=== block 1 ===
**Block 1: wiring by layer**

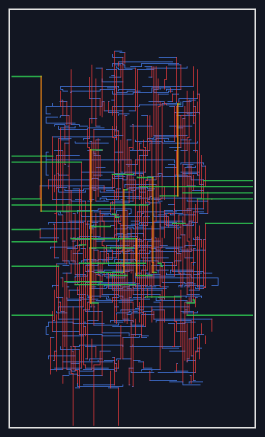

==> src/rtl/mc_arb_wrr.sv <==
// mc_arb_wrr: three-class (urgent/high/normal) round-robin arbiter with per-port
// starvation counters, registered one-hot grant and a freeze (hold) input.
`default_nettype none

module mc_arb_wrr #(
  parameter real TCQ       = 0.1,
  parameter int  NPORT     = 4,
  parameter int  WAIT_W    = 4,
  parameter int  STARVE_TH = 8
) (
  input  logic                     clk,
  input  logic                     rst,
  input  logic [NPORT-1:0]         req,
  input  logic [NPORT-1:0]         prio,
  input  logic                     hold,
  output logic [NPORT-1:0]         winPort,
  output logic [$clog2(NPORT)-1:0] winIdx,
  output logic                     winVld
);

  localparam int                IDX_W  = $clog2(NPORT);
  localparam logic [WAIT_W-1:0] TH     = WAIT_W'(STARVE_TH);
  localparam logic [IDX_W-1:0]  PTR_RST = IDX_W'(NPORT - 1);

  logic [NPORT-1:0]  win_q;
  logic [IDX_W-1:0]  idx_q;
  logic              vld_q;
  logic [IDX_W-1:0]  ptr_q;
  logic [WAIT_W-1:0] cnt_q [NPORT];
  logic [WAIT_W-1:0] cnt_d [NPORT];

  logic [NPORT-1:0]  urg;
  logic [NPORT-1:0]  hi;
  logic [NPORT-1:0]  nrm;
  logic [NPORT-1:0]  cand;
  logic [NPORT-1:0]  grant_d;
  logic [IDX_W-1:0]  idx_d;
  logic              found;

  always_comb begin
    urg     = '0;
    hi      = '0;
    nrm     = '0;
    cand    = '0;
    grant_d = '0;
    idx_d   = '0;
    found   = 1'b0;

    for (int i = 0; i < NPORT; i++) begin
      urg[i] = req[i] && (cnt_q[i] == TH);
      hi[i]  = req[i] && prio[i] && !urg[i];
      nrm[i] = req[i] && !prio[i] && !urg[i];
    end

    // Only the highest non-empty class competes.
    if (|urg)     cand = urg;
    else if (|hi) cand = hi;
    else          cand = nrm;

    for (int k = 1; k <= NPORT; k++) begin
      int               pos;
      logic [IDX_W-1:0] pos_idx;
      pos = int'(ptr_q) + k;
      if (pos >= NPORT) pos = pos - NPORT;
      pos_idx = IDX_W'(pos);
      if (!found && cand[pos_idx]) begin
        found = 1'b1;
        idx_d = pos_idx;
      end
    end

    if (found) grant_d[idx_d] = 1'b1;

    for (int i = 0; i < NPORT; i++) begin
      if (!req[i] || grant_d[i]) cnt_d[i] = '0;
      else if (cnt_q[i] != TH)   cnt_d[i] = cnt_q[i] + 1'b1;
      else                       cnt_d[i] = cnt_q[i];
    end
  end

  always_ff @(posedge clk) begin
    if (rst) begin
      win_q <= '0;
      idx_q <= '0;
      vld_q <= 1'b0;
      ptr_q <= PTR_RST;
      for (int i = 0; i < NPORT; i++) cnt_q[i] <= '0;
    end else if (!hold) begin
      win_q <= grant_d;
      idx_q <= idx_d;
      vld_q <= found;
      if (found) ptr_q <= idx_d;
      for (int i = 0; i < NPORT; i++) cnt_q[i] <= cnt_d[i];
    end
  end

  assign winPort = win_q;
  assign winIdx  = idx_q;
  assign winVld  = vld_q;

endmodule

`default_nettype wire
==> config.mk <==
export PLATFORM = sky130hd
export DESIGN_NAME = mc_arb_wrr
export DESIGN_NICKNAME = d
export VERILOG_FILES = /design/src/rtl/mc_arb_wrr.sv
export SDC_FILE = /design/constraint.sdc
export NUM_CORES = 1
export LEC_CHECK = 0
export CORE_ASPECT_RATIO = 2
export CORE_MARGIN = 8
export CORE_UTILIZATION = 56
export DETAILED_ROUTE_END_ITERATION = 8
export DONT_BUFFER_PORTS = 1
export PLACE_DENSITY = 0.74
export SYNTH_ARGS = -nofsm -noshare
export SYNTH_HDL_FRONTEND = slang
export SYNTH_SLANG_ARGS = --single-unit
==> constraint.sdc <==
create_clock -name clk -period 2.4 [get_ports clk]
set_clock_uncertainty 0.2 [all_clocks]
set_input_delay 0.24 -clock clk [delete_from_list [all_inputs] [get_ports clk]]
set_output_delay 0.24 -clock clk [all_outputs]
set_load 0.01 [all_outputs]
=== block 2 ===
--- src/rtl/clock_pkg.sv ---
// Shared constants and BCD segment decode
// for the clock display path.
package clock_pkg;

  localparam logic [2:0] IDX_S0 = 3'd0;
  localparam logic [2:0] IDX_S1 = 3'd1;
  localparam logic [2:0] IDX_M0 = 3'd2;
  localparam logic [2:0] IDX_M1 = 3'd3;
  localparam logic [2:0] IDX_H0 = 3'd4;
  localparam logic [2:0] IDX_H1 = 3'd5;

  localparam logic [6:0] SEG_0    = 7'h3F;
  localparam logic [6:0] SEG_1    = 7'h06;
  localparam logic [6:0] SEG_2    = 7'h5B;
  localparam logic [6:0] SEG_3    = 7'h4F;
  localparam logic [6:0] SEG_4    = 7'h66;
  localparam logic [6:0] SEG_5    = 7'h6D;
  localparam logic [6:0] SEG_6    = 7'h7D;
  localparam logic [6:0] SEG_7    = 7'h07;
  localparam logic [6:0] SEG_8    = 7'h7F;
  localparam logic [6:0] SEG_9    = 7'h6F;
  localparam logic [6:0] SEG_DASH = 7'h40;
  localparam logic [6:0] SEG_OFF  = 7'h00;

  typedef struct packed {
    logic [1:0] h1;
    logic [3:0] h0;
    logic [3:0] m1;
    logic [3:0] m0;
    logic [3:0] s1;
    logic [3:0] s0;
    logic       alarm;
  } snap_t;

  function automatic logic [6:0] bcd_to_seg(
    input logic [3:0] d
  );
    logic [6:0] s;
    case (d)
      4'd0:    s = SEG_0;
      4'd1:    s = SEG_1;
      4'd2:    s = SEG_2;
      4'd3:    s = SEG_3;
      4'd4:    s = SEG_4;
      4'd5:    s = SEG_5;
      4'd6:    s = SEG_6;
      4'd7:    s = SEG_7;
      4'd8:    s = SEG_8;
      4'd9:    s = SEG_9;
      default: s = SEG_DASH;
    endcase
    return s;
  endfunction

endpackage

--- src/rtl/clock_display_scan_if.sv ---
// Time digits in, scanned display out,
// between the clock core and the scan driver.
interface clock_display_scan_if;
  logic [1:0] H_in1;
  logic [3:0] H_in0;
  logic [3:0] M_in1;
  logic [3:0] M_in0;
  logic [3:0] S_in1;
  logic [3:0] S_in0;
  logic       Alarm;
  logic [5:0] an;
  logic [6:0] seg;
  logic       dp;
  logic       frame_done;

  modport master (
    output H_in1, H_in0, M_in1, M_in0,
    output S_in1, S_in0, Alarm,
    input  an, seg, dp, frame_done
  );

  modport slave (
    input  H_in1, H_in0, M_in1, M_in0,
    input  S_in1, S_in0, Alarm,
    output an, seg, dp, frame_done
  );
endinterface

--- src/rtl/seg7_decode.sv ---
// BCD digit to active-high segments,
// dash for values above nine.
module seg7_decode
  import clock_pkg::*;
(
  input  logic [3:0] bcd,
  output logic [6:0] seg
);
  assign seg = bcd_to_seg(bcd);
endmodule

--- src/rtl/clock_display_scan.sv ---
// Six-digit multiplexed display driver with
// per-frame snapshot, separator and alarm blink.
module clock_display_scan
  import clock_pkg::*;
#(
  parameter int SCAN_DIV       = 4,
  parameter int BLINK_FRAMES   = 32,
  parameter int ACTIVE_LOW_OUT = 1,
  parameter int LZ_BLANK       = 1
) (
  input  logic clk,
  input  logic reset,
  clock_display_scan_if.slave bus
);
  localparam int PW = (SCAN_DIV > 1) ? $clog2(SCAN_DIV) : 1;
  localparam int BW = $clog2(BLINK_FRAMES + 1);
  localparam logic [PW-1:0] PRE_TC = PW'(SCAN_DIV - 1);
  localparam logic [BW-1:0] BLK_TC = BW'(BLINK_FRAMES - 1);
  localparam logic OFF = (ACTIVE_LOW_OUT != 0);

  logic [PW-1:0] pre_cnt_q, pre_cnt_d;
  logic [2:0]    idx_q, idx_d;
  logic [BW-1:0] blink_cnt_q, blink_cnt_d;
  logic          blink_off_q, blink_off_d;
  snap_t         snap_q, snap_d, snap_in;
  logic          frame_done_q, frame_done_d;
  logic [5:0]    an_q, an_d;
  logic [6:0]    seg_q, seg_d;
  logic          dp_q, dp_d;
  logic          tc, wrap, blank;
  logic [3:0]    digit;
  logic [6:0]    dec_seg;

  assign snap_in = {bus.H_in1, bus.H_in0,
                    bus.M_in1, bus.M_in0,
                    bus.S_in1, bus.S_in0,
                    bus.Alarm};

  assign tc   = (pre_cnt_q == PRE_TC);
  assign wrap = tc && (idx_q == IDX_H1);

  // Scan position, frame snapshot and blink phase
  always_comb begin
    pre_cnt_d    = tc ? '0 : pre_cnt_q + 1'b1;
    idx_d        = idx_q;
    snap_d       = snap_q;
    frame_done_d = wrap;
    blink_cnt_d  = blink_cnt_q;
    blink_off_d  = blink_off_q;
    if (tc) begin
      idx_d = wrap ? IDX_S0 : idx_q + 3'd1;
    end
    if (wrap) begin
      snap_d = snap_in;
      if (!snap_q.alarm) begin
        blink_cnt_d = '0;
        blink_off_d = 1'b0;
      end else if (blink_cnt_q == BLK_TC) begin
        blink_cnt_d = '0;
        blink_off_d = ~blink_off_q;
      end else begin
        blink_cnt_d = blink_cnt_q + 1'b1;
      end
    end
  end

  // Select the digit currently being scanned
  always_comb begin
    digit = '0;
    unique case (1'b1)
      idx_q == IDX_S0: digit = snap_q.s0;
      idx_q == IDX_S1: digit = snap_q.s1;
      idx_q == IDX_M0: digit = snap_q.m0;
      idx_q == IDX_M1: digit = snap_q.m1;
      idx_q == IDX_H0: digit = snap_q.h0;
      idx_q == IDX_H1: digit = {2'b00, snap_q.h1};
      default:         digit = '0;
    endcase
  end

  seg7_decode u_dec (
    .bcd (digit),
    .seg (dec_seg)
  );

  assign blank = (snap_q.alarm && blink_off_q)
              || ((LZ_BLANK != 0)
                  && (idx_q == IDX_H1)
                  && (snap_q.h1 == 2'd0));

  // Next output levels, blanked then polarity-adjusted
  always_comb begin
    an_d  = 6'b000001 << idx_q;
    seg_d = dec_seg;
    dp_d  = ((idx_q == IDX_M0) || (idx_q == IDX_H0))
         && !snap_q.s0[0];
    if (blank) begin
      an_d  = '0;
      seg_d = SEG_OFF;
      dp_d  = 1'b0;
    end
    if (OFF) begin
      an_d  = ~an_d;
      seg_d = ~seg_d;
      dp_d  = ~dp_d;
    end
  end

  // State and output registers, snapshot follows inputs in reset
  always_ff @(posedge clk) begin
    if (!reset) begin
      pre_cnt_q    <= '0;
      idx_q        <= IDX_S0;
      blink_cnt_q  <= '0;
      blink_off_q  <= 1'b0;
      snap_q       <= snap_in;
      frame_done_q <= 1'b0;
      an_q         <= {6{OFF}};
      seg_q        <= {7{OFF}};
      dp_q         <= OFF;
    end else begin
      pre_cnt_q    <= pre_cnt_d;
      idx_q        <= idx_d;
      blink_cnt_q  <= blink_cnt_d;
      blink_off_q  <= blink_off_d;
      snap_q       <= snap_d;
      frame_done_q <= frame_done_d;
      an_q         <= an_d;
      seg_q        <= seg_d;
      dp_q         <= dp_d;
    end
  end

  assign bus.an         = an_q;
  assign bus.seg        = seg_q;
  assign bus.dp         = dp_q;
  assign bus.frame_done = frame_done_q;

endmodule

--- src/flat_wrapper.sv ---
// flat-port wrapper written by rule: the top's interface ports become plain ports
module clock_display_scan_flat import clock_pkg::*;
#(
  parameter int SCAN_DIV       = 4,
  parameter int BLINK_FRAMES   = 32,
  parameter int ACTIVE_LOW_OUT = 1,
  parameter int LZ_BLANK       = 1
)
  (clk, reset, bus_H_in1, bus_H_in0, bus_M_in1, bus_M_in0, bus_S_in1, bus_S_in0, bus_Alarm, bus_an, bus_seg, bus_dp, bus_frame_done);
  clock_display_scan_if bus_i ();
  input  logic clk;
  input  logic reset;
  input wire logic [$bits(bus_i.H_in1)-1:0] bus_H_in1;
  input wire logic [$bits(bus_i.H_in0)-1:0] bus_H_in0;
  input wire logic [$bits(bus_i.M_in1)-1:0] bus_M_in1;
  input wire logic [$bits(bus_i.M_in0)-1:0] bus_M_in0;
  input wire logic [$bits(bus_i.S_in1)-1:0] bus_S_in1;
  input wire logic [$bits(bus_i.S_in0)-1:0] bus_S_in0;
  input wire logic [$bits(bus_i.Alarm)-1:0] bus_Alarm;
  output wire logic [$bits(bus_i.an)-1:0] bus_an;
  output wire logic [$bits(bus_i.seg)-1:0] bus_seg;
  output wire logic [$bits(bus_i.dp)-1:0] bus_dp;
  output wire logic [$bits(bus_i.frame_done)-1:0] bus_frame_done;
  assign bus_i.H_in1 = bus_H_in1;
  assign bus_i.H_in0 = bus_H_in0;
  assign bus_i.M_in1 = bus_M_in1;
  assign bus_i.M_in0 = bus_M_in0;
  assign bus_i.S_in1 = bus_S_in1;
  assign bus_i.S_in0 = bus_S_in0;
  assign bus_i.Alarm = bus_Alarm;
  assign bus_an = bus_i.an;
  assign bus_seg = bus_i.seg;
  assign bus_dp = bus_i.dp;
  assign bus_frame_done = bus_i.frame_done;
  clock_display_scan #(.SCAN_DIV(SCAN_DIV), .BLINK_FRAMES(BLINK_FRAMES), .ACTIVE_LOW_OUT(ACTIVE_LOW_OUT), .LZ_BLANK(LZ_BLANK)) u_core (.clk(clk), .reset(reset), .bus(bus_i));
endmodule
--- config.mk ---
export PLATFORM = sky130hd
export DESIGN_NAME = clock_display_scan_flat
export DESIGN_NICKNAME = d
export VERILOG_FILES = /design/src/rtl/clock_pkg.sv /design/src/rtl/clock_display_scan_if.sv /design/src/rtl/seg7_decode.sv /design/src/rtl/clock_display_scan.sv /design/src/flat_wrapper.sv
export SDC_FILE = /design/constraint.sdc
export NUM_CORES = 1
export LEC_CHECK = 0
export CAP_MARGIN = 5
export CORE_MARGIN = 5
export CORE_UTILIZATION = 29
export CTS_CLUSTER_SIZE = 12
export DETAILED_ROUTE_END_ITERATION = 16
export PLACE_DENSITY = 0.55
export SLEW_MARGIN = 15
export SYNTH_ARGS = -nofsm -noshare
export SYNTH_HDL_FRONTEND = slang
export SYNTH_HIERARCHICAL = 1
export SYNTH_SLANG_ARGS = --single-unit
--- constraint.sdc ---
create_clock -name clk -period 2.6 [get_ports clk]
set_input_delay 0.65 -clock clk [delete_from_list [all_inputs] [get_ports clk]]
set_output_delay 0.65 -clock clk [all_outputs]
set_load 0.05 [all_outputs]
=== block 3 ===
### src/rtl/uart_hash_loader_pkg.sv
// Shared definitions for the UART hash loader: command bytes, FSM encodings
// and the elaboration-time bit-period helper.
package uart_hash_loader_pkg;

  localparam logic [7:0] CMD_HASH = 8'h48;  // 'H'
  localparam logic [7:0] CMD_GO   = 8'h47;  // 'G'

  typedef enum logic [1:0] {
    P_IDLE,
    P_HASH,
    P_RUN,
    P_ERR
  } parser_state_e;

  typedef enum logic [2:0] {
    R_IDLE,
    R_START,
    R_DATA,
    R_STOP,
    R_WAIT
  } rx_state_e;

  // Rounded clock cycles per UART bit.
  function automatic int unsigned bit_cycles(input int unsigned clk_hz,
                                             input int unsigned baud);
    return (clk_hz + baud / 2) / baud;
  endfunction

endpackage

### src/rtl/uart_hash_loader_rx.sv
// UART receiver: 2-flop synchroniser, mid-bit sampling, 8N1 framing with
// one-cycle byte_valid / frame_err pulses.
module uart_rx
  import uart_hash_loader_pkg::*;
#(
  parameter int unsigned BIT_CYC = 16
) (
  input  logic       clk,
  input  logic       rst,
  input  logic       rx,
  output logic       byte_valid,
  output logic [7:0] data,
  output logic       frame_err
);

  localparam int unsigned CNT_W = $clog2(BIT_CYC + 1);
  localparam logic [CNT_W-1:0] CNT_FULL = CNT_W'(BIT_CYC - 1);
  localparam logic [CNT_W-1:0] CNT_HALF = CNT_W'(BIT_CYC / 2);

  logic [1:0]       sync_q;
  logic             rx_s;
  rx_state_e        state_q, state_d;
  logic [CNT_W-1:0] cnt_q, cnt_d;
  logic [2:0]       bit_q, bit_d;
  logic [7:0]       shift_q, shift_d;
  logic             valid_q, valid_d;
  logic             ferr_q, ferr_d;
  logic             expired;

  assign rx_s       = sync_q[1];
  assign expired    = (cnt_q == '0);
  assign byte_valid = valid_q;
  assign data       = shift_q;
  assign frame_err  = ferr_q;

  // Synchroniser resets to the idle-high line level so reset never looks like a start bit.
  always_ff @(posedge clk or posedge rst) begin
    if (rst) begin
      sync_q <= 2'b11;
    end else begin
      // NOTE: non-blocking assignments keep every flop sampling pre-edge values; blocking here would collapse the synchroniser to one stage.
      sync_q <= {sync_q[0], rx};
    end
  end

  always_ff @(posedge clk or posedge rst) begin
    if (rst) begin
      state_q <= R_IDLE;
      cnt_q   <= '0;
      bit_q   <= '0;
      shift_q <= '0;
      valid_q <= 1'b0;
      ferr_q  <= 1'b0;
    end else begin
      state_q <= state_d;
      cnt_q   <= cnt_d;
      bit_q   <= bit_d;
      shift_q <= shift_d;
      valid_q <= valid_d;
      ferr_q  <= ferr_d;
    end
  end

  always_comb begin
    // NOTE: every output of this block gets a default first, otherwise paths that skip an assignment infer latches.
    state_d = state_q;
    cnt_d   = expired ? cnt_q : cnt_q - 1'b1;
    bit_d   = bit_q;
    shift_d = shift_q;
    valid_d = 1'b0;
    ferr_d  = 1'b0;

    unique case (state_q)
      R_IDLE: begin
        if (!rx_s) begin
          cnt_d   = CNT_HALF;
          state_d = R_START;
        end
      end
      R_START: begin
        // Re-check mid start bit so short glitches are rejected.
        if (expired) begin
          if (!rx_s) begin
            cnt_d   = CNT_FULL;
            bit_d   = '0;
            state_d = R_DATA;
          end else begin
            state_d = R_IDLE;
          end
        end
      end
      R_DATA: begin
        if (expired) begin
          shift_d = {rx_s, shift_q[7:1]};
          cnt_d   = CNT_FULL;
          bit_d   = bit_q + 1'b1;
          if (bit_q == 3'd7) state_d = R_STOP;
        end
      end
      R_STOP: begin
        if (expired) begin
          if (rx_s) begin
            valid_d = 1'b1;
            state_d = R_IDLE;
          end else begin
            ferr_d  = 1'b1;
            state_d = R_WAIT;
          end
        end
      end
      R_WAIT: begin
        if (rx_s) state_d = R_IDLE;
      end
      default: state_d = R_IDLE;
    endcase
  end

endmodule

### src/rtl/uart_hash_loader.sv
// Host-side front end of the NT hash cracker: parses 'H' + 16-byte hash
// loads and the 'G' start command from a UART stream.
module uart_hash_loader
  import uart_hash_loader_pkg::*;
#(
  parameter int unsigned CLK_HZ     = 62000000,
  parameter int unsigned BAUD       = 115200,
  parameter int unsigned MAX_HASHES = 128,
  parameter int unsigned HASH_BYTES = 16
) (
  input  logic       clk,
  input  logic       rst,
  input  logic       rx,
  output logic [7:0] new_hash_byte,
  output logic       store_hash_byte,
  output logic       go,
  output logic [7:0] hash_count,
  output logic       running,
  output logic       error
);

  localparam int unsigned BIT_CYC = bit_cycles(CLK_HZ, BAUD);
  localparam int unsigned IDX_W   = (HASH_BYTES > 1) ? $clog2(HASH_BYTES) : 1;
  localparam logic [IDX_W-1:0] IDX_LAST = IDX_W'(HASH_BYTES - 1);
  localparam logic [7:0]       MAX_CNT  = 8'(MAX_HASHES);

  logic          rx_valid;
  logic [7:0]    rx_data;
  logic          rx_ferr;

  parser_state_e state_q, state_d;
  logic [IDX_W-1:0] idx_q, idx_d;
  logic [7:0]    byte_q, byte_d;
  logic          store_q, store_d;
  logic          go_q, go_d;
  logic [7:0]    count_q, count_d;
  logic          running_q, running_d;
  logic          error_q, error_d;

  uart_rx #(
    .BIT_CYC(BIT_CYC)
  ) u_rx (
    .clk       (clk),
    .rst       (rst),
    .rx        (rx),
    .byte_valid(rx_valid),
    .data      (rx_data),
    .frame_err (rx_ferr)
  );

  assign new_hash_byte   = byte_q;
  assign store_hash_byte = store_q;
  assign go              = go_q;
  assign hash_count      = count_q;
  assign running         = running_q;
  assign error           = error_q;

  always_ff @(posedge clk or posedge rst) begin
    if (rst) begin
      state_q   <= P_IDLE;
      idx_q     <= '0;
      byte_q    <= '0;
      store_q   <= 1'b0;
      go_q      <= 1'b0;
      count_q   <= '0;
      running_q <= 1'b0;
      error_q   <= 1'b0;
    end else begin
      state_q   <= state_d;
      idx_q     <= idx_d;
      byte_q    <= byte_d;
      store_q   <= store_d;
      go_q      <= go_d;
      count_q   <= count_d;
      running_q <= running_d;
      error_q   <= error_d;
    end
  end

  always_comb begin
    state_d   = state_q;
    idx_d     = idx_q;
    byte_d    = byte_q;
    store_d   = 1'b0;
    go_d      = 1'b0;
    count_d   = count_q;
    running_d = running_q;
    error_d   = error_q;

    if (rx_ferr) begin
      // A broken frame mid-hash would leave a partially written slot, so lock out.
      error_d = 1'b1;
      if (state_q == P_HASH) state_d = P_ERR;
    end else if (rx_valid) begin
      unique case (state_q)
        P_IDLE: begin
          if (rx_data == CMD_HASH) begin
            if (count_q < MAX_CNT) begin
              idx_d   = '0;
              state_d = P_HASH;
            end else begin
              error_d = 1'b1;
            end
          end else if (rx_data == CMD_GO) begin
            if (count_q != '0) begin
              go_d      = 1'b1;
              running_d = 1'b1;
              state_d   = P_RUN;
            end else begin
              error_d = 1'b1;
            end
          end else begin
            error_d = 1'b1;
          end
        end
        P_HASH: begin
          byte_d  = rx_data;
          store_d = 1'b1;
          if (idx_q == IDX_LAST) begin
            idx_d   = '0;
            state_d = P_IDLE;
            if (count_q < MAX_CNT) count_d = count_q + 8'd1;
          end else begin
            idx_d = idx_q + 1'b1;
          end
        end
        P_RUN, P_ERR: ;
        default: state_d = P_IDLE;
      endcase
    end
  end

endmodule

### config.mk
export PLATFORM = sky130hd
export DESIGN_NAME = uart_hash_loader
export DESIGN_NICKNAME = d
export VERILOG_FILES = /design/src/rtl/uart_hash_loader_pkg.sv /design/src/rtl/uart_hash_loader_rx.sv /design/src/rtl/uart_hash_loader.sv
export SDC_FILE = /design/constraint.sdc
export NUM_CORES = 1
export LEC_CHECK = 0
export CORE_UTILIZATION = 45
export CTS_CLUSTER_SIZE = 14
export DETAILED_ROUTE_END_ITERATION = 10
export PLACE_DENSITY = 0.66
export SLEW_MARGIN = 20
export SYNTH_ARGS = -nofsm -noshare
export SYNTH_HDL_FRONTEND = slang
export SYNTH_SLANG_ARGS = --single-unit
### constraint.sdc
create_clock -name clk -period 2.44 [get_ports clk]
set_input_delay 0.488 -clock clk [delete_from_list [all_inputs] [get_ports clk]]
set_output_delay 0.488 -clock clk [all_outputs]
set_load 0.01 [all_outputs]
**Block 1: logic cells by family**

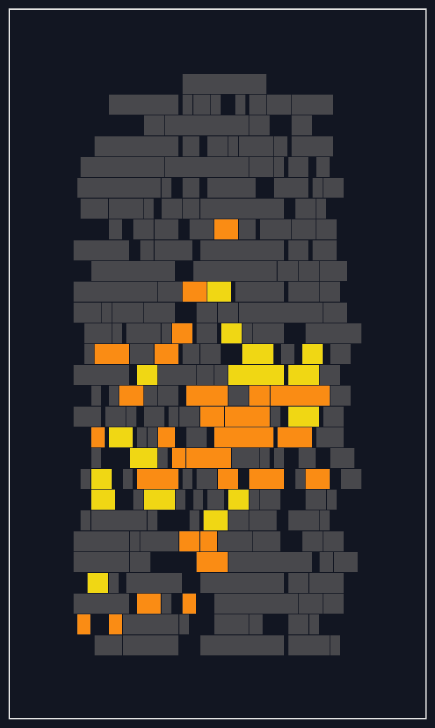
| color | family | cells | most used |
|---|---|---|---|
| yellow | AND-OR and OR-AND gates | 16 | o21a_1 |
| orange | inverting AOI/OAI gates | 28 | a21oi_1 |

Notes on 'wiring by layer' of block 1 above:
| color | layer | wire length |
|---|---|---|
| orange | met4 | 132 um |
| red | met2 | 2290 um |
| blue | met1 | 1720 um |
| green | met3 | 316 um |

==> results.cfg, block 1 <==
; yosys + openroad results
[floorplanning]
core_sq_mm = 0.00287
fp_util = 0.572

[critical_path]
startpoint_type = flop
path_cells = inv_1, ha_2, nand3b_1, nand3_2, a311o_2, a32oi_2, o221ai_2, a21oi_2, or2_4
path_max_fanout = 5
cp-endpoint = cnt_q[2][1]$_SDFFCE_PP0P_
max_stage_delay_ns = 0.47

[sta]
tns_ns = -4.75
max_slew_margin = 0.540
holdWs_ns = -0.0190
fin_ws_ns = -0.200
hold_viol_final = 1
setup_violations = 38

[final_layout]
fill_cells = 195
fin_cells = 246
seq_share = 0.296
clockBufferCount = 4
regMostFlops = cnt_q
seqCellArea_sq_um = 661

[clocking]
cts_setup_buffers = 5
cts_tree = done
clk_pin_slew_ns = 0.08

[power]
power_leader = sequential cells
p_comb_frac = 0.317
clkPwrFrac = 0.222
p_leak_uw = 0.000890

[drt]
wl_per_cell_um = 18.1
routed-wl-met2_um = 2290
wl_met3_um = 316

[synthesis]
synthArstFlopShare = 0
yosysTopAreaCell = edfxtp_1
ys_warn_count = 0

[grt]
grt.overflow.total = 0
grt_max_degree = 16
antenna_found_initial = 0

[status]
violations = hold timing, setup timing
status = complete, but fails checks

[placement]
place_area_sq_mm = 0.00189
block 1: worst min path at each step:
stage	from	end	slack [ns]	cells after the start
3_3_place_gp	rst	winIdx[1]$_SDFFE_PP0N_	0.11	1
5_1_grt	rst	ptr_q[0]$_SDFFE_PP1P_	0.008	3
6_report	rst	ptr_q[0]$_SDFFE_PP1P_	-0.02	3
4_1_cts	rst	winIdx[1]$_SDFFE_PP0N_	-0.18	1
3_5_place_dp	rst	winIdx[1]$_SDFFE_PP0N_	0.11	1
2_1_floorplan	rst	ptr_q[0]$_SDFFE_PP1P_	0.18	1
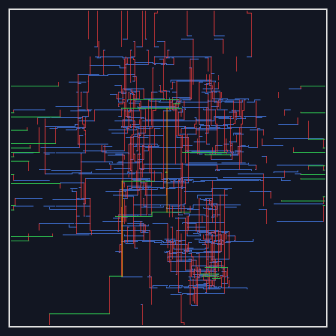
**Above:** block 2 (wiring by layer).
| color | layer | wire length |
|---|---|---|
| orange | met4 | 61.2 um |
| red | met2 | 1860 um |
| blue | met1 | 2070 um |
| green | met3 | 301 um |

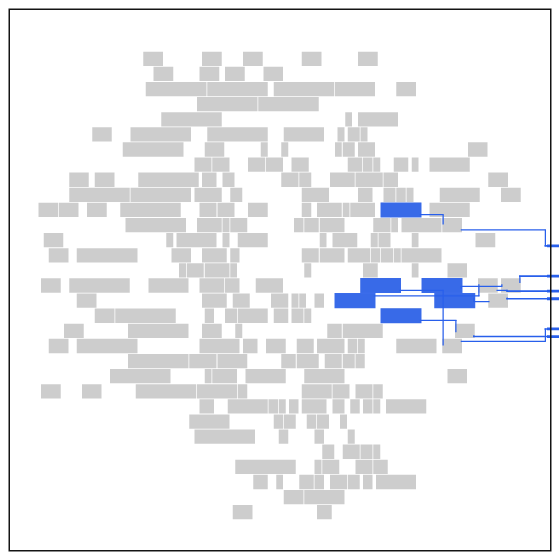
**Above:** block 2 (wires at chosen ports, followed through buffers).
| color | port | bits | direction | end cells | buffers | wire |
|---|---|---|---|---|---|---|
| blue | bus_an | 6 | output | 6 | 6 | 137 um |

==> results.cfg, block 2 <==
; yosys + openroad results
[power]
power.switching_uw = 419
p_clk_uw = 549
p_leak_uw = 0.00105
seqPwrFrac = 0.521

[critical_path]
cp.depth = 10
path_cells = ha_1, ha_1, and2_1, a2111oi_0, a221oi_2, buf_4, ha_1, o21ai_0, o31a_1, nand2_1
startpoint = u_core/idx_q[0]$_SDFFE_PN0N_

[status]
status = completed

[drt]
first_pass_iters = 4
wl_per_cell_um = 12.9

[placement]
dp_hpwl_um = 3210
place_area_sq_mm = 0.00272

[final_layout]
ff_count = 50
layout.nets = 271

[grt]
gr-usage-all-layers = 0.0976

[clocking]
clock_latency_ns = 0.30

[sta]
maxSlewViolCount = 0

[synthesis]
mappedNetlistNets = 227
[block 2: registers in the layout, indices dropped and copies added, names as in the netlist]
register	count
u_core/bus.an	6
u_core/snap_q	23
u_core/pre_cnt_q	2
u_core/blink_cnt_q	6
u_core/idx_q	3
u_core/blink_off_q	1
u_core/bus.frame_done	1
u_core/bus.dp	1
u_core/bus.seg	7
[block 2: cells in the mapped netlist (all sizes together) (3+ instances only)]
cell type and number:
o21ai 7, a22o 4, edfxtp 23, ha 13, and3 3, a221oi 6
inv 10, nor2b 4, nand2 19, a21oi 5, buf 9, dfxtp 27
o2111ai 3, nor2 6, mux2i 3, o22ai 6, nand3 9
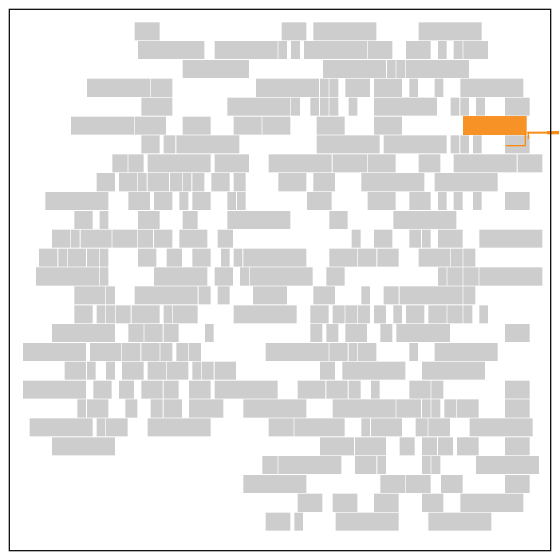
**Above:** block 3 (wires at chosen ports, followed through buffers).
| color | port | bits | direction | end cells | buffers | wire |
|---|---|---|---|---|---|---|
| orange | store_hash_byte | 1 | output | 1 | 1 | 8.40 um |

==> results.cfg, block 3 <==
; yosys + openroad results
[grt]
grt_use_met2 = 0.273

[synthesis]
synthMostInstantiatedCell = dfrtp_1
ys_sh_adder = 0.0386

[sta]
fmax_ghz = 0.448
hold_viol_final = 0
worstMarginPinSlew_ns = 0.714
fin_crit_sh = 0.916

[final_layout]
area_growth_pct = 17.8
antennaDiodeCount = 0

[critical_path]
slowest_stage = or3b_4
r2r_start = u_rx.cnt_q[0]$_DFF_PP0_

[drt]
routed-wl-met2_um = 2170
avgViaCountPerCell = 5.35

[clocking]
cts_hold_buf = 0

[flow_run]
warning_count = 28

[status]
status = completed
block 3: registers in the layout (all words and copies together) (netlist names), 2 cells and up:
signal	cells
u_rx.cnt_q	10
u_rx.data	8
new_hash_byte	8
u_rx.state_q	3
state_q	2
u_rx.bit_q	3
hash_count	8
u_rx.sync_q	2
idx_q	4
block 3: cell type report:
type | instances | area [sq um]
inverter | 11 | 41.3
tap | 72 | 90.1
timing repair buffer | 33 | 315
multi-input combinational | 172 | 1160
fill | 509 | 2490
sequential | 54 | 1350
clock buffer | 5 | 68.8
clock inverter | 3 | 23.8

=== block 4 ===
`src/rtl/call_ret_seq_pkg.sv`:
```
// -----------------------------------------------------------------------------
// call_ret_seq_pkg
//   Shared types for the CALL/RET sequencer of the RISC-Mini core.
//   - seq_state_e : FSM state encoding (also visible on the state_dbg port)
//   - fault_e     : fault codes reported on the fault port
// -----------------------------------------------------------------------------
package call_ret_seq_pkg;

  typedef enum logic [2:0] {
    ST_IDLE     = 3'd0,
    ST_PUSH     = 3'd1,
    ST_POP_REQ  = 3'd2,
    ST_POP_WAIT = 3'd3,
    ST_REDIRECT = 3'd4,
    ST_FAULT    = 3'd5
  } seq_state_e;

  typedef enum logic [1:0] {
    FLT_NONE = 2'd0,
    FLT_OVF  = 2'd1,
    FLT_UNF  = 2'd2,
    FLT_ILL  = 2'd3
  } fault_e;

endpackage : call_ret_seq_pkg

```
`src/rtl/call_ret_seq.sv`:
```
// -----------------------------------------------------------------------------
// call_ret_seq
//   Multi-cycle sequencer for CALL and RET. Holds the core stalled while the
//   return address is pushed to / popped from a descending stack in dmem,
//   owns the stack pointer, then redirects the PC with a one-cycle strobe.
//
// Ports:
//   clk, rst            core clock, asynchronous active-high reset
//   start_call          decoder strobe for a valid CALL (samples pc_plus4/target)
//   start_ret           decoder strobe for a valid RET
//   pc_plus4, target    return address and call target
//   mem_req/we/addr/wdata  shared dmem request port (push = write, pop = read)
//   mem_gnt             request accepted this cycle
//   mem_rdata/rvalid    pop read data, at least one cycle after the grant
//   stall               freeze fetch/decode (combinational on the strobes)
//   pc_load, pc_next    one-cycle PC redirect strobe and target
//   sp                  stack pointer, points at the next free slot
//   fault, fault_clr    sticky fault code and its clear
//   state_dbg           current FSM state, for debug and checker binding
//
// dmem handshake: a request is held with mem_req/mem_we/mem_addr/mem_wdata
// stable until the cycle mem_gnt is high; that cycle completes the transfer.
// For a read, mem_rvalid is only honoured in ST_POP_WAIT and ignored elsewhere.
// -----------------------------------------------------------------------------
module call_ret_seq
  import call_ret_seq_pkg::*;
#(
  parameter int unsigned DWIDTH      = 32,
  parameter int unsigned AWIDTH      = 16,
  parameter int unsigned STACK_BASE  = 16'h00FF,
  parameter int unsigned STACK_LIMIT = 16'h00FC
) (
  input  logic              clk,
  input  logic              rst,
  input  logic              start_call,
  input  logic              start_ret,
  input  logic [DWIDTH-1:0] pc_plus4,
  input  logic [DWIDTH-1:0] target,
  output logic              mem_req,
  output logic              mem_we,
  output logic [AWIDTH-1:0] mem_addr,
  output logic [DWIDTH-1:0] mem_wdata,
  input  logic              mem_gnt,
  input  logic [DWIDTH-1:0] mem_rdata,
  input  logic              mem_rvalid,
  output logic              stall,
  output logic              pc_load,
  output logic [DWIDTH-1:0] pc_next,
  output logic [AWIDTH-1:0] sp,
  output logic [1:0]        fault,
  input  logic              fault_clr,
  output logic [2:0]        state_dbg
);

  // Empty: sp at the top slot. Full: sp one below the lowest usable slot.
  localparam logic [AWIDTH-1:0] SP_EMPTY = AWIDTH'(STACK_BASE);
  localparam logic [AWIDTH-1:0] SP_FULL  = AWIDTH'(STACK_LIMIT - 1);
  localparam logic [AWIDTH-1:0] SP_ONE   = AWIDTH'(1);

  seq_state_e        state;
  fault_e            fault_q;
  logic [AWIDTH-1:0] sp_q;
  logic [DWIDTH-1:0] pc_next_q;
  logic [DWIDTH-1:0] ret_addr_q;
  logic [DWIDTH-1:0] target_q;

  // ---------------------------------------------------------------------------
  // Sequencer FSM, stack pointer and latches
  // ---------------------------------------------------------------------------
  always_ff @(posedge clk or posedge rst) begin
    if (rst) begin
      state      <= ST_IDLE;
      fault_q    <= FLT_NONE;
      sp_q       <= SP_EMPTY;
      pc_next_q  <= '0;
      ret_addr_q <= '0;
      target_q   <= '0;
    end else begin
      case (state)
        ST_IDLE: begin
          if (start_call && start_ret) begin
            fault_q <= FLT_ILL;
            state   <= ST_FAULT;
          end else if (start_call) begin
            if (sp_q == SP_FULL) begin
              fault_q <= FLT_OVF;
              state   <= ST_FAULT;
            end else begin
              ret_addr_q <= pc_plus4;
              target_q   <= target;
              state      <= ST_PUSH;
            end
          end else if (start_ret) begin
            if (sp_q == SP_EMPTY) begin
              fault_q <= FLT_UNF;
              state   <= ST_FAULT;
            end else begin
              state <= ST_POP_REQ;
            end
          end
        end

        ST_PUSH: begin
          if (mem_gnt) begin
            sp_q      <= sp_q - SP_ONE;
            pc_next_q <= target_q;
            state     <= ST_REDIRECT;
          end
        end

        ST_POP_REQ: begin
          if (mem_gnt) begin
            sp_q  <= sp_q + SP_ONE;
            state <= ST_POP_WAIT;
          end
        end

        ST_POP_WAIT: begin
          if (mem_rvalid) begin
            pc_next_q <= mem_rdata;
            state     <= ST_REDIRECT;
          end
        end

        ST_REDIRECT: begin
          state <= ST_IDLE;
        end

        ST_FAULT: begin
          if (fault_clr) begin
            fault_q <= FLT_NONE;
            state   <= ST_IDLE;
          end
        end

        default: begin
          state <= ST_IDLE;
        end
      endcase
    end
  end

  // ---------------------------------------------------------------------------
  // Outputs decoded from the state register. Because state is cleared by the
  // asynchronous reset, mem_req drops as soon as rst rises.
  // ---------------------------------------------------------------------------
  always_comb begin
    mem_req   = 1'b0;
    mem_we    = 1'b0;
    mem_addr  = sp_q;
    mem_wdata = '0;
    case (state)
      ST_PUSH: begin
        mem_req   = 1'b1;
        mem_we    = 1'b1;
        mem_addr  = sp_q;
        mem_wdata = ret_addr_q;
      end
      ST_POP_REQ: begin
        mem_req  = 1'b1;
        mem_addr = sp_q + SP_ONE;
      end
      default: begin
        mem_req = 1'b0;
      end
    endcase
  end

  // Stall reacts to the strobes in the same cycle so the decoder never sees a
  // second instruction; it is held low while reset is asserted.
  assign stall     = !rst && ((state != ST_IDLE) || start_call || start_ret);
  assign pc_load   = (state == ST_REDIRECT);
  assign pc_next   = pc_next_q;
  assign sp        = sp_q;
  assign fault     = fault_q;
  assign state_dbg = state;

endmodule : call_ret_seq

```
`config.mk`:
```
export PLATFORM = sky130hd
export DESIGN_NAME = call_ret_seq
export DESIGN_NICKNAME = d
export VERILOG_FILES = /design/src/rtl/call_ret_seq_pkg.sv /design/src/rtl/call_ret_seq.sv
export SDC_FILE = /design/constraint.sdc
export NUM_CORES = 1
export LEC_CHECK = 0
export CAP_MARGIN = 0
export CORE_UTILIZATION = 55
export CTS_BUF_LIST = sky130_fd_sc_hd__clkbuf_8
export DETAILED_ROUTE_END_ITERATION = 10
export DONT_BUFFER_PORTS = 1
export PLACE_DENSITY = 0.7
export SKIP_CTS_REPAIR_TIMING = 1
export SYNTH_ARGS = -nofsm -noshare
export SYNTH_HDL_FRONTEND = slang
export SYNTH_SLANG_ARGS = --single-unit
```
`constraint.sdc`:
```
create_clock -name clk -period 4.2 [get_ports clk]
set_input_delay 0.84 -clock clk [delete_from_list [all_inputs] [get_ports clk]]
set_output_delay 0.84 -clock clk [all_outputs]
set_load 0.01 [all_outputs]
```
=== block 5 ===
File: src/rtl/par_serial_scheduler.sv
// par_serial_scheduler
// Round-robin arbiter and frame sequencer in front of a 6-bit
// parallel-to-serial shifter. Four requesters compete for the shifter. A
// winning word is captured in IDLE, loaded with a one-cycle ld/ack strobe,
// then shifted out MSB first over six cycles. An optional idle gap follows
// before the next arbitration.
//
// Every output comes from a flop. The combinational process computes the
// value each output must show in the coming cycle. The sequential process
// registers that value, so outputs always match the state the FSM is in.

module par_serial_scheduler #(
    parameter int GAP_CYCLES = 1          // idle cycles after each frame, 0..3
) (
    input  logic        clk,
    input  logic        reset,            // synchronous, active high
    input  logic [3:0]  req,
    input  logic [23:0] req_data,
    output logic        ld,
    output logic [5:0]  par_data,
    output logic [1:0]  grant,
    output logic [3:0]  ack,
    output logic        busy,
    output logic [2:0]  shift_bit,
    output logic        done
);

    typedef enum logic [1:0] {
        S_IDLE  = 2'd0,
        S_LOAD  = 2'd1,
        S_SHIFT = 2'd2,
        S_GAP   = 2'd3
    } state_t;

    // The gap counter holds the number of GAP cycles still to follow the
    // current one, so it is preloaded with GAP_CYCLES-1.
    localparam logic [1:0] GAP_INIT = (GAP_CYCLES > 0) ? 2'(GAP_CYCLES - 1) : 2'd0;

    // ------------------------------------------------------------------
    // State and registered outputs
    // ------------------------------------------------------------------
    state_t      r_state;
    logic [1:0]  r_rr_ptr;
    logic [1:0]  r_gap_cnt;
    logic        r_ld;
    logic [5:0]  r_par_data;
    logic [1:0]  r_grant;
    logic [3:0]  r_ack;
    logic        r_busy;
    logic [2:0]  r_shift_bit;
    logic        r_done;

    // Next-cycle values
    state_t      w_state_nxt;
    logic [1:0]  w_rr_ptr_nxt;
    logic [1:0]  w_gap_cnt_nxt;
    logic        w_ld_nxt;
    logic [5:0]  w_par_data_nxt;
    logic [1:0]  w_grant_nxt;
    logic [3:0]  w_ack_nxt;
    logic        w_shift_nxt_valid;
    logic [2:0]  w_shift_bit_nxt;
    logic        w_done_nxt;

    // Arbitration results
    logic [1:0]  w_winner;
    logic [5:0]  w_winner_data;

    // Round-robin pick. The scan runs from the farthest offset down to
    // rr_ptr itself, so the last hit is the requester closest to the pointer.
    always_comb begin
        w_winner = r_rr_ptr;
        for (int i = 3; i >= 0; i--) begin
            if (req[r_rr_ptr + 2'(i)]) begin
                w_winner = r_rr_ptr + 2'(i);
            end
        end
    end

    // Select the winner's word from the flattened request bus
    assign w_winner_data = req_data[6 * w_winner +: 6];

    // Next-state and next-output decode for the frame sequencer
    always_comb begin
        // NOTE: every signal gets a default before the case statement.
        // A path that leaves one unassigned would infer a latch.
        w_state_nxt       = r_state;
        w_rr_ptr_nxt      = r_rr_ptr;
        w_gap_cnt_nxt     = r_gap_cnt;
        w_ld_nxt          = 1'b0;
        w_par_data_nxt    = r_par_data;
        w_grant_nxt       = r_grant;
        w_ack_nxt         = 4'b0000;
        w_shift_nxt_valid = 1'b0;
        w_shift_bit_nxt   = 3'd0;
        w_done_nxt        = 1'b0;

        case (r_state)
            S_IDLE: begin
                // Capture the winner's word now. Later changes on
                // req/req_data cannot reach the frame in flight.
                if (|req) begin
                    w_state_nxt    = S_LOAD;
                    w_grant_nxt    = w_winner;
                    w_par_data_nxt = w_winner_data;
                    w_rr_ptr_nxt   = w_winner + 2'd1;
                    w_ld_nxt       = 1'b1;
                    w_ack_nxt      = 4'b0001 << w_winner;
                end
            end

            S_LOAD: begin
                w_state_nxt       = S_SHIFT;
                w_shift_nxt_valid = 1'b1;
                w_shift_bit_nxt   = 3'd5;
            end

            S_SHIFT: begin
                if (r_shift_bit == 3'd0) begin
                    if (GAP_CYCLES > 0) begin
                        w_state_nxt   = S_GAP;
                        w_gap_cnt_nxt = GAP_INIT;
                    end else begin
                        w_state_nxt   = S_IDLE;
                    end
                end else begin
                    w_shift_nxt_valid = 1'b1;
                    w_shift_bit_nxt   = r_shift_bit - 3'd1;
                    // done accompanies the cycle that emits bit 0
                    w_done_nxt        = (r_shift_bit == 3'd1);
                end
            end

            S_GAP: begin
                if (r_gap_cnt == 2'd0) begin
                    w_state_nxt = S_IDLE;
                end else begin
                    w_gap_cnt_nxt = r_gap_cnt - 2'd1;
                end
            end

            default: begin
                w_state_nxt = S_IDLE;
            end
        endcase
    end

    // State register and output flops. Reset overrides everything,
    // so a frame that is cut short is dropped and never resumed.
    always_ff @(posedge clk) begin
        // NOTE: sequential state uses non-blocking assignments, so every
        // flop samples the values from before the edge.
        if (reset) begin
            r_state     <= S_IDLE;
            r_rr_ptr    <= 2'd0;
            r_gap_cnt   <= 2'd0;
            r_ld        <= 1'b0;
            r_par_data  <= 6'd0;
            r_grant     <= 2'd0;
            r_ack       <= 4'b0000;
            r_busy      <= 1'b0;
            r_shift_bit <= 3'd0;
            r_done      <= 1'b0;
        end else begin
            r_state     <= w_state_nxt;
            r_rr_ptr    <= w_rr_ptr_nxt;
            r_gap_cnt   <= w_gap_cnt_nxt;
            r_ld        <= w_ld_nxt;
            r_par_data  <= w_par_data_nxt;
            r_grant     <= w_grant_nxt;
            r_ack       <= w_ack_nxt;
            r_busy      <= (w_state_nxt != S_IDLE);
            r_shift_bit <= w_shift_nxt_valid ? w_shift_bit_nxt : 3'd0;
            r_done      <= w_done_nxt;
        end
    end

    assign ld        = r_ld;
    assign par_data  = r_par_data;
    assign grant     = r_grant;
    assign ack       = r_ack;
    assign busy      = r_busy;
    assign shift_bit = r_shift_bit;
    assign done      = r_done;

endmodule

File: config.mk
export PLATFORM = sky130hd
export DESIGN_NAME = par_serial_scheduler
export DESIGN_NICKNAME = d
export VERILOG_FILES = /design/src/rtl/par_serial_scheduler.sv
export SDC_FILE = /design/constraint.sdc
export NUM_CORES = 1
export LEC_CHECK = 0
export CORE_MARGIN = 8
export CORE_UTILIZATION = 35
export DETAILED_ROUTE_END_ITERATION = 6
export PLACE_DENSITY = 0.65
export SYNTH_ARGS = -nofsm -noshare
export SYNTH_HDL_FRONTEND = slang
export SYNTH_SLANG_ARGS = --single-unit
File: constraint.sdc
create_clock -name clk -period 3.05 [get_ports clk]
set_input_delay 0.305 -clock clk [delete_from_list [all_inputs] [get_ports clk]]
set_output_delay 0.305 -clock clk [all_outputs]
set_load 0.005 [all_outputs]
=== block 6 ===
==> src/rtl/card_pkg.sv <==
// rtl/card_pkg.sv - shared constants, dealer state encoding and card value helper
package card_pkg;
  localparam int DECK_SIZE      = 52;
  localparam int CODE_W         = 6;
  localparam int TOTAL_W        = 6;
  localparam int DEALER_HIT_MAX = 15;
  localparam int BUST_LIMIT     = 21;

  typedef enum logic [3:0] {
    EMPTY, LOADING, READY, DEAL_P0, DEAL_P1, DEAL_D0, DEAL_D1,
    PLAYER_TURN, PLAYER_DRAW, DEALER_TURN, DONE
  } state_t;

  // Rank 1..12 from the code; face ranks collapse to 10, aces stay 1.
  function automatic logic [3:0] card_value(input logic [CODE_W-1:0] code);
    logic [CODE_W-1:0] rank;
    rank = (code % CODE_W'(12)) + CODE_W'(1);
    return (rank > CODE_W'(10)) ? 4'd10 : rank[3:0];
  endfunction
endpackage

==> src/rtl/card_deck_mem.sv <==
// rtl/card_deck_mem.sv - deck register file with write pointer and combinational read
module card_deck_mem
  import card_pkg::*;
(
  input  logic              clk,
  input  logic              rst_n,
  input  logic              we,
  input  logic              restart,
  input  logic [CODE_W-1:0] wdata,
  input  logic [CODE_W-1:0] rd_ptr,
  output logic [CODE_W-1:0] rdata,
  output logic              wr_last
);
  logic [CODE_W-1:0] mem [DECK_SIZE];
  logic [CODE_W-1:0] wr_ptr;
  logic [CODE_W-1:0] wr_addr;

  // A restarting beat overwrites index 0 regardless of where the pointer was left.
  assign wr_addr = restart ? '0 : wr_ptr;
  assign wr_last = (wr_addr == CODE_W'(DECK_SIZE - 1));

  always_ff @(posedge clk or negedge rst_n) begin
    if (!rst_n) begin
      wr_ptr <= '0;
    end else if (we) begin
      wr_ptr <= wr_last ? '0 : wr_addr + CODE_W'(1);
    end
  end

  always_ff @(posedge clk) begin
    if (we) mem[wr_addr] <= wdata;
  end

  assign rdata = (rd_ptr < CODE_W'(DECK_SIZE)) ? mem[rd_ptr] : '0;
endmodule

==> src/rtl/card_dealer.sv <==
// rtl/card_dealer.sv - stores a loaded deck and plays one blackjack round per start pulse
module card_dealer
  import card_pkg::*;
(
  input  logic               clk,
  input  logic               rst_n,
  input  logic               load_valid,
  output logic               load_ready,
  input  logic [CODE_W-1:0]  load_data,
  output logic               load_err,
  input  logic               start,
  input  logic               hit,
  input  logic               stand,
  output logic               card_strobe,
  output logic [3:0]         card_value,
  output logic               card_to_dealer,
  output logic [TOTAL_W-1:0] player_total,
  output logic [TOTAL_W-1:0] dealer_total,
  output logic               player_turn,
  output logic               round_done,
  output logic               player_bust,
  output logic               dealer_bust,
  output logic               deck_empty
);
  state_t state, next_state;
  logic [CODE_W-1:0]  rd_ptr, rd_code;
  logic [3:0]         cur_val;
  logic               beat, restart, first_beat, bad_code, wr_last, exhausted;
  logic               deal, to_dealer, set_empty, set_dbust, clear_round;
  logic [TOTAL_W-1:0] player_next, dealer_next;

  card_deck_mem u_mem (
    .clk     (clk),
    .rst_n   (rst_n),
    .we      (beat),
    .restart (restart),
    .wdata   (load_data),
    .rd_ptr  (rd_ptr),
    .rdata   (rd_code),
    .wr_last (wr_last)
  );

  assign load_ready  = state inside {EMPTY, LOADING, READY, DONE};
  assign beat        = load_valid && load_ready;
  assign restart     = beat && (state == READY || state == DONE);
  assign first_beat  = beat && (state != LOADING);
  assign bad_code    = (load_data == '0) || (load_data > CODE_W'(DECK_SIZE));
  assign cur_val     = card_pkg::card_value(rd_code);
  assign exhausted   = (rd_ptr == CODE_W'(DECK_SIZE));
  assign player_next = player_total + TOTAL_W'(cur_val);
  assign dealer_next = dealer_total + TOTAL_W'(cur_val);
  assign player_turn = (state == PLAYER_TURN);
  assign round_done  = (state == DONE);
  assign player_bust = (player_total > TOTAL_W'(BUST_LIMIT));

  always_comb begin
    next_state  = state;
    deal        = 1'b0;
    to_dealer   = 1'b0;
    set_empty   = 1'b0;
    set_dbust   = 1'b0;
    clear_round = 1'b0;
    case (state)
      EMPTY, LOADING: if (beat) next_state = wr_last ? READY : LOADING;
      READY, DONE: begin
        if (beat) begin
          next_state = wr_last ? READY : LOADING;
        end else if (start && !(state == DONE && deck_empty)) begin
          next_state  = DEAL_P0;
          clear_round = 1'b1;
        end
      end
      DEAL_P0: begin deal = 1'b1; next_state = DEAL_P1; end
      DEAL_P1: begin deal = 1'b1; next_state = DEAL_D0; end
      DEAL_D0: begin deal = 1'b1; to_dealer = 1'b1; next_state = DEAL_D1; end
      DEAL_D1: begin deal = 1'b1; to_dealer = 1'b1; next_state = PLAYER_TURN; end
      PLAYER_TURN: begin
        if (stand)    next_state = DEALER_TURN;
        else if (hit) next_state = PLAYER_DRAW;
      end
      PLAYER_DRAW: begin
        deal       = 1'b1;
        next_state = (player_next > TOTAL_W'(BUST_LIMIT)) ? DONE : PLAYER_TURN;
      end
      DEALER_TURN: begin
        if (dealer_total <= TOTAL_W'(DEALER_HIT_MAX)) begin
          deal      = 1'b1;
          to_dealer = 1'b1;
        end else begin
          next_state = DONE;
          set_dbust  = (dealer_total > TOTAL_W'(BUST_LIMIT));
        end
      end
      default: next_state = EMPTY;
    endcase
    // Running out of cards overrides whatever deal was due this cycle.
    if (deal && exhausted) begin
      deal       = 1'b0;
      set_empty  = 1'b1;
      next_state = DONE;
    end
  end

  always_ff @(posedge clk or negedge rst_n) begin
    if (!rst_n) begin
      state          <= EMPTY;
      rd_ptr         <= '0;
      load_err       <= 1'b0;
      card_strobe    <= 1'b0;
      card_value     <= '0;
      card_to_dealer <= 1'b0;
      player_total   <= '0;
      dealer_total   <= '0;
      dealer_bust    <= 1'b0;
      deck_empty     <= 1'b0;
    end else begin
      state       <= next_state;
      card_strobe <= deal;
      if (first_beat)           load_err <= bad_code;
      else if (beat && bad_code) load_err <= 1'b1;
      if (restart || clear_round) begin
        player_total <= '0;
        dealer_total <= '0;
        dealer_bust  <= 1'b0;
      end
      if (restart) begin
        rd_ptr     <= '0;
        deck_empty <= 1'b0;
      end
      if (deal) begin
        card_value     <= cur_val;
        card_to_dealer <= to_dealer;
        rd_ptr         <= rd_ptr + CODE_W'(1);
        if (to_dealer) dealer_total <= dealer_next;
        else           player_total <= player_next;
      end
      if (set_empty) deck_empty  <= 1'b1;
      if (set_dbust) dealer_bust <= 1'b1;
    end
  end
endmodule

==> config.mk <==
export PLATFORM = sky130hd
export DESIGN_NAME = card_dealer
export DESIGN_NICKNAME = d
export VERILOG_FILES = /design/src/rtl/card_pkg.sv /design/src/rtl/card_deck_mem.sv /design/src/rtl/card_dealer.sv
export SDC_FILE = /design/constraint.sdc
export NUM_CORES = 1
export LEC_CHECK = 0
export CORE_MARGIN = 4
export CORE_UTILIZATION = 29
export DETAILED_ROUTE_END_ITERATION = 8
export HOLD_SLACK_MARGIN = 0.08
export PLACE_DENSITY = 0.42
export SYNTH_ARGS = -nofsm -noshare
export SYNTH_HDL_FRONTEND = slang
export SYNTH_HIERARCHICAL = 1
export SYNTH_SLANG_ARGS = --single-unit
==> constraint.sdc <==
create_clock -name clk -period 15 [get_ports clk]
set_clock_uncertainty 0.15 [all_clocks]
set_input_delay 3.75 -clock clk [delete_from_list [all_inputs] [get_ports clk]]
set_output_delay 3.75 -clock clk [all_outputs]
set_load 0.03 [all_outputs]
=== block 7 ===
**config.mk**
```make
export PLATFORM = sky130hd
export DESIGN_NAME = output_layer_sequencer_flat
export DESIGN_NICKNAME = d
export VERILOG_FILES = /design/src/rtl/output_layer_sequencer_if.sv /design/src/rtl/output_layer_sequencer.sv /design/src/flat_wrapper.sv
export SDC_FILE = /design/constraint.sdc
export NUM_CORES = 1
export LEC_CHECK = 0
export CAP_MARGIN = 5
export CORE_ASPECT_RATIO = 0.75
export CORE_MARGIN = 2
export CORE_UTILIZATION = 41
export DETAILED_ROUTE_END_ITERATION = 6
export GPL_TIMING_DRIVEN = 0
export MAX_ROUTING_LAYER = met4
export PLACE_DENSITY = 0.75
export SYNTH_ARGS = -nofsm -noshare
export SYNTH_HDL_FRONTEND = slang
export SYNTH_SLANG_ARGS = --single-unit
```
**constraint.sdc**
```tcl
create_clock -name clk -period 1.9 [get_ports clk]
set_input_delay 0.38 -clock clk [delete_from_list [all_inputs] [get_ports clk]]
set_output_delay 0.38 -clock clk [all_outputs]
set_load 0.03 [all_outputs]
```
**src/rtl/output_layer_sequencer_if.sv**
```systemverilog
// Bundle of signals between the output-layer sequencer and its surroundings:
// the start/busy control, the MAC job handshake, the packed score bus to the
// argmax unit and the result valid/ready handshake.
interface output_layer_sequencer_if #(
  parameter int NUM_CLASSES = 10,
  parameter int SCORE_W     = 20,
  parameter int IDX_W       = 4
);
  logic                           start;
  logic                           busy;
  logic                           mac_start;
  logic [IDX_W-1:0]               neuron_idx;
  logic                           mac_done;
  logic [SCORE_W-1:0]             mac_score;
  logic [NUM_CLASSES*SCORE_W-1:0] scores_packed;
  logic [IDX_W-1:0]               max_idx_in;
  logic                           result_valid;
  logic                           result_ready;
  logic [IDX_W-1:0]               result_idx;

  // Environment side: control, MAC model, argmax unit and result consumer.
  modport master (
    output start, mac_done, mac_score, max_idx_in, result_ready,
    input  busy, mac_start, neuron_idx, scores_packed, result_valid, result_idx
  );

  // Sequencer side.
  modport slave (
    input  start, mac_done, mac_score, max_idx_in, result_ready,
    output busy, mac_start, neuron_idx, scores_packed, result_valid, result_idx
  );
endinterface

```
**src/rtl/output_layer_sequencer.sv**
```systemverilog
// Output-layer sequencer: issues one MAC job per class, buffers the signed
// scores for the external argmax, latches the winning class once every score
// is in, and offers it downstream through a valid/ready handshake.
module output_layer_sequencer #(
  parameter int NUM_CLASSES = 10,
  parameter int SCORE_W     = 20,
  parameter int IDX_W       = 4
) (
  input logic clk,
  input logic rst,
  output_layer_sequencer_if.slave bus
);

  localparam logic [IDX_W-1:0] LAST_IDX = IDX_W'(NUM_CLASSES - 1);

  typedef enum logic [2:0] {
    IDLE,
    ISSUE,
    WAIT,
    LATCH,
    HOLD
  } state_t;

  state_t                   state_q;
  logic                     busy_q;
  logic                     mac_start_q;
  logic [IDX_W-1:0]         neuron_idx_q;
  logic                     result_valid_q;
  logic [IDX_W-1:0]         result_idx_q;
  logic [SCORE_W-1:0]       score_q [NUM_CLASSES];
  logic [NUM_CLASSES*SCORE_W-1:0] scores_flat;

  // Control FSM with registered outputs; also owns the score buffer writes.
  // mac_start and busy are set on the transition into the state they
  // describe, so each output is valid in the same cycle as its state.
  always_ff @(posedge clk) begin
    if (rst) begin
      state_q        <= IDLE;
      busy_q         <= 1'b0;
      mac_start_q    <= 1'b0;
      neuron_idx_q   <= '0;
      result_valid_q <= 1'b0;
      result_idx_q   <= '0;
      for (int i = 0; i < NUM_CLASSES; i++) begin
        score_q[i] <= '0;
      end
    end else begin
      mac_start_q <= 1'b0;
      case (state_q)
        IDLE: begin
          if (bus.start) begin
            neuron_idx_q <= '0;
            mac_start_q  <= 1'b1;
            busy_q       <= 1'b1;
            state_q      <= ISSUE;
          end
        end
        ISSUE: begin
          // A mac_done arriving together with mac_start is not for this job.
          state_q <= WAIT;
        end
        WAIT: begin
          if (bus.mac_done) begin
            score_q[neuron_idx_q] <= bus.mac_score;
            if (neuron_idx_q == LAST_IDX) begin
              state_q <= LATCH;
            end else begin
              neuron_idx_q <= neuron_idx_q + IDX_W'(1);
              mac_start_q  <= 1'b1;
              state_q      <= ISSUE;
            end
          end
        end
        LATCH: begin
          // The last score became visible on scores_packed this cycle, so the
          // combinational argmax has settled on the full set.
          result_idx_q   <= bus.max_idx_in;
          result_valid_q <= 1'b1;
          state_q        <= HOLD;
        end
        HOLD: begin
          if (bus.result_ready) begin
            result_valid_q <= 1'b0;
            busy_q         <= 1'b0;
            state_q        <= IDLE;
          end
        end
        default: begin
          state_q <= IDLE;
        end
      endcase
    end
  end

  // Pack the score buffer into the argmax bus, slot i at [i*SCORE_W +: SCORE_W].
  for (genvar gi = 0; gi < NUM_CLASSES; gi++) begin : g_pack
    assign scores_flat[gi*SCORE_W +: SCORE_W] = score_q[gi];
  end

  assign bus.scores_packed = scores_flat;
  assign bus.busy          = busy_q;
  assign bus.mac_start     = mac_start_q;
  assign bus.neuron_idx    = neuron_idx_q;
  assign bus.result_valid  = result_valid_q;
  assign bus.result_idx    = result_idx_q;

endmodule

```
**src/flat_wrapper.sv**
```systemverilog
// flat-port wrapper written by rule: the top's interface ports become plain ports
module output_layer_sequencer_flat 
#(
  parameter int NUM_CLASSES = 10,
  parameter int SCORE_W     = 20,
  parameter int IDX_W       = 4
)
  (clk, rst, bus_start, bus_mac_done, bus_mac_score, bus_max_idx_in, bus_result_ready, bus_busy, bus_mac_start, bus_neuron_idx, bus_scores_packed, bus_result_valid, bus_result_idx);
  output_layer_sequencer_if #(.NUM_CLASSES(NUM_CLASSES), .SCORE_W(SCORE_W), .IDX_W(IDX_W)) bus_i ();
  input logic clk;
  input logic rst;
  input wire logic [$bits(bus_i.start)-1:0] bus_start;
  input wire logic [$bits(bus_i.mac_done)-1:0] bus_mac_done;
  input wire logic [$bits(bus_i.mac_score)-1:0] bus_mac_score;
  input wire logic [$bits(bus_i.max_idx_in)-1:0] bus_max_idx_in;
  input wire logic [$bits(bus_i.result_ready)-1:0] bus_result_ready;
  output wire logic [$bits(bus_i.busy)-1:0] bus_busy;
  output wire logic [$bits(bus_i.mac_start)-1:0] bus_mac_start;
  output wire logic [$bits(bus_i.neuron_idx)-1:0] bus_neuron_idx;
  output wire logic [$bits(bus_i.scores_packed)-1:0] bus_scores_packed;
  output wire logic [$bits(bus_i.result_valid)-1:0] bus_result_valid;
  output wire logic [$bits(bus_i.result_idx)-1:0] bus_result_idx;
  assign bus_i.start = bus_start;
  assign bus_i.mac_done = bus_mac_done;
  assign bus_i.mac_score = bus_mac_score;
  assign bus_i.max_idx_in = bus_max_idx_in;
  assign bus_i.result_ready = bus_result_ready;
  assign bus_busy = bus_i.busy;
  assign bus_mac_start = bus_i.mac_start;
  assign bus_neuron_idx = bus_i.neuron_idx;
  assign bus_scores_packed = bus_i.scores_packed;
  assign bus_result_valid = bus_i.result_valid;
  assign bus_result_idx = bus_i.result_idx;
  output_layer_sequencer #(.NUM_CLASSES(NUM_CLASSES), .SCORE_W(SCORE_W), .IDX_W(IDX_W)) u_core (.clk(clk), .rst(rst), .bus(bus_i));
endmodule
```

==> screenshots <==
Wiring by layer.
Plate I
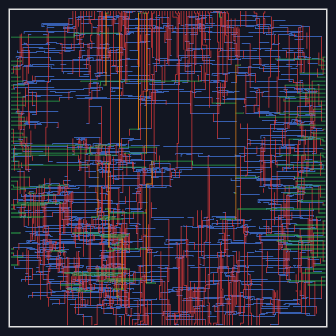
Plate II
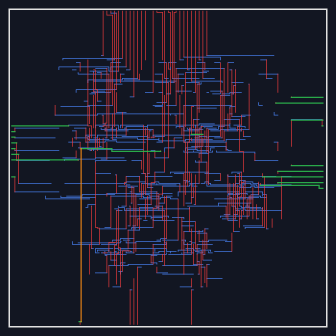
Plate III
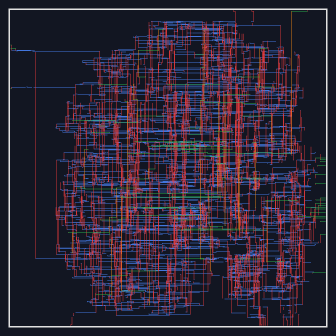
Plate IV
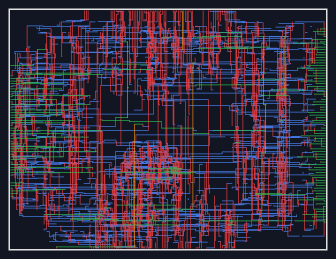
block 4 -> Plate I
block 5 -> Plate II
block 7 -> Plate IV
block 6 -> Plate III

**Block 5: logic cells by family**

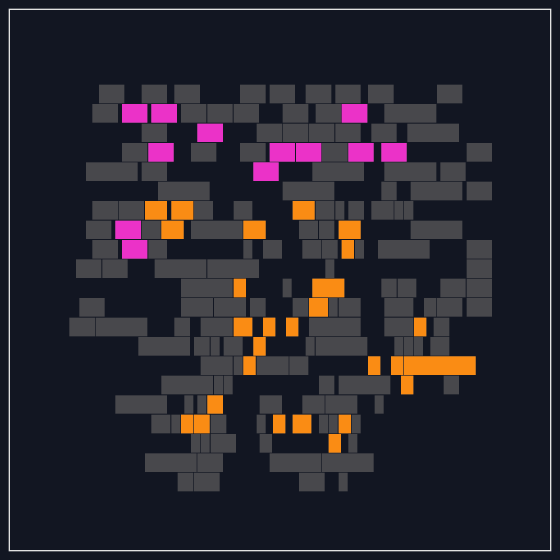
| color | family | cells | most used |
|---|---|---|---|
| orange | inverting AOI/OAI gates | 27 | a21oi_1 |
| magenta | multiplexers | 12 | mux2i_1 |

==> results.cfg, block 5 <==
; yosys + openroad results
[clocking]
cts_setup_buffers = 0
cts_tree = done
clk_pin_slew_ns = 0.12
clock_sinks = 24

[power]
p_leak_uw = 0.000664
p_seq_uw = 375

[sta]
worstMarginPinSlew_ns = 0.622

[final_layout]
postLayoutCoreUtil = 0.519
fill_cells = 319

[floorplanning]
nWellTaps = 46
core_sq_mm = 0.00339

[grt]
grt.overflow.total = 0

[synthesis]
ys_sh_adder = 0.0602
yosys_area_sq_mm = 0.00125
simple_gate_area_frac = 0.217
synthCells = 134

[status]
status = completed
-- block 5: critical path, delay by kind of cell --
family / cells / cell delay, ns
AOI/OAI and AO/OA: 1 / 0.16
buffers and inverters: 1 / 0.51
and+or+nand+nor: 4 / 1.11
-- block 5: cell usage after synthesis (all sizes together) (3+ instances only) --
master	number
nand2	12
nor2	10
ha	6
o21ai	4
clkbuf	4
inv	8
mux2i	12
a211oi	3
a21oi	10
or2	3
dfxtp	24
o221ai	6
nor2b	3
nand3b	6
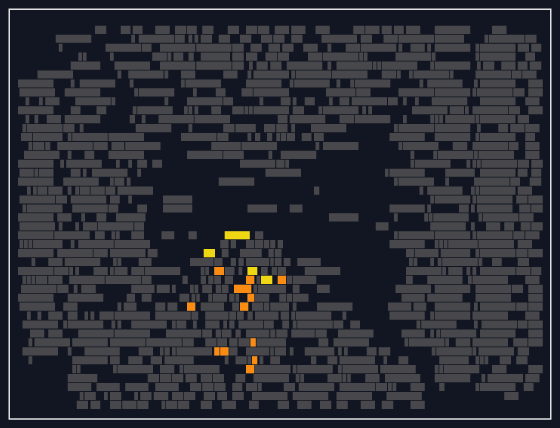
**Above:** block 7 (logic cells by family).
| color | family | cells | most used |
|---|---|---|---|
| orange | inverting AOI/OAI gates | 12 | a21oi_1 |
| yellow | AND-OR and OR-AND gates | 4 | a311o_1 |

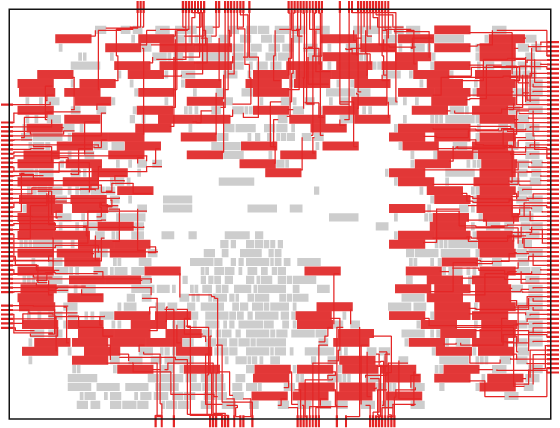
**Above:** block 7 (wires at chosen ports, followed through buffers).
| color | port | bits | direction | end cells | buffers | wire |
|---|---|---|---|---|---|---|
| red | bus_scores_packed | 200 | output | 200 | 200 | 5880 um |

==> results.cfg, block 7 <==
; yosys + openroad results
[status]
status = complete, but fails checks
violations = setup timing

[final_layout]
area_growth_pct = 47.1
seqCellArea_sq_mm = 0.00629
regMostFlops = u_core.score_q
seq_share = 0.540
sh_comb_area = 0.141
num-multi-input-gates = 288
layout.nets = 849
fill_cells = 1447
layout.area.comb_sq_mm = 0.00164
antennaDiodeCount = 0

[sta]
fin_ws_ns = -0.0302
setup_violations = 29

[placement]
post-place-ws_ns = -0.911
place_area_sq_mm = 0.0106

[synthesis]
simple_gate_area_frac = 0.154
mux_area_frac = 0.00632
ys_sh_adder = 0.00316
synthCells = 551
ys_cells = 551

[critical_path]
critPathBufInv = 3
arrival_ns = 2.08
slowest_stage = clkdlybuf4s50_1
max_stage_delay_ns = 0.56
worst_path_dominant_cell_family = buffers and inverters
startpoint_type = input pin

[clocking]
cts_hold_buf = 0
cts_tree = done

[drt]
wl_met3_um = 2110

[power]
intPower_uw = 7750

[flow_run]
warning_count = 29

[grt]
grt_max_degree = 21
grt.overflow.total = 0
## block 7: worst paths after layout
check | start | to | depth (start not counted)
worst max register to register | u_core.bus.neuron_idx[1]$_SDFFE_PP0P_ | u_core.bus.neuron_idx[1]$_SDFFE_PP0P_ | 6
worst min register to register | u_core.bus.result_idx[0]$_SDFFE_PP0P_ | u_core.bus.result_idx[0]$_SDFFE_PP0P_ | 2
worst max-delay path | bus_mac_done | u_core.score_q[9][8]$_DFFE_PP_ | 5
worst min-delay path | rst | u_core.bus.neuron_idx[0]$_SDFFE_PP0P_ | 2
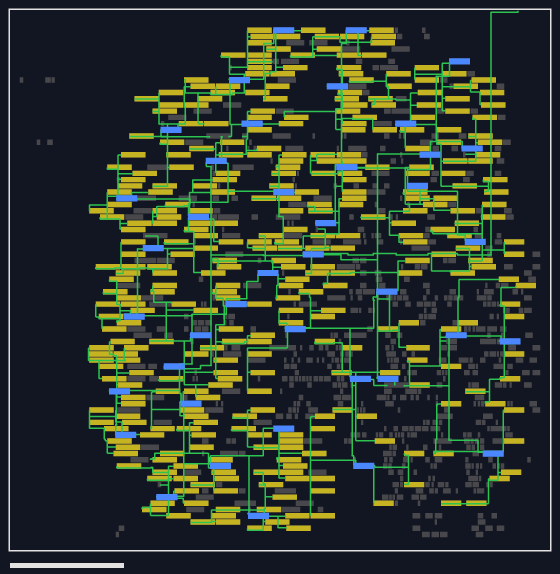
**Above:** block 6 (clock network drawn from the DEF).
Scale bar: 50 um.
[blue] cells driving clock nets | count: 40
[green] clock wires | length: 4810 um
[yellow] flip-flops | count: 349
routed clock nets: 41

==> results.cfg, block 6 <==
; yosys + openroad results
[power]
p_seq_uw = 1220
p_comb_frac = 0.417
power_leader = combinational logic
switching_share = 0.375
power_density_mw_per_mm2 = 217

[final_layout]
layout.nets = 982
final_layout_size_suffix_gt1_frac = 0.166
antennaDiodeCount = 0
inverters_excl_clock = 17
finalInstanceArea_sq_mm = 0.0174
layout_top_cell = edfxtp_1
clock_area_frac = 0.0769
buffer_area_frac = 0.0247

[synthesis]
topCellsByArea = edfxtp_1 (62%), mux4_2 (8.8%), dfrtp_1 (6.1%)
mux_area_frac = 0.132
synthFlopType = edfxtp_1
mappedNetlistNets = 938
ys_warn_count = 6
synth_flops = 349
logic_family = multiplexers
synthMostInstantiatedCell = edfxtp_1
synthCells = 910
aoi_share = 0.0648
ys_sh_adder = 0.0143
synth_top_area_share = 0.622
synthTopCellsByCount = edfxtp_1 (312), nor2_1 (75), mux4_2 (59)
simple_gate_area_frac = 0.0774

[critical_path]
max_stage_delay_ns = 0.76
critPathBufInv = 1
rr_worst_depth = 18

[placement]
post-place-cells = 1592
dp_hpwl_um = 23900

[sta]
finalCriticalPeriod_ns = 6.43
worstMarginPinSlew_ns = 1.21

[drt]
avgViaCountPerCell = 4.93
first_pass_iters = 5

[clocking]
clk_pin_slew_ns = 0.05
cts_tree = done

[grt]
antenna_found_initial = 1

[status]
status = completed

[floorplanning]
nWellTaps = 680
[block 6: sequential cells by signal, indices dropped and copies added, names as in the netlist]
name            flops
card_value          4
dealer_bust         1
u_mem/mem         312
deck_empty          1
player_total        6
state               4
dealer_total        6
u_mem/wr_ptr        6
rd_ptr              6
load_err            1
card_to_dealer      1
card_strobe         1
[block 6: routing by layer]
metal,track usage,vias to the layer above,share of wire
met5,0,-,0
met4,0.0491,0,0.030
met3,0.0283,68,0.042
met2,0.214,151,0.47
met1,0.186,4272,0.46
li1,-,3722,-
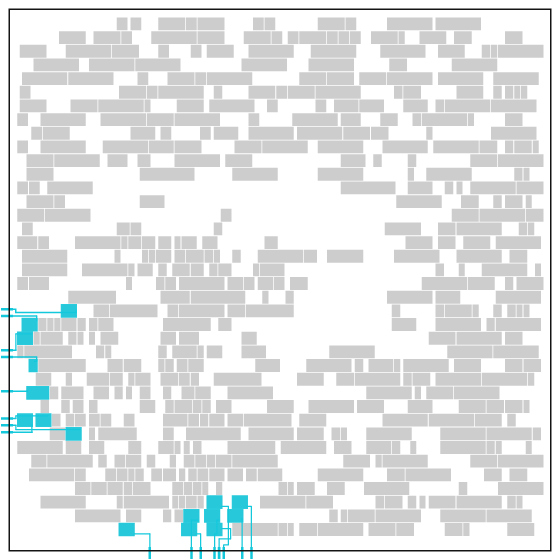
**Above:** block 4 (wires at chosen ports, followed through buffers).
| color | port | bits | direction | end cells | buffers | wire |
|---|---|---|---|---|---|---|
| cyan | mem_addr | 16 | output | 16 | 0 | 121 um |

==> results.cfg, block 4 <==
; yosys + openroad results
[sta]
finalCriticalPeriod_ns = 3.34
rsz0062_at_grt = false
fin_crit_sh = 0.795
worstMarginPinSlew_ns = 1.09
fin_ws_ns = 0.862

[floorplanning]
pin_count = 208

[placement]
dp_hpwl_um = 8950
portBuffers = 0

[grt]
grt_use_met3 = 0.0714
grt_pass1_vias = 3893
grt.overflow.total = 0

[synthesis]
mappedNetlistNets = 632
synth_top_area_share = 0.446
yosysTopAreaCell = dfrtp_1
synthMostInstantiatedCell = dfrtp_1
synthTopCellsByCount = dfrtp_1 (109), mux2_4 (60), nand2_1 (46)
ys_warn_count = 0
synth.avg_cell_area_sq_um = 11.7
ys_cells = 525
syn_area_sq_mm = 0.00612
yosys_area_sq_mm = 0.00612
synthCells = 525

[critical_path]
startpoint = state_dbg[1]$_DFFE_PP0P_
critPathBufInv = 1
r2r_slack_ns = 1.40
r2r_start = sp[1]$_DFFE_PP1P_
slowest_stage = or3b_1
cp.depth = 5

[clocking]
clock-root-buffer = clkbuf_8
clk_pin_slew_ns = 0.07

[final_layout]
antennaDiodeCount = 0
clockBufferCount = 20
seqCellArea_sq_mm = 0.00294
n_all_buffers = 6
layout.area.comb_sq_mm = 0.00291
final_layout_size_suffix_gt1_frac = 0.228

[drt]
num_vias = 3926
wl_per_cell_um = 19.7
wl_met3_um = 1160
first_pass_iters = 4

[status]
status = completed
block 4: cell families after synthesis:
group                    count (synthesis)  share of synthesized area
AND-OR/OR-AND                           68                     0.0668
XOR/XNOR                                29                     0.0415
adder cells (fa/ha/maj)                  4                    0.00818
buffers and inverters                   51                     0.0495
flip-flops                             117                      0.480
multiplexers                            98                      0.210
AND/OR/NAND/NOR                        158                      0.144
block 4: power by group:
part	switching (uW)	internal [uW]	leakage, uW
Clock	436	683	0.000222
Combinational	916	947	0.00155
Sequential	571	1700	0.00141
Total	1920	3330	0.00318

=== block 8 ===
**Block 8: clock routing**

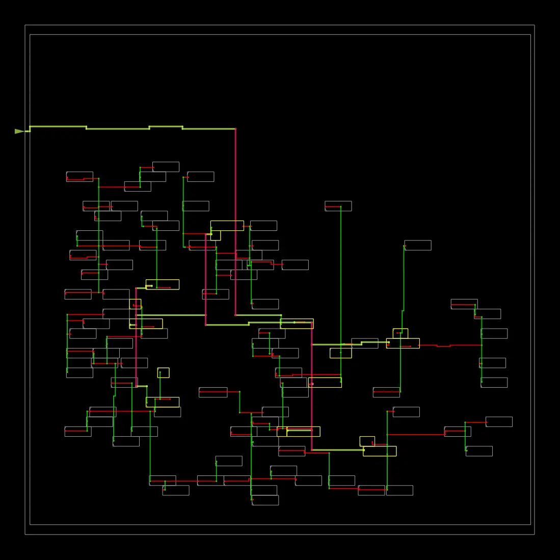

===== src/rtl/lsp_dequant.sv =====
// Scalar LSP dequantizer: unpacks ten codebook indices, looks each one up and
// streams the LSP frequencies (1-15-16 fixed point) over valid/ready, flagging
// frames whose LSPs are not strictly ascending.
module lsp_dequant #(
  parameter int N = 32
) (
  input  logic          clk,
  input  logic          rst,
  input  logic          start,
  input  logic [35:0]   indexes,
  input  logic          out_ready,
  output logic [N-1:0]  lsp_hz,
  output logic [3:0]    lsp_num,
  output logic          lsp_valid,
  output logic          order_err,
  output logic          busy,
  output logic          done
);

  typedef enum logic [1:0] {IDLE, RUN, DONE} state_t;

  state_t        state_q, state_d;
  logic [3:0]    count_q, count_d;
  logic [35:0]   shadow_q, shadow_d;
  logic [N-1:0]  lsp_hz_q, lsp_hz_d;
  logic [3:0]    lsp_num_q, lsp_num_d;
  logic          lsp_valid_q, lsp_valid_d;
  logic          order_err_q, order_err_d;
  logic          busy_q, busy_d;
  logic          done_q, done_d;
  logic [N-1:0]  code;

  // Extract the index field of LSP k; narrower fields are zero-extended.
  function automatic logic [3:0] field(input logic [35:0] idx, input logic [3:0] k);
    logic [3:0] f;
    case (k)
      4'd0:    f = idx[3:0];
      4'd1:    f = idx[7:4];
      4'd2:    f = idx[11:8];
      4'd3:    f = idx[15:12];
      4'd4:    f = idx[19:16];
      4'd5:    f = idx[23:20];
      4'd6:    f = idx[27:24];
      4'd7:    f = {1'b0, idx[30:28]};
      4'd8:    f = {1'b0, idx[33:31]};
      4'd9:    f = {2'b00, idx[35:34]};
      default: f = 4'd0;
    endcase
    return f;
  endfunction

  // Codebook lookup. Every Codec2 scalar LSP table is a uniform grid, so each
  // table is stored as (first entry, spacing) in Hz and scaled by 65536.
  function automatic logic [N-1:0] codebook(input logic [3:0] k, input logic [3:0] a);
    logic [15:0] base;
    logic [15:0] step;
    logic [15:0] hz;
    case (k)
      4'd0:    begin base = 16'd225;  step = 16'd25;  end
      4'd1:    begin base = 16'd325;  step = 16'd25;  end
      4'd2:    begin base = 16'd500;  step = 16'd50;  end
      4'd3:    begin base = 16'd700;  step = 16'd100; end
      4'd4:    begin base = 16'd950;  step = 16'd100; end
      4'd5:    begin base = 16'd1100; step = 16'd100; end
      4'd6:    begin base = 16'd1500; step = 16'd100; end
      4'd7:    begin base = 16'd2300; step = 16'd100; end
      4'd8:    begin base = 16'd2500; step = 16'd100; end
      4'd9:    begin base = 16'd2900; step = 16'd200; end
      default: begin base = 16'd0;    step = 16'd0;   end
    endcase
    hz = base + step * {12'd0, a};
    return {{(N-16){1'b0}}, hz} << 16;
  endfunction

  // Next-state logic: frame sequencing, LSP loading and order checking.
  always_comb begin
    state_d     = state_q;
    count_d     = count_q;
    shadow_d    = shadow_q;
    lsp_hz_d    = lsp_hz_q;
    lsp_num_d   = lsp_num_q;
    lsp_valid_d = lsp_valid_q;
    order_err_d = order_err_q;
    busy_d      = busy_q;
    done_d      = 1'b0;
    code        = codebook(count_q, field(shadow_q, count_q));
    case (state_q)
      IDLE: begin
        if (start) begin
          shadow_d    = indexes;
          count_d     = 4'd0;
          order_err_d = 1'b0;
          busy_d      = 1'b1;
          state_d     = RUN;
        end
      end
      RUN: begin
        if (!lsp_valid_q || out_ready) begin
          if (count_q <= 4'd9) begin
            lsp_hz_d    = code;
            lsp_num_d   = count_q;
            lsp_valid_d = 1'b1;
            count_d     = count_q + 4'd1;
            // lsp_hz_q still holds the previously loaded LSP here
            if (count_q != 4'd0 && code <= lsp_hz_q) order_err_d = 1'b1;
          end else if (out_ready) begin
            lsp_valid_d = 1'b0;
            state_d     = DONE;
          end
        end
      end
      DONE: begin
        done_d  = 1'b1;
        busy_d  = 1'b0;
        state_d = IDLE;
      end
      default: state_d = IDLE;
    endcase
  end

  // State register with synchronous reset of every flop.
  always_ff @(posedge clk) begin
    if (rst) begin
      state_q     <= IDLE;
      count_q     <= 4'd0;
      shadow_q    <= 36'd0;
      lsp_hz_q    <= '0;
      lsp_num_q   <= 4'd0;
      lsp_valid_q <= 1'b0;
      order_err_q <= 1'b0;
      busy_q      <= 1'b0;
      done_q      <= 1'b0;
    end else begin
      state_q     <= state_d;
      count_q     <= count_d;
      shadow_q    <= shadow_d;
      lsp_hz_q    <= lsp_hz_d;
      lsp_num_q   <= lsp_num_d;
      lsp_valid_q <= lsp_valid_d;
      order_err_q <= order_err_d;
      busy_q      <= busy_d;
      done_q      <= done_d;
    end
  end

  assign lsp_hz    = lsp_hz_q;
  assign lsp_num   = lsp_num_q;
  assign lsp_valid = lsp_valid_q;
  assign order_err = order_err_q;
  assign busy      = busy_q;
  assign done      = done_q;

endmodule

===== config.mk =====
export PLATFORM = sky130hd
export DESIGN_NAME = lsp_dequant
export DESIGN_NICKNAME = d
export VERILOG_FILES = /design/src/rtl/lsp_dequant.sv
export SDC_FILE = /design/constraint.sdc
export NUM_CORES = 1
export LEC_CHECK = 0
export CAP_MARGIN = 10
export CORE_UTILIZATION = 27
export CTS_CLUSTER_DIAMETER = 200
export DETAILED_ROUTE_END_ITERATION = 16
export SLEW_MARGIN = 20
export SYNTH_ARGS = -nofsm -noshare
export SYNTH_HDL_FRONTEND = slang
export SYNTH_SLANG_ARGS = --single-unit

===== constraint.sdc =====
create_clock -name clk -period 6.58 [get_ports clk]
set_input_delay 1.316 -clock clk [delete_from_list [all_inputs] [get_ports clk]]
set_output_delay 1.316 -clock clk [all_outputs]
set_load 0.1 [all_outputs]

=== block 9 ===
`src/rtl/ex_mem_stage_if.sv`:
```
// ============================================================================
// Module   : ex_mem_stage_if
// Purpose  : EX->MEM boundary bundle: EX-side inputs, pipeline control and
//            the registered MEM-side outputs of ex_mem_stage.
// Revision : 1.0  initial release
// ============================================================================
`default_nettype none

interface ex_mem_stage_if #(
  parameter int DW = 16,
  parameter int RW = 4
);
  logic          stall;
  logic          flush;
  logic          ex_valid;
  logic [3:0]    ex_opcode;
  logic [DW-1:0] ex_alu_out;
  logic          ex_ovfl;
  logic [RW-1:0] ex_rd;
  logic          ex_reg_wr;
  logic          ex_mem_rd;
  logic          ex_mem_wr;
  logic [DW-1:0] ex_store_data;

  logic          mem_valid;
  logic [DW-1:0] mem_alu_out;
  logic [RW-1:0] mem_rd;
  logic          mem_reg_wr;
  logic          mem_mem_rd;
  logic          mem_mem_wr;
  logic [DW-1:0] mem_store_data;
  logic          flag_n;
  logic          flag_z;
  logic          flag_v;
  logic          halted;
  logic          fwd_valid;

  modport master (
    output stall, flush, ex_valid, ex_opcode, ex_alu_out, ex_ovfl, ex_rd,
           ex_reg_wr, ex_mem_rd, ex_mem_wr, ex_store_data,
    input  mem_valid, mem_alu_out, mem_rd, mem_reg_wr, mem_mem_rd, mem_mem_wr,
           mem_store_data, flag_n, flag_z, flag_v, halted, fwd_valid
  );

  modport slave (
    input  stall, flush, ex_valid, ex_opcode, ex_alu_out, ex_ovfl, ex_rd,
           ex_reg_wr, ex_mem_rd, ex_mem_wr, ex_store_data,
    output mem_valid, mem_alu_out, mem_rd, mem_reg_wr, mem_mem_rd, mem_mem_wr,
           mem_store_data, flag_n, flag_z, flag_v, halted, fwd_valid
  );
endinterface

`default_nettype wire

```
`src/rtl/ex_mem_stage.sv`:
```
// ============================================================================
// Module   : ex_mem_stage
// Purpose  : WISC EX->MEM pipeline register with N/Z/V flag ownership,
//            HLT drain FSM and forwarding tap. FLAG_BYPASS_EN exposes the
//            flag next-state combinationally in the capture cycle.
// Revision : 1.0  initial release
// ============================================================================
`default_nettype none

module ex_mem_stage #(
  parameter int DW = 16,
  parameter int RW = 4
) (
  input  logic          clk,
  input  logic          rst_n,
  ex_mem_stage_if.slave bus
);

  typedef enum logic [1:0] {
    S_RUN    = 2'd0,
    S_DRAIN  = 2'd1,
    S_HALTED = 2'd2
  } state_e;

  localparam logic [3:0] OP_ADD = 4'b0000;
  localparam logic [3:0] OP_SUB = 4'b0001;
  localparam logic [3:0] OP_XOR = 4'b0010;
  localparam logic [3:0] OP_SLL = 4'b0100;
  localparam logic [3:0] OP_SRA = 4'b0101;
  localparam logic [3:0] OP_ROR = 4'b0110;
  localparam logic [3:0] OP_HLT = 4'b1111;

  state_e        state_q, state_d;
  logic          valid_q, valid_d;
  logic [DW-1:0] alu_q, alu_d;
  logic [RW-1:0] rd_q, rd_d;
  logic          reg_wr_q, reg_wr_d;
  logic          mem_rd_q, mem_rd_d;
  logic          mem_wr_q, mem_wr_d;
  logic [DW-1:0] store_q, store_d;
  logic          n_q, n_d;
  logic          z_q, z_d;
  logic          v_q, v_d;
  logic          cap;
  logic          is_hlt;

  always_comb begin
    cap      = bus.ex_valid & ~bus.stall & ~bus.flush & (state_q == S_RUN);
    is_hlt   = (bus.ex_opcode == OP_HLT);
    state_d  = state_q;
    valid_d  = valid_q;
    alu_d    = alu_q;
    rd_d     = rd_q;
    reg_wr_d = reg_wr_q;
    mem_rd_d = mem_rd_q;
    mem_wr_d = mem_wr_q;
    store_d  = store_q;
    n_d      = n_q;
    z_d      = z_q;
    v_d      = v_q;

    // Flush beats stall; data fields are left stale on a flush.
    if (bus.flush) begin
      valid_d  = 1'b0;
      reg_wr_d = 1'b0;
      mem_rd_d = 1'b0;
      mem_wr_d = 1'b0;
    end else if (!bus.stall) begin
      alu_d    = bus.ex_alu_out;
      rd_d     = bus.ex_rd;
      store_d  = bus.ex_store_data;
      valid_d  = cap;
      reg_wr_d = cap & bus.ex_reg_wr & ~is_hlt;
      mem_rd_d = cap & bus.ex_mem_rd;
      mem_wr_d = cap & bus.ex_mem_wr & ~is_hlt;
    end

    if (cap) begin
      unique case (bus.ex_opcode)
        OP_ADD, OP_SUB: begin
          n_d = bus.ex_alu_out[DW-1];
          z_d = (bus.ex_alu_out == '0);
          v_d = bus.ex_ovfl;
        end
        OP_XOR, OP_SLL, OP_SRA, OP_ROR: z_d = (bus.ex_alu_out == '0);
        default: ;
      endcase
    end

    unique case (state_q)
      S_RUN:    if (cap && is_hlt) state_d = S_DRAIN;
      S_DRAIN:  if (bus.flush || !bus.stall) state_d = S_HALTED;
      S_HALTED: state_d = S_HALTED;
      default:  state_d = S_RUN;
    endcase
  end

  always_ff @(posedge clk or negedge rst_n) begin
    if (!rst_n) begin
      state_q  <= S_RUN;
      valid_q  <= 1'b0;
      alu_q    <= '0;
      rd_q     <= '0;
      reg_wr_q <= 1'b0;
      mem_rd_q <= 1'b0;
      mem_wr_q <= 1'b0;
      store_q  <= '0;
      n_q      <= 1'b0;
      z_q      <= 1'b0;
      v_q      <= 1'b0;
    end else begin
      state_q  <= state_d;
      valid_q  <= valid_d;
      alu_q    <= alu_d;
      rd_q     <= rd_d;
      reg_wr_q <= reg_wr_d;
      mem_rd_q <= mem_rd_d;
      mem_wr_q <= mem_wr_d;
      store_q  <= store_d;
      n_q      <= n_d;
      z_q      <= z_d;
      v_q      <= v_d;
    end
  end

  assign bus.mem_valid      = valid_q;
  assign bus.mem_alu_out    = alu_q;
  assign bus.mem_rd         = rd_q;
  assign bus.mem_reg_wr     = reg_wr_q;
  assign bus.mem_mem_rd     = mem_rd_q;
  assign bus.mem_mem_wr     = mem_wr_q;
  assign bus.mem_store_data = store_q;
  assign bus.halted         = (state_q == S_HALTED);
  assign bus.fwd_valid      = reg_wr_q & ~mem_rd_q;

`ifdef FLAG_BYPASS_EN
  // Next-state view lets a branch in EX see flags of the instruction ahead.
  assign bus.flag_n = rst_n & n_d;
  assign bus.flag_z = rst_n & z_d;
  assign bus.flag_v = rst_n & v_d;
`else
  assign bus.flag_n = n_q;
  assign bus.flag_z = z_q;
  assign bus.flag_v = v_q;
`endif

endmodule

`default_nettype wire
```
`src/flat_wrapper.sv`:
```
// flat-port wrapper written by rule: the top's interface ports become plain ports
module ex_mem_stage_flat 
#(
  parameter int DW = 16,
  parameter int RW = 4
)
  (clk, rst_n, bus_stall, bus_flush, bus_ex_valid, bus_ex_opcode, bus_ex_alu_out, bus_ex_ovfl, bus_ex_rd, bus_ex_reg_wr, bus_ex_mem_rd, bus_ex_mem_wr, bus_ex_store_data, bus_mem_valid, bus_mem_alu_out, bus_mem_rd, bus_mem_reg_wr, bus_mem_mem_rd, bus_mem_mem_wr, bus_mem_store_data, bus_flag_n, bus_flag_z, bus_flag_v, bus_halted, bus_fwd_valid);
  ex_mem_stage_if #(.DW(DW), .RW(RW)) bus_i ();
  input  logic clk;
  input  logic rst_n;
  input wire logic [$bits(bus_i.stall)-1:0] bus_stall;
  input wire logic [$bits(bus_i.flush)-1:0] bus_flush;
  input wire logic [$bits(bus_i.ex_valid)-1:0] bus_ex_valid;
  input wire logic [$bits(bus_i.ex_opcode)-1:0] bus_ex_opcode;
  input wire logic [$bits(bus_i.ex_alu_out)-1:0] bus_ex_alu_out;
  input wire logic [$bits(bus_i.ex_ovfl)-1:0] bus_ex_ovfl;
  input wire logic [$bits(bus_i.ex_rd)-1:0] bus_ex_rd;
  input wire logic [$bits(bus_i.ex_reg_wr)-1:0] bus_ex_reg_wr;
  input wire logic [$bits(bus_i.ex_mem_rd)-1:0] bus_ex_mem_rd;
  input wire logic [$bits(bus_i.ex_mem_wr)-1:0] bus_ex_mem_wr;
  input wire logic [$bits(bus_i.ex_store_data)-1:0] bus_ex_store_data;
  output wire logic [$bits(bus_i.mem_valid)-1:0] bus_mem_valid;
  output wire logic [$bits(bus_i.mem_alu_out)-1:0] bus_mem_alu_out;
  output wire logic [$bits(bus_i.mem_rd)-1:0] bus_mem_rd;
  output wire logic [$bits(bus_i.mem_reg_wr)-1:0] bus_mem_reg_wr;
  output wire logic [$bits(bus_i.mem_mem_rd)-1:0] bus_mem_mem_rd;
  output wire logic [$bits(bus_i.mem_mem_wr)-1:0] bus_mem_mem_wr;
  output wire logic [$bits(bus_i.mem_store_data)-1:0] bus_mem_store_data;
  output wire logic [$bits(bus_i.flag_n)-1:0] bus_flag_n;
  output wire logic [$bits(bus_i.flag_z)-1:0] bus_flag_z;
  output wire logic [$bits(bus_i.flag_v)-1:0] bus_flag_v;
  output wire logic [$bits(bus_i.halted)-1:0] bus_halted;
  output wire logic [$bits(bus_i.fwd_valid)-1:0] bus_fwd_valid;
  assign bus_i.stall = bus_stall;
  assign bus_i.flush = bus_flush;
  assign bus_i.ex_valid = bus_ex_valid;
  assign bus_i.ex_opcode = bus_ex_opcode;
  assign bus_i.ex_alu_out = bus_ex_alu_out;
  assign bus_i.ex_ovfl = bus_ex_ovfl;
  assign bus_i.ex_rd = bus_ex_rd;
  assign bus_i.ex_reg_wr = bus_ex_reg_wr;
  assign bus_i.ex_mem_rd = bus_ex_mem_rd;
  assign bus_i.ex_mem_wr = bus_ex_mem_wr;
  assign bus_i.ex_store_data = bus_ex_store_data;
  assign bus_mem_valid = bus_i.mem_valid;
  assign bus_mem_alu_out = bus_i.mem_alu_out;
  assign bus_mem_rd = bus_i.mem_rd;
  assign bus_mem_reg_wr = bus_i.mem_reg_wr;
  assign bus_mem_mem_rd = bus_i.mem_mem_rd;
  assign bus_mem_mem_wr = bus_i.mem_mem_wr;
  assign bus_mem_store_data = bus_i.mem_store_data;
  assign bus_flag_n = bus_i.flag_n;
  assign bus_flag_z = bus_i.flag_z;
  assign bus_flag_v = bus_i.flag_v;
  assign bus_halted = bus_i.halted;
  assign bus_fwd_valid = bus_i.fwd_valid;
  ex_mem_stage #(.DW(DW), .RW(RW)) u_core (.clk(clk), .rst_n(rst_n), .bus(bus_i));
endmodule
```
`config.mk`:
```
export PLATFORM = sky130hd
export DESIGN_NAME = ex_mem_stage_flat
export DESIGN_NICKNAME = d
export VERILOG_FILES = /design/src/rtl/ex_mem_stage_if.sv /design/src/rtl/ex_mem_stage.sv /design/src/flat_wrapper.sv
export SDC_FILE = /design/constraint.sdc
export NUM_CORES = 1
export LEC_CHECK = 0
export ABC_AREA = 1
export ABC_CLOCK_PERIOD_IN_PS = 1400
export CORE_ASPECT_RATIO = 0.7
export CORE_MARGIN = 2
export CORE_UTILIZATION = 28
export DETAILED_ROUTE_END_ITERATION = 8
export SYNTH_ARGS = -nofsm -noshare
export SYNTH_HDL_FRONTEND = slang
export SYNTH_SLANG_ARGS = --single-unit
```
`constraint.sdc`:
```
create_clock -name clk -period 1.4 [get_ports clk]
set_input_delay 0.28 -clock clk [delete_from_list [all_inputs] [get_ports clk]]
set_output_delay 0.28 -clock clk [all_outputs]
set_load 0.01 [all_outputs]
```
=== block 10 ===
$ cat src/rtl/fifo_pkg.sv
// Shared types and constant helpers for the fifo_flow FIFO.
// Threshold helpers take plain integers so callers can mix parameter and register widths.
package fifo_pkg;

    typedef enum logic {
        FIFO_SHOWAHEAD = 1'b0,
        FIFO_REGOUT    = 1'b1
    } fifo_out_mode_e;

    function automatic fifo_out_mode_e out_mode(input int unsigned out_reg);
        return (out_reg != 0) ? FIFO_REGOUT : FIFO_SHOWAHEAD;
    endfunction

    function automatic logic lvl_ge(input int unsigned lvl, input int unsigned thr);
        return lvl >= thr;
    endfunction

    function automatic logic lvl_le(input int unsigned lvl, input int unsigned thr);
        return lvl <= thr;
    endfunction

    function automatic logic lvls_ok(input int unsigned aempty_lvl,
                                     input int unsigned afull_lvl,
                                     input int unsigned depth);
        return (aempty_lvl < afull_lvl) && (afull_lvl <= depth);
    endfunction

endpackage

$ cat src/rtl/fifo_ram.sv
// Simple dual-port storage for fifo_flow: synchronous write port, asynchronous read port.
// Contents are deliberately not reset.
module fifo_ram
    import fifo_pkg::*;
#(
    parameter int unsigned DATASIZE   = 8,
    parameter int unsigned ADDR_WIDTH = 8
) (
    input  logic                  clk,
    input  logic                  we,
    input  logic [ADDR_WIDTH-1:0] waddr,
    input  logic [DATASIZE-1:0]   wdata,
    input  logic [ADDR_WIDTH-1:0] raddr,
    output logic [DATASIZE-1:0]   rdata
);

    logic [DATASIZE-1:0] mem [1 << ADDR_WIDTH];

    always_ff @(posedge clk) begin
        if (we) begin
            mem[waddr] <= wdata;
        end
    end

    assign rdata = mem[raddr];

endmodule

$ cat src/rtl/fifo_flow.sv
// Single-clock FIFO with programmable almost-full/empty, fill level, synchronous flush,
// sticky overflow/underflow flags and an optional registered read port.
module fifo_flow
    import fifo_pkg::*;
#(
    parameter int unsigned DATASIZE   = 8,
    parameter int unsigned ADDR_WIDTH = 8,
    parameter int unsigned AFULL_LVL  = (1 << ADDR_WIDTH) - 2,
    parameter int unsigned AEMPTY_LVL = 2,
    parameter int unsigned OUT_REG    = 0
) (
    input  logic                  clk,
    input  logic                  rst,
    input  logic                  flush,
    input  logic [DATASIZE-1:0]   wdata,
    input  logic                  winc,
    input  logic                  rinc,
    output logic [DATASIZE-1:0]   rdata,
    output logic                  rvalid,
    output logic                  wfull,
    output logic                  rempty,
    output logic                  afull,
    output logic                  aempty,
    output logic [ADDR_WIDTH:0]   level,
    output logic                  ovf,
    output logic                  udf
);

    localparam int unsigned         DEPTH   = 1 << ADDR_WIDTH;
    localparam fifo_out_mode_e      MODE    = out_mode(OUT_REG);
    localparam logic [ADDR_WIDTH:0] PTR_ONE = {{ADDR_WIDTH{1'b0}}, 1'b1};

    if (!lvls_ok(AEMPTY_LVL, AFULL_LVL, DEPTH)) begin : g_lvl_check
        $error("fifo_flow: thresholds must satisfy AEMPTY_LVL < AFULL_LVL <= DEPTH");
    end

    logic [ADDR_WIDTH:0]  waddr_q, waddr_d;
    logic [ADDR_WIDTH:0]  raddr_q, raddr_d;
    logic [ADDR_WIDTH:0]  level_q, level_d;
    logic                 ovf_q, ovf_d;
    logic                 udf_q, udf_d;
    logic                 rvalid_q, rvalid_d;
    logic [DATASIZE-1:0]  rdata_q, rdata_d;
    logic [DATASIZE-1:0]  ram_rdata;
    logic                 full, empty;
    logic                 wr_ok, rd_ok;

    // Pointers carry one extra wrap bit: equal => empty, only the wrap bit differs => full.
    assign full  = (waddr_q[ADDR_WIDTH] != raddr_q[ADDR_WIDTH]) &&
                   (waddr_q[ADDR_WIDTH-1:0] == raddr_q[ADDR_WIDTH-1:0]);
    assign empty = (waddr_q == raddr_q);

    always_comb begin
        waddr_d  = waddr_q;
        raddr_d  = raddr_q;
        level_d  = level_q;
        ovf_d    = ovf_q;
        udf_d    = udf_q;
        rvalid_d = 1'b0;
        rdata_d  = rdata_q;
        wr_ok    = 1'b0;
        rd_ok    = 1'b0;

        if (flush) begin
            waddr_d = '0;
            raddr_d = '0;
            level_d = '0;
            ovf_d   = 1'b0;
            udf_d   = 1'b0;
        end else begin
            // A simultaneous read frees a slot on a full FIFO, so the write still lands.
            wr_ok = winc & (~full | rinc);
            rd_ok = rinc & ~empty;

            if (wr_ok) begin
                waddr_d = waddr_q + PTR_ONE;
            end
            if (rd_ok) begin
                raddr_d  = raddr_q + PTR_ONE;
                rdata_d  = ram_rdata;
                rvalid_d = 1'b1;
            end
            if (wr_ok && !rd_ok) begin
                level_d = level_q + PTR_ONE;
            end else if (rd_ok && !wr_ok) begin
                level_d = level_q - PTR_ONE;
            end

            ovf_d = ovf_q | (winc & full & ~rinc);
            udf_d = udf_q | (rinc & empty);
        end
    end

    always_ff @(posedge clk or negedge rst) begin
        if (!rst) begin
            waddr_q  <= '0;
            raddr_q  <= '0;
            level_q  <= '0;
            ovf_q    <= 1'b0;
            udf_q    <= 1'b0;
            rvalid_q <= 1'b0;
            rdata_q  <= '0;
        end else begin
            waddr_q  <= waddr_d;
            raddr_q  <= raddr_d;
            level_q  <= level_d;
            ovf_q    <= ovf_d;
            udf_q    <= udf_d;
            rvalid_q <= rvalid_d;
            rdata_q  <= rdata_d;
        end
    end

    fifo_ram #(
        .DATASIZE   (DATASIZE),
        .ADDR_WIDTH (ADDR_WIDTH)
    ) u_ram (
        .clk   (clk),
        .we    (wr_ok),
        .waddr (waddr_q[ADDR_WIDTH-1:0]),
        .wdata (wdata),
        .raddr (raddr_q[ADDR_WIDTH-1:0]),
        .rdata (ram_rdata)
    );

    assign wfull  = full;
    assign rempty = empty;
    assign afull  = lvl_ge(32'(level_q), AFULL_LVL);
    assign aempty = lvl_le(32'(level_q), AEMPTY_LVL);
    assign level  = level_q;
    assign ovf    = ovf_q;
    assign udf    = udf_q;
    assign rdata  = (MODE == FIFO_REGOUT) ? rdata_q : ram_rdata;
    assign rvalid = (MODE == FIFO_REGOUT) ? rvalid_q : ~empty;

endmodule

$ cat config.mk
export PLATFORM = sky130hd
export DESIGN_NAME = fifo_flow
export DESIGN_NICKNAME = d
export VERILOG_FILES = /design/src/rtl/fifo_pkg.sv /design/src/rtl/fifo_ram.sv /design/src/rtl/fifo_flow.sv
export SDC_FILE = /design/constraint.sdc
export NUM_CORES = 2
export LEC_CHECK = 0
export ABC_CLOCK_PERIOD_IN_PS = 4300
export CORE_ASPECT_RATIO = 1.75
export CORE_MARGIN = 5
export CORE_UTILIZATION = 63
export CTS_CLUSTER_DIAMETER = 120
export DETAILED_ROUTE_END_ITERATION = 6
export HOLD_SLACK_MARGIN = 0.03
export PLACE_DENSITY = 0.79
export SYNTH_ARGS = -nofsm -noshare
export SYNTH_HDL_FRONTEND = slang
export SYNTH_SLANG_ARGS = --single-unit
$ cat constraint.sdc
create_clock -name clk -period 4.3 [get_ports clk]
set_clock_uncertainty 0.2 [all_clocks]
set_input_delay 1.29 -clock clk [delete_from_list [all_inputs] [get_ports clk]]
set_output_delay 1.29 -clock clk [all_outputs]
set_load 0.01 [all_outputs]
=== block 11 ===
[src/rtl/p405s_timer_event_gen.sv]
// Timer event generator: FIT/watchdog tap edge detection, watchdog escalation strobes and the PIT decrementer.
// Optional feature macro: P405S_PIT_AUTORELOAD_EN (adds the pitReload register and honours tcrAre).
module p405s_timer_event_gen (
  input  logic        CB,
  input  logic        resetN,
  input  logic [0:31] tbl,
  input  logic        tbTick,
  input  logic [0:1]  tcrWp,
  input  logic [0:1]  tcrWrc,
  input  logic [0:1]  tcrFp,
  input  logic        tcrAre,
  input  logic        pitWrite,
  input  logic [0:31] pitWrData,
  input  logic [0:3]  tsrState,
  output logic        wdPulse,
  output logic        hwSetWdIntrp,
  output logic        hwSetWdRst,
  output logic [0:1]  wdRstType,
  output logic        hwSetFitStatus,
  output logic        hwSetPitStatus,
  output logic [0:31] pitValue
);

  logic        fitTap;
  logic        wdTap;
  logic        fitPrev;
  logic        wdPrev;
  logic        fitEvent;
  logic        wdEvent;
  logic        wdIntrpNext;
  logic        wdRstNext;
  logic        tsrEnw;
  logic        tsrWis;
  logic [0:1]  tsrWrs;
  logic [0:31] pitNext;
  logic        pitEventNext;
  logic [0:31] reloadValue;
  logic        unusedTbl;

  // Only a handful of time base bits feed the taps; the rest are sunk here.
  assign unusedTbl = ^tbl;

  // FIT and watchdog tap multiplexers.
  always_comb begin
    fitTap = 1'b0;
    wdTap  = 1'b0;
    case (tcrFp)
      2'b00:   fitTap = tbl[23];
      2'b01:   fitTap = tbl[19];
      2'b10:   fitTap = tbl[15];
      2'b11:   fitTap = tbl[11];
      default: fitTap = 1'b0;
    endcase
    case (tcrWp)
      2'b00:   wdTap = tbl[15];
      2'b01:   wdTap = tbl[11];
      2'b10:   wdTap = tbl[7];
      2'b11:   wdTap = tbl[3];
      default: wdTap = 1'b0;
    endcase
  end

  assign fitEvent = fitTap & ~fitPrev;
  assign wdEvent  = wdTap & ~wdPrev;

  assign tsrEnw = tsrState[0];
  assign tsrWis = tsrState[1];
  assign tsrWrs = tsrState[2:3];

  // Escalation: a reset is only requested once WIS is pending and WRS is still clear.
  assign wdIntrpNext = wdEvent & tsrEnw;
  assign wdRstNext   = wdEvent & tsrEnw & tsrWis & (tcrWrc != 2'b00) & (tsrWrs == 2'b00);

`ifdef P405S_PIT_AUTORELOAD_EN
  logic [0:31] pitReload;

  assign reloadValue = tcrAre ? pitReload : 32'd0;

  // Reload value shadows every PIT write.
  always_ff @(posedge CB or negedge resetN) begin
    if (!resetN) begin
      pitReload <= 32'd0;
    end else if (pitWrite) begin
      pitReload <= pitWrData;
    end
  end
`else
  logic unusedAre;

  assign unusedAre   = tcrAre;
  assign reloadValue = 32'd0;
`endif

  // PIT next value: a write wins over a decrement; zero is sticky without reload.
  always_comb begin
    pitNext      = pitValue;
    pitEventNext = 1'b0;
    if (pitWrite) begin
      pitNext = pitWrData;
    end else if (tbTick && (pitValue != 32'd0)) begin
      if (pitValue == 32'd1) begin
        pitEventNext = 1'b1;
        pitNext      = reloadValue;
      end else begin
        pitNext = pitValue - 32'd1;
      end
    end else begin
      pitNext = pitValue;
    end
  end

  // Tap history, registered strobes and PIT state.
  always_ff @(posedge CB or negedge resetN) begin
    if (!resetN) begin
      fitPrev        <= 1'b1;
      wdPrev         <= 1'b1;
      hwSetFitStatus <= 1'b0;
      wdPulse        <= 1'b0;
      hwSetWdIntrp   <= 1'b0;
      hwSetWdRst     <= 1'b0;
      wdRstType      <= 2'b00;
      hwSetPitStatus <= 1'b0;
      pitValue       <= 32'd0;
    end else begin
      fitPrev        <= fitTap;
      wdPrev         <= wdTap;
      hwSetFitStatus <= fitEvent;
      wdPulse        <= wdEvent;
      hwSetWdIntrp   <= wdIntrpNext;
      hwSetWdRst     <= wdRstNext;
      if (wdRstNext) begin
        wdRstType <= tcrWrc;
      end
      hwSetPitStatus <= pitEventNext;
      pitValue       <= pitNext;
    end
  end

endmodule
[config.mk]
export PLATFORM = sky130hd
export DESIGN_NAME = p405s_timer_event_gen
export DESIGN_NICKNAME = d
export VERILOG_FILES = /design/src/rtl/p405s_timer_event_gen.sv
export SDC_FILE = /design/constraint.sdc
export NUM_CORES = 1
export LEC_CHECK = 0
export CORE_MARGIN = 2
export CORE_UTILIZATION = 37
export DETAILED_ROUTE_END_ITERATION = 10
export PLACE_DENSITY_LB_ADDON = 0.3
export SETUP_SLACK_MARGIN = 0.5
export SYNTH_ARGS = -nofsm -noshare
export SYNTH_HDL_FRONTEND = slang
export SYNTH_SLANG_ARGS = --single-unit
[constraint.sdc]
create_clock -name CB -period 2.24 [get_ports CB]
set_input_delay 0.672 -clock CB [delete_from_list [all_inputs] [get_ports CB]]
set_output_delay 0.672 -clock CB [all_outputs]
set_load 0.005 [all_outputs]
**Block 11: logic cells by family**

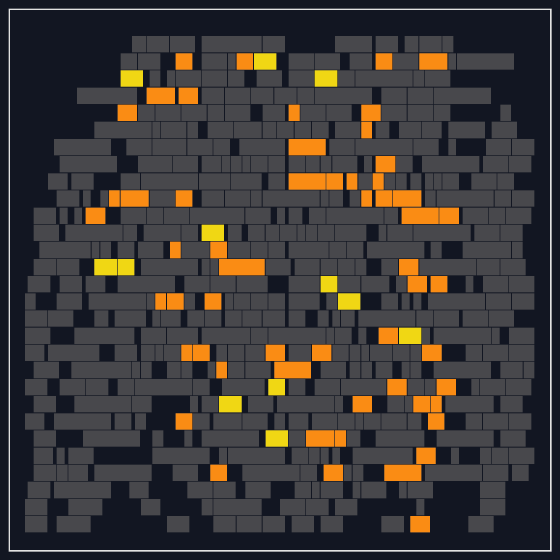
| color | family | cells | most used |
|---|---|---|---|
| orange | inverting AOI/OAI gates | 56 | o211ai_1 |
| yellow | AND-OR and OR-AND gates | 12 | a221o_1 |

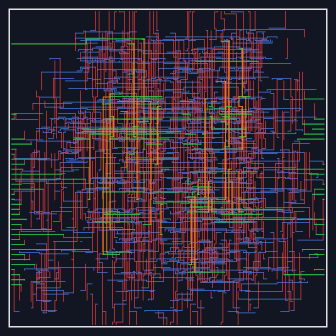
**Above:** block 11 (wiring by layer).
| color | layer | wire length |
|---|---|---|
| orange | met4 | 511 um |
| green | met3 | 819 um |
| red | met2 | 5470 um |
| blue | met1 | 3990 um |

==> results.cfg, block 11 <==
; yosys + openroad results
[critical_path]
path_cells = nor4_4, buf_4, buf_4, nand4_1, buf_4, nor3_1, nand2_1, a32oi_1, nand2_1
startpoint_type = flop
max_stage_delay_ns = 0.44
arrival_ns = 2.49
cp-end-kind = flop
rr_worst_depth = 9
required_ns = 2.42
cp.depth = 9

[status]
violations = setup timing
status = complete, but fails checks

[floorplanning]
nWellTaps = 77
fp_util = 0.387
placementRows = 29
fp.dieW_um = 85.7

[grt]
grt_pass1_wl_um = 14900
antenna_found_initial = 0

[synthesis]
logic_family = simple AND/OR/NAND/NOR gates
ys_cells = 262
synthTopCellsByCount = dfrtp_1 (39), nand2_1 (36), nor3_1 (22)

[power]
ir_drop_uv = 326
power_uw = 2500

[drt]
wl_per_cell_um = 19.4
first_pass_iters = 5
maxUsedRoutingLayer = met4

[final_layout]
fill_cells = 400
postLayoutCoreUtil = 0.783
finalInstanceArea_sq_mm = 0.00500
lay_top_cells = buf_6 (86), buf_4 (66), clkdlybuf4s50_1 (44), dfrtp_1 (36), nand2_1 (33)
fin_cells = 557
reg_top3 = pitValue: 32 flops, wdRstType: 2 flops

[placement]
post-place-cells = 485
place_area_sq_mm = 0.00399

[clocking]
cts_tree = done
cts-buffers-inserted = 5
clock-root-buffer = clkbuf_8

[sta]
setup_violations = 15
max_slew_margin = 0.563
finalCriticalPeriod_ns = 2.31
maxSlewViolCount = 0
fin_ws_ns = -0.0697
block 11: worst reg2reg max path: stages, from the launching register on:
cell	delay, ns
dfrtp_2	0.44
nor4_4	0.34
buf_4	0.18
buf_4	0.11
nand4_1	0.16
buf_4	0.21
nor3_1	0.33
nand2_1	0.09
a32oi_1	0.22
nand2_1	0.09
block 11: report_power, final:
part	leakage, uW	total, uW	internal [uW]	switching [uW]
sequential	0.000503	903	820	83.1
clock	0.0000512	530	250	279
combinational	0.00166	1060	629	435
total	0.00221	2500	1700	797
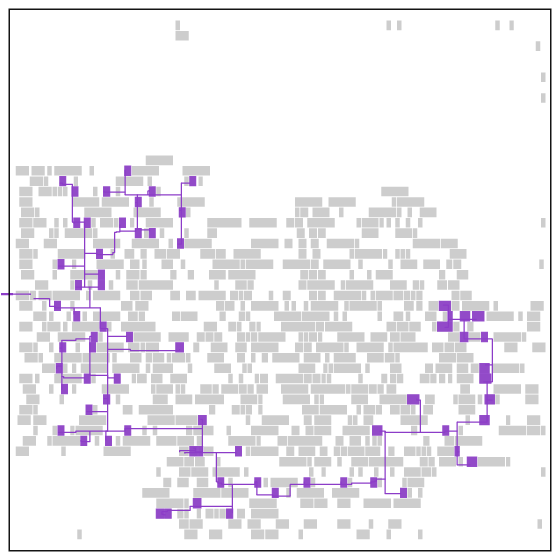
**Above:** block 8 (wires at chosen ports, followed through buffers).
| color | port | bits | direction | end cells | buffers | wire |
|---|---|---|---|---|---|---|
| purple | rst | 1 | input | 68 | 2 | 578 um |

Notes on 'clock routing' of block 8 above:
Clk power: 502 uW
clk_buf instances: 9

==> results.cfg, block 8 <==
; yosys + openroad results
[final_layout]
num-multi-input-gates = 453
clock_area_frac = 0.0467
n_all_buffers = 67
seq_share = 0.262
seqCellArea_sq_mm = 0.00166
inverters_excl_clock = 74
layout.nets = 793

[floorplanning]
nWellTaps = 260
placementRows = 50
pin_count = 80

[critical_path]
cp.depth = 22
r2r_start = count_q[1]$_SDFFE_PP0P_
crit_type = reg2reg
r2r_slack_ns = 0.42
critPathBufInv = 4

[sta]
finalCriticalPeriod_ns = 6.16
max_slew_margin = 0.343

[synthesis]
synth_top_area_share = 0.317
ys_warn_count = 0
yosysTopAreaCell = dfxtp_1
simple_gate_area_frac = 0.193

[power]
p_seq_uw = 548
seqPwrFrac = 0.371

[grt]
antenna_found_initial = 0
grt_pass1_wl_um = 20200

[clocking]
cts-buffers-inserted = 9
clock-root-buffer = clkbuf_16
cts_max_level = 3

[status]
status = completed

[drt]
first_pass_iters = 6

[flow_run]
warning_count = 34
maxCapViolCount = 0

[placement]
routabilityCongestion = 0.830
==> block 8: routing by layer <==
layer,share of wire,vias to the layer above,GRT usage
met1,0.50,1910,0.178
met3,0.035,18,0.0246
li1,-,2196,-
met5,0,-,0
met2,0.45,86,0.196
met4,0.017,0,0.0413
==> block 8: timing repair <==
| item | CTS | global route |
|---|---|---|
| buffers inserted | 0 | 0 |
| setup endpoints to repair | 0 | 1 |
| gates resized | 0 | 5 |
| hold endpoints to repair | 0 | 0 |
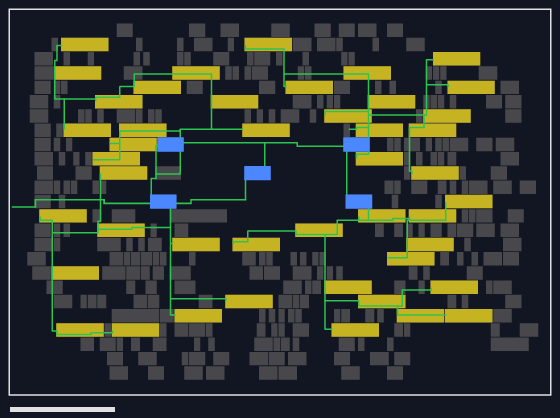
**Above:** block 9 (clock network drawn from the DEF).
Scale bar: 20 um.
[green] clock wires | length: 562 um
[yellow] flip-flops | count: 45
[blue] cells driving clock nets | count: 5
routed clock nets: 6

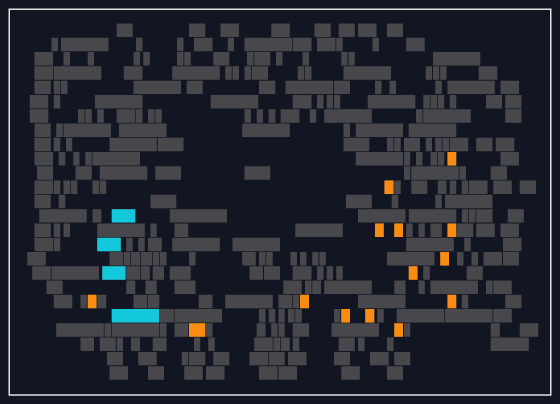
**Above:** block 9 (logic cells by family).
| color | family | cells | most used |
|---|---|---|---|
| orange | inverting AOI/OAI gates | 14 | o21ai_1 |
| cyan | adder and majority cells | 4 | ha_1 |

==> results.cfg, block 9 <==
; yosys + openroad results
[synthesis]
yosys_area_sq_mm = 0.00192
synthMostInstantiatedCell = nand2_1
ys_types = 18
yosysTopAreaCell = dfrtp_1
aoi_share = 0.0431

[power]
pg_comb_uw = 1030
ir_drop_uv = 556
power.switching_uw = 1020
p_comb_frac = 0.283
seqPwrFrac = 0.439
clkPwrFrac = 0.278
power_leader = sequential cells

[flow_run]
maxCapViolCount = 0

[floorplanning]
pin_count = 94

[drt]
drt_wl_total_um = 4850
routed-wl-met2_um = 2050

[clocking]
clk_pin_slew_ns = 0.08
cts-buffers-inserted = 5
cts_max_level = 2
cts_setup_buffers = 1
postCtsResizedCells = 49

[sta]
finClkSkew_ns = 0.00420
max_slew_margin = 0.702
fin_crit_sh = 0.962

[placement]
portBuffers = 93
place_area_sq_mm = 0.00300

[final_layout]
finalInstanceArea_sq_mm = 0.00310
fill_cells = 729
postLayoutCoreUtil = 0.462
lay_top_cells = nand2_1 (105), clkdlybuf4s50_1 (47), dfrtp_1 (45), dlygate4sd2_1 (44)

[min_path]
min_path_type = reg2reg
min_to = u_core.bus.mem_alu_out[11]$_DFFE_PN0P_

[status]
status = completed

[critical_path]
r2r_slack_ns = 0.09
slowest_stage = dfrtp_1
crit_type = reg2out
cp-endpoint = bus_halted
r2r_start = u_core.state_q[1]$_DFFE_PN0P_
path_max_fanout = 3
cp.depth = 3
timing.rr.end = u_core.bus.mem_valid$_DFFE_PN0P_

[grt]
grt_max_degree = 46
[block 9: metrics by stage]
stage	power, uW	cells
6_report	3620	422
5_1_grt	3870	422
4_1_cts	3630	421
3_5_place_dp	2720	411
3_3_place_gp	2710	411
2_1_floorplan	2050	219
[block 9: final cells by class]
type                            instances  area, sq um  area share
Clock buffer                            7         86.3      0.0279
Sequential cell                        45         1130       0.364
Inverter                               18         67.6      0.0218
Timing Repair Buffer                  108          993       0.321
Multi-Input combinational cell        149          674       0.218
Tap cell                               94          118      0.0380
Clock inverter                          1         30.0     0.00970
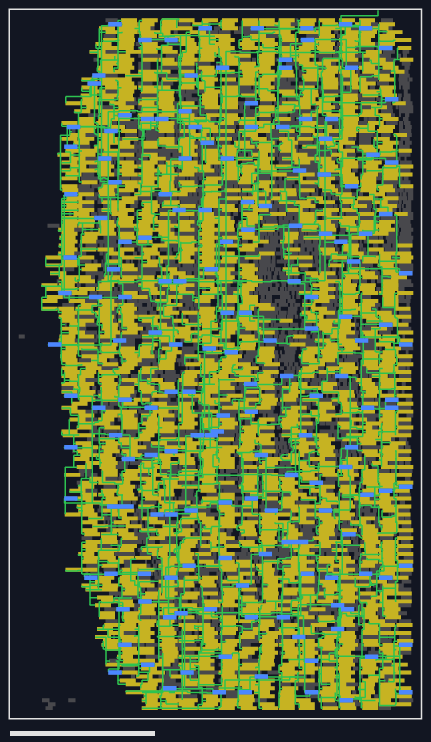
**Above:** block 10 (clock network drawn from the DEF).
Scale bar: 100 um.
[yellow] flip-flops | count: 2077
[green] clock wires | length: 21.0 mm
[blue] cells driving clock nets | count: 168
routed clock nets: 169
flops lie: all over the die

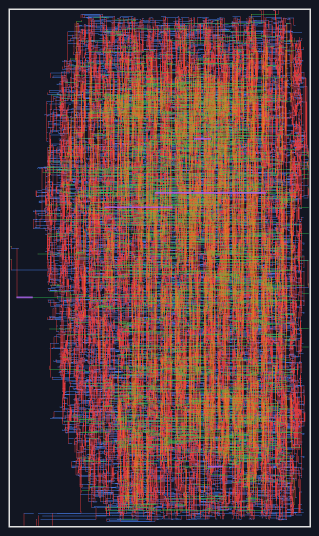
**Above:** block 10 (wiring by layer).
| color | layer | wire length |
|---|---|---|
| purple | met5 | 207 um |
| blue | met1 | 73.4 mm |
| green | met3 | 31.4 mm |
| red | met2 | 123 mm |
| orange | met4 | 27.4 mm |

==> results.cfg, block 10 <==
; yosys + openroad results
[status]
status = complete, but fails checks
violations = DRC, setup timing

[min_path]
worstHoldPathCells = 2

[synthesis]
synthTopCellsByCount = edfxtp_1 (2048), mux4_2 (390), nor2_1 (326)
ys_warn_count = 0

[final_layout]
postLayoutCoreUtil = 0.747
antennaDiodeCount = 8

[drt]
maxUsedRoutingLayer = met5
avgViaCountPerCell = 7.35
drcViolationCount = 4

[critical_path]
cp.depth = 12

[power]
pg_comb_uw = 4420
seqPwrFrac = 0.531

[sta]
setup_violations = 24
fin_ws_ns = -1.39

[clocking]
clock-root-buffer = clkbuf_16
-- block 10: per-stage QoR --
stage | setup slack, ns | std cells | cell area [sq um]
after floorplan | 0.351 | 4033 | 82000
after global placement | -1.36 | 6240 | 89100
after detailed placement | -1.43 | 6240 | 89100
after CTS | -1.20 | 6594 | 95900
after global routing | -1.36 | 6649 | 96900
final | -1.39 | 6656 | 96900
-- block 10: flip-flops by register name, summed over array words and instances (netlist names) --
register and count:
level 9, raddr_q 9, u_ram.mem 2048, ovf 1, udf 1, waddr_q 9


## Gallery

Clock routing.
image #1
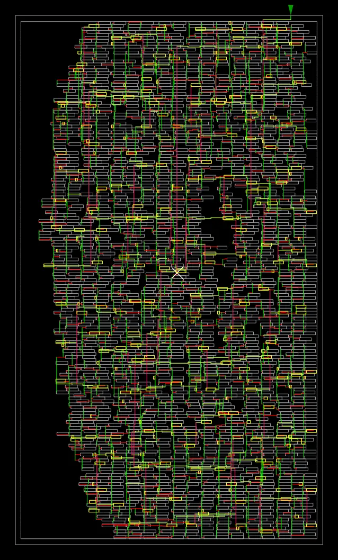
image #2
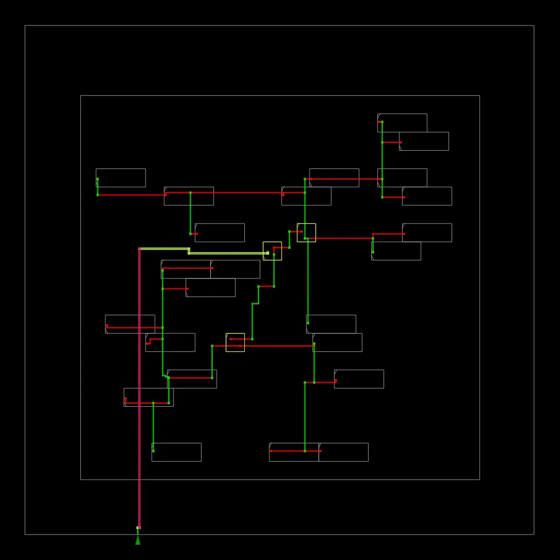
image #3
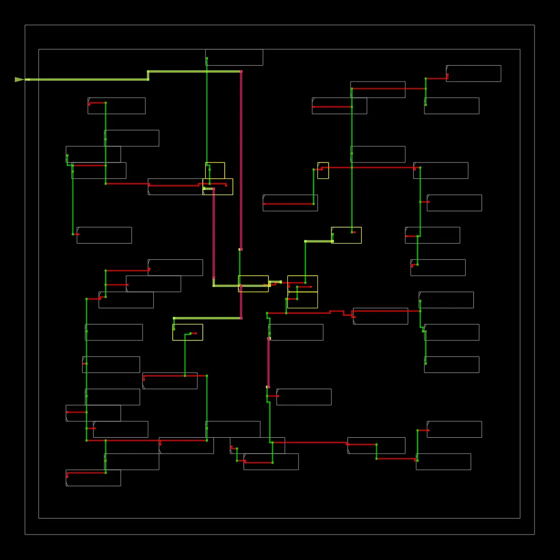
image #4
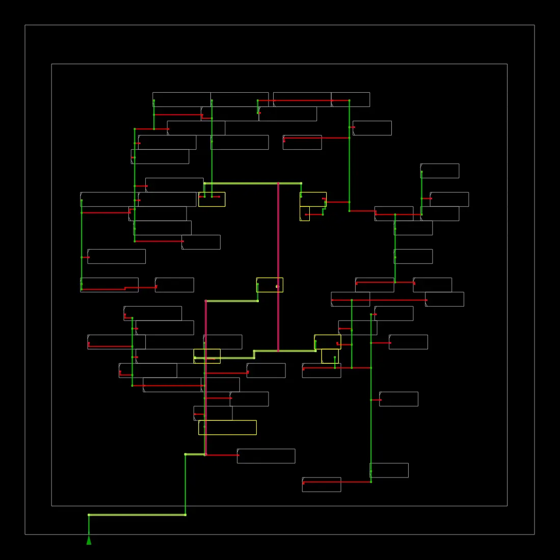
image #5
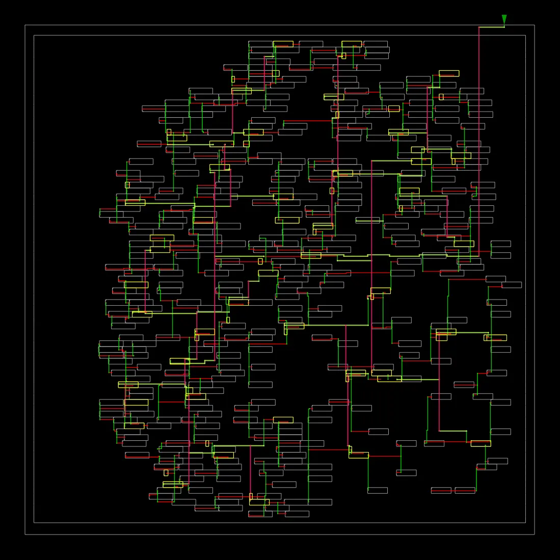
image #6
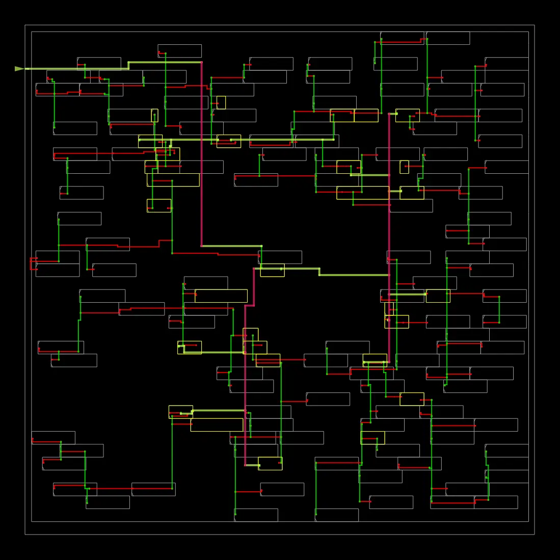
| picture | from |
|---|---|
| image #4 | block 2 |
| image #3 | block 11 |
| image #1 | block 10 |
| image #2 | block 5 |
| image #5 | block 6 |
| image #6 | block 4 |


==> layout pictures side by side <==
Wires at chosen ports, followed through buffers.
panel A
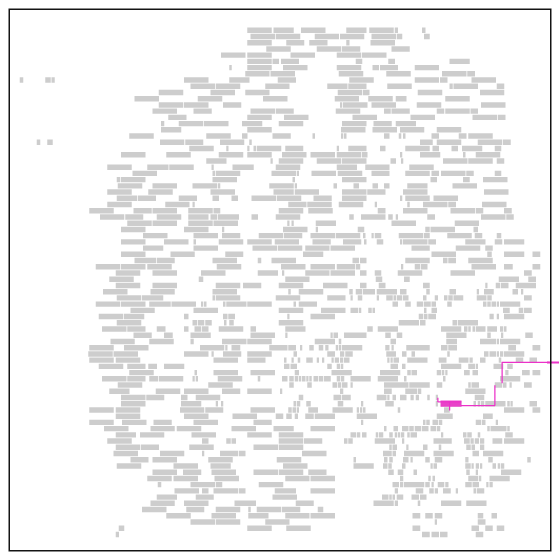
panel B
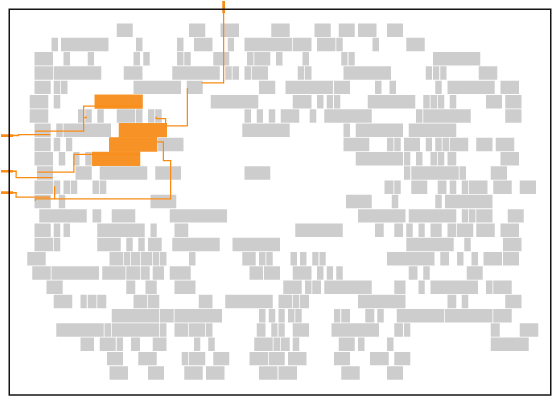
panel C
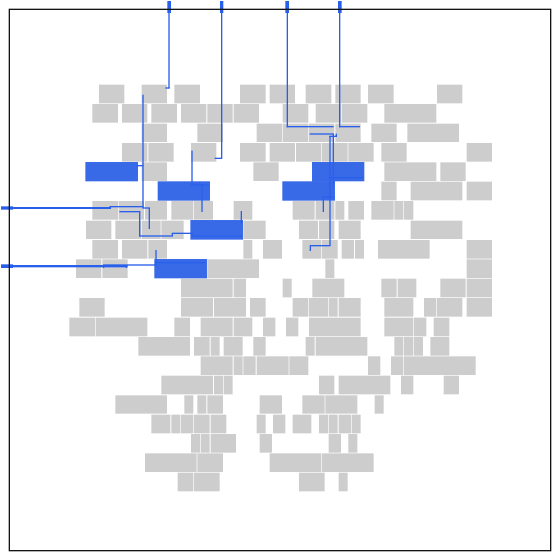
panel D
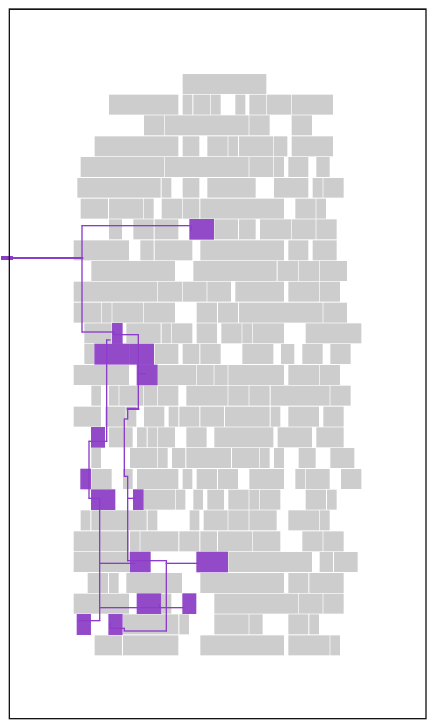
panel E
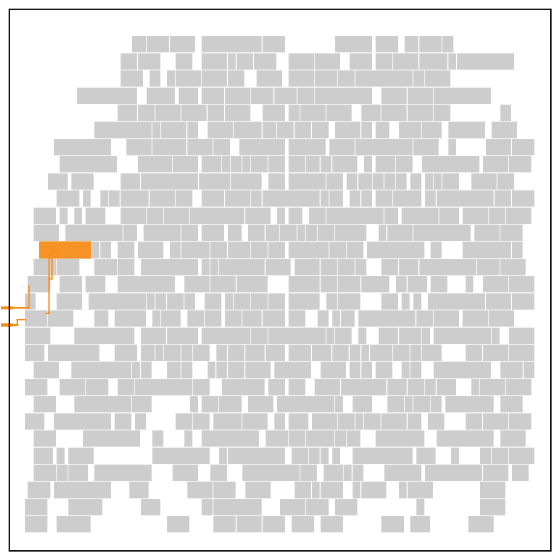
panel F
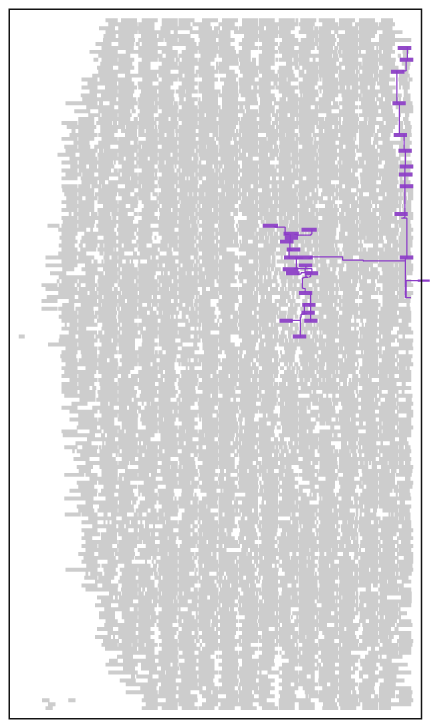
The one with the most cells is panel F.
| from | picture |
|---|---|
| block 6 | panel A |
| block 9 | panel B |
| block 10 | panel F |
| block 5 | panel C |
| block 1 | panel D |
| block 11 | panel E |

Power figures rest on the tool's default switching activity, not on a simulated workload.
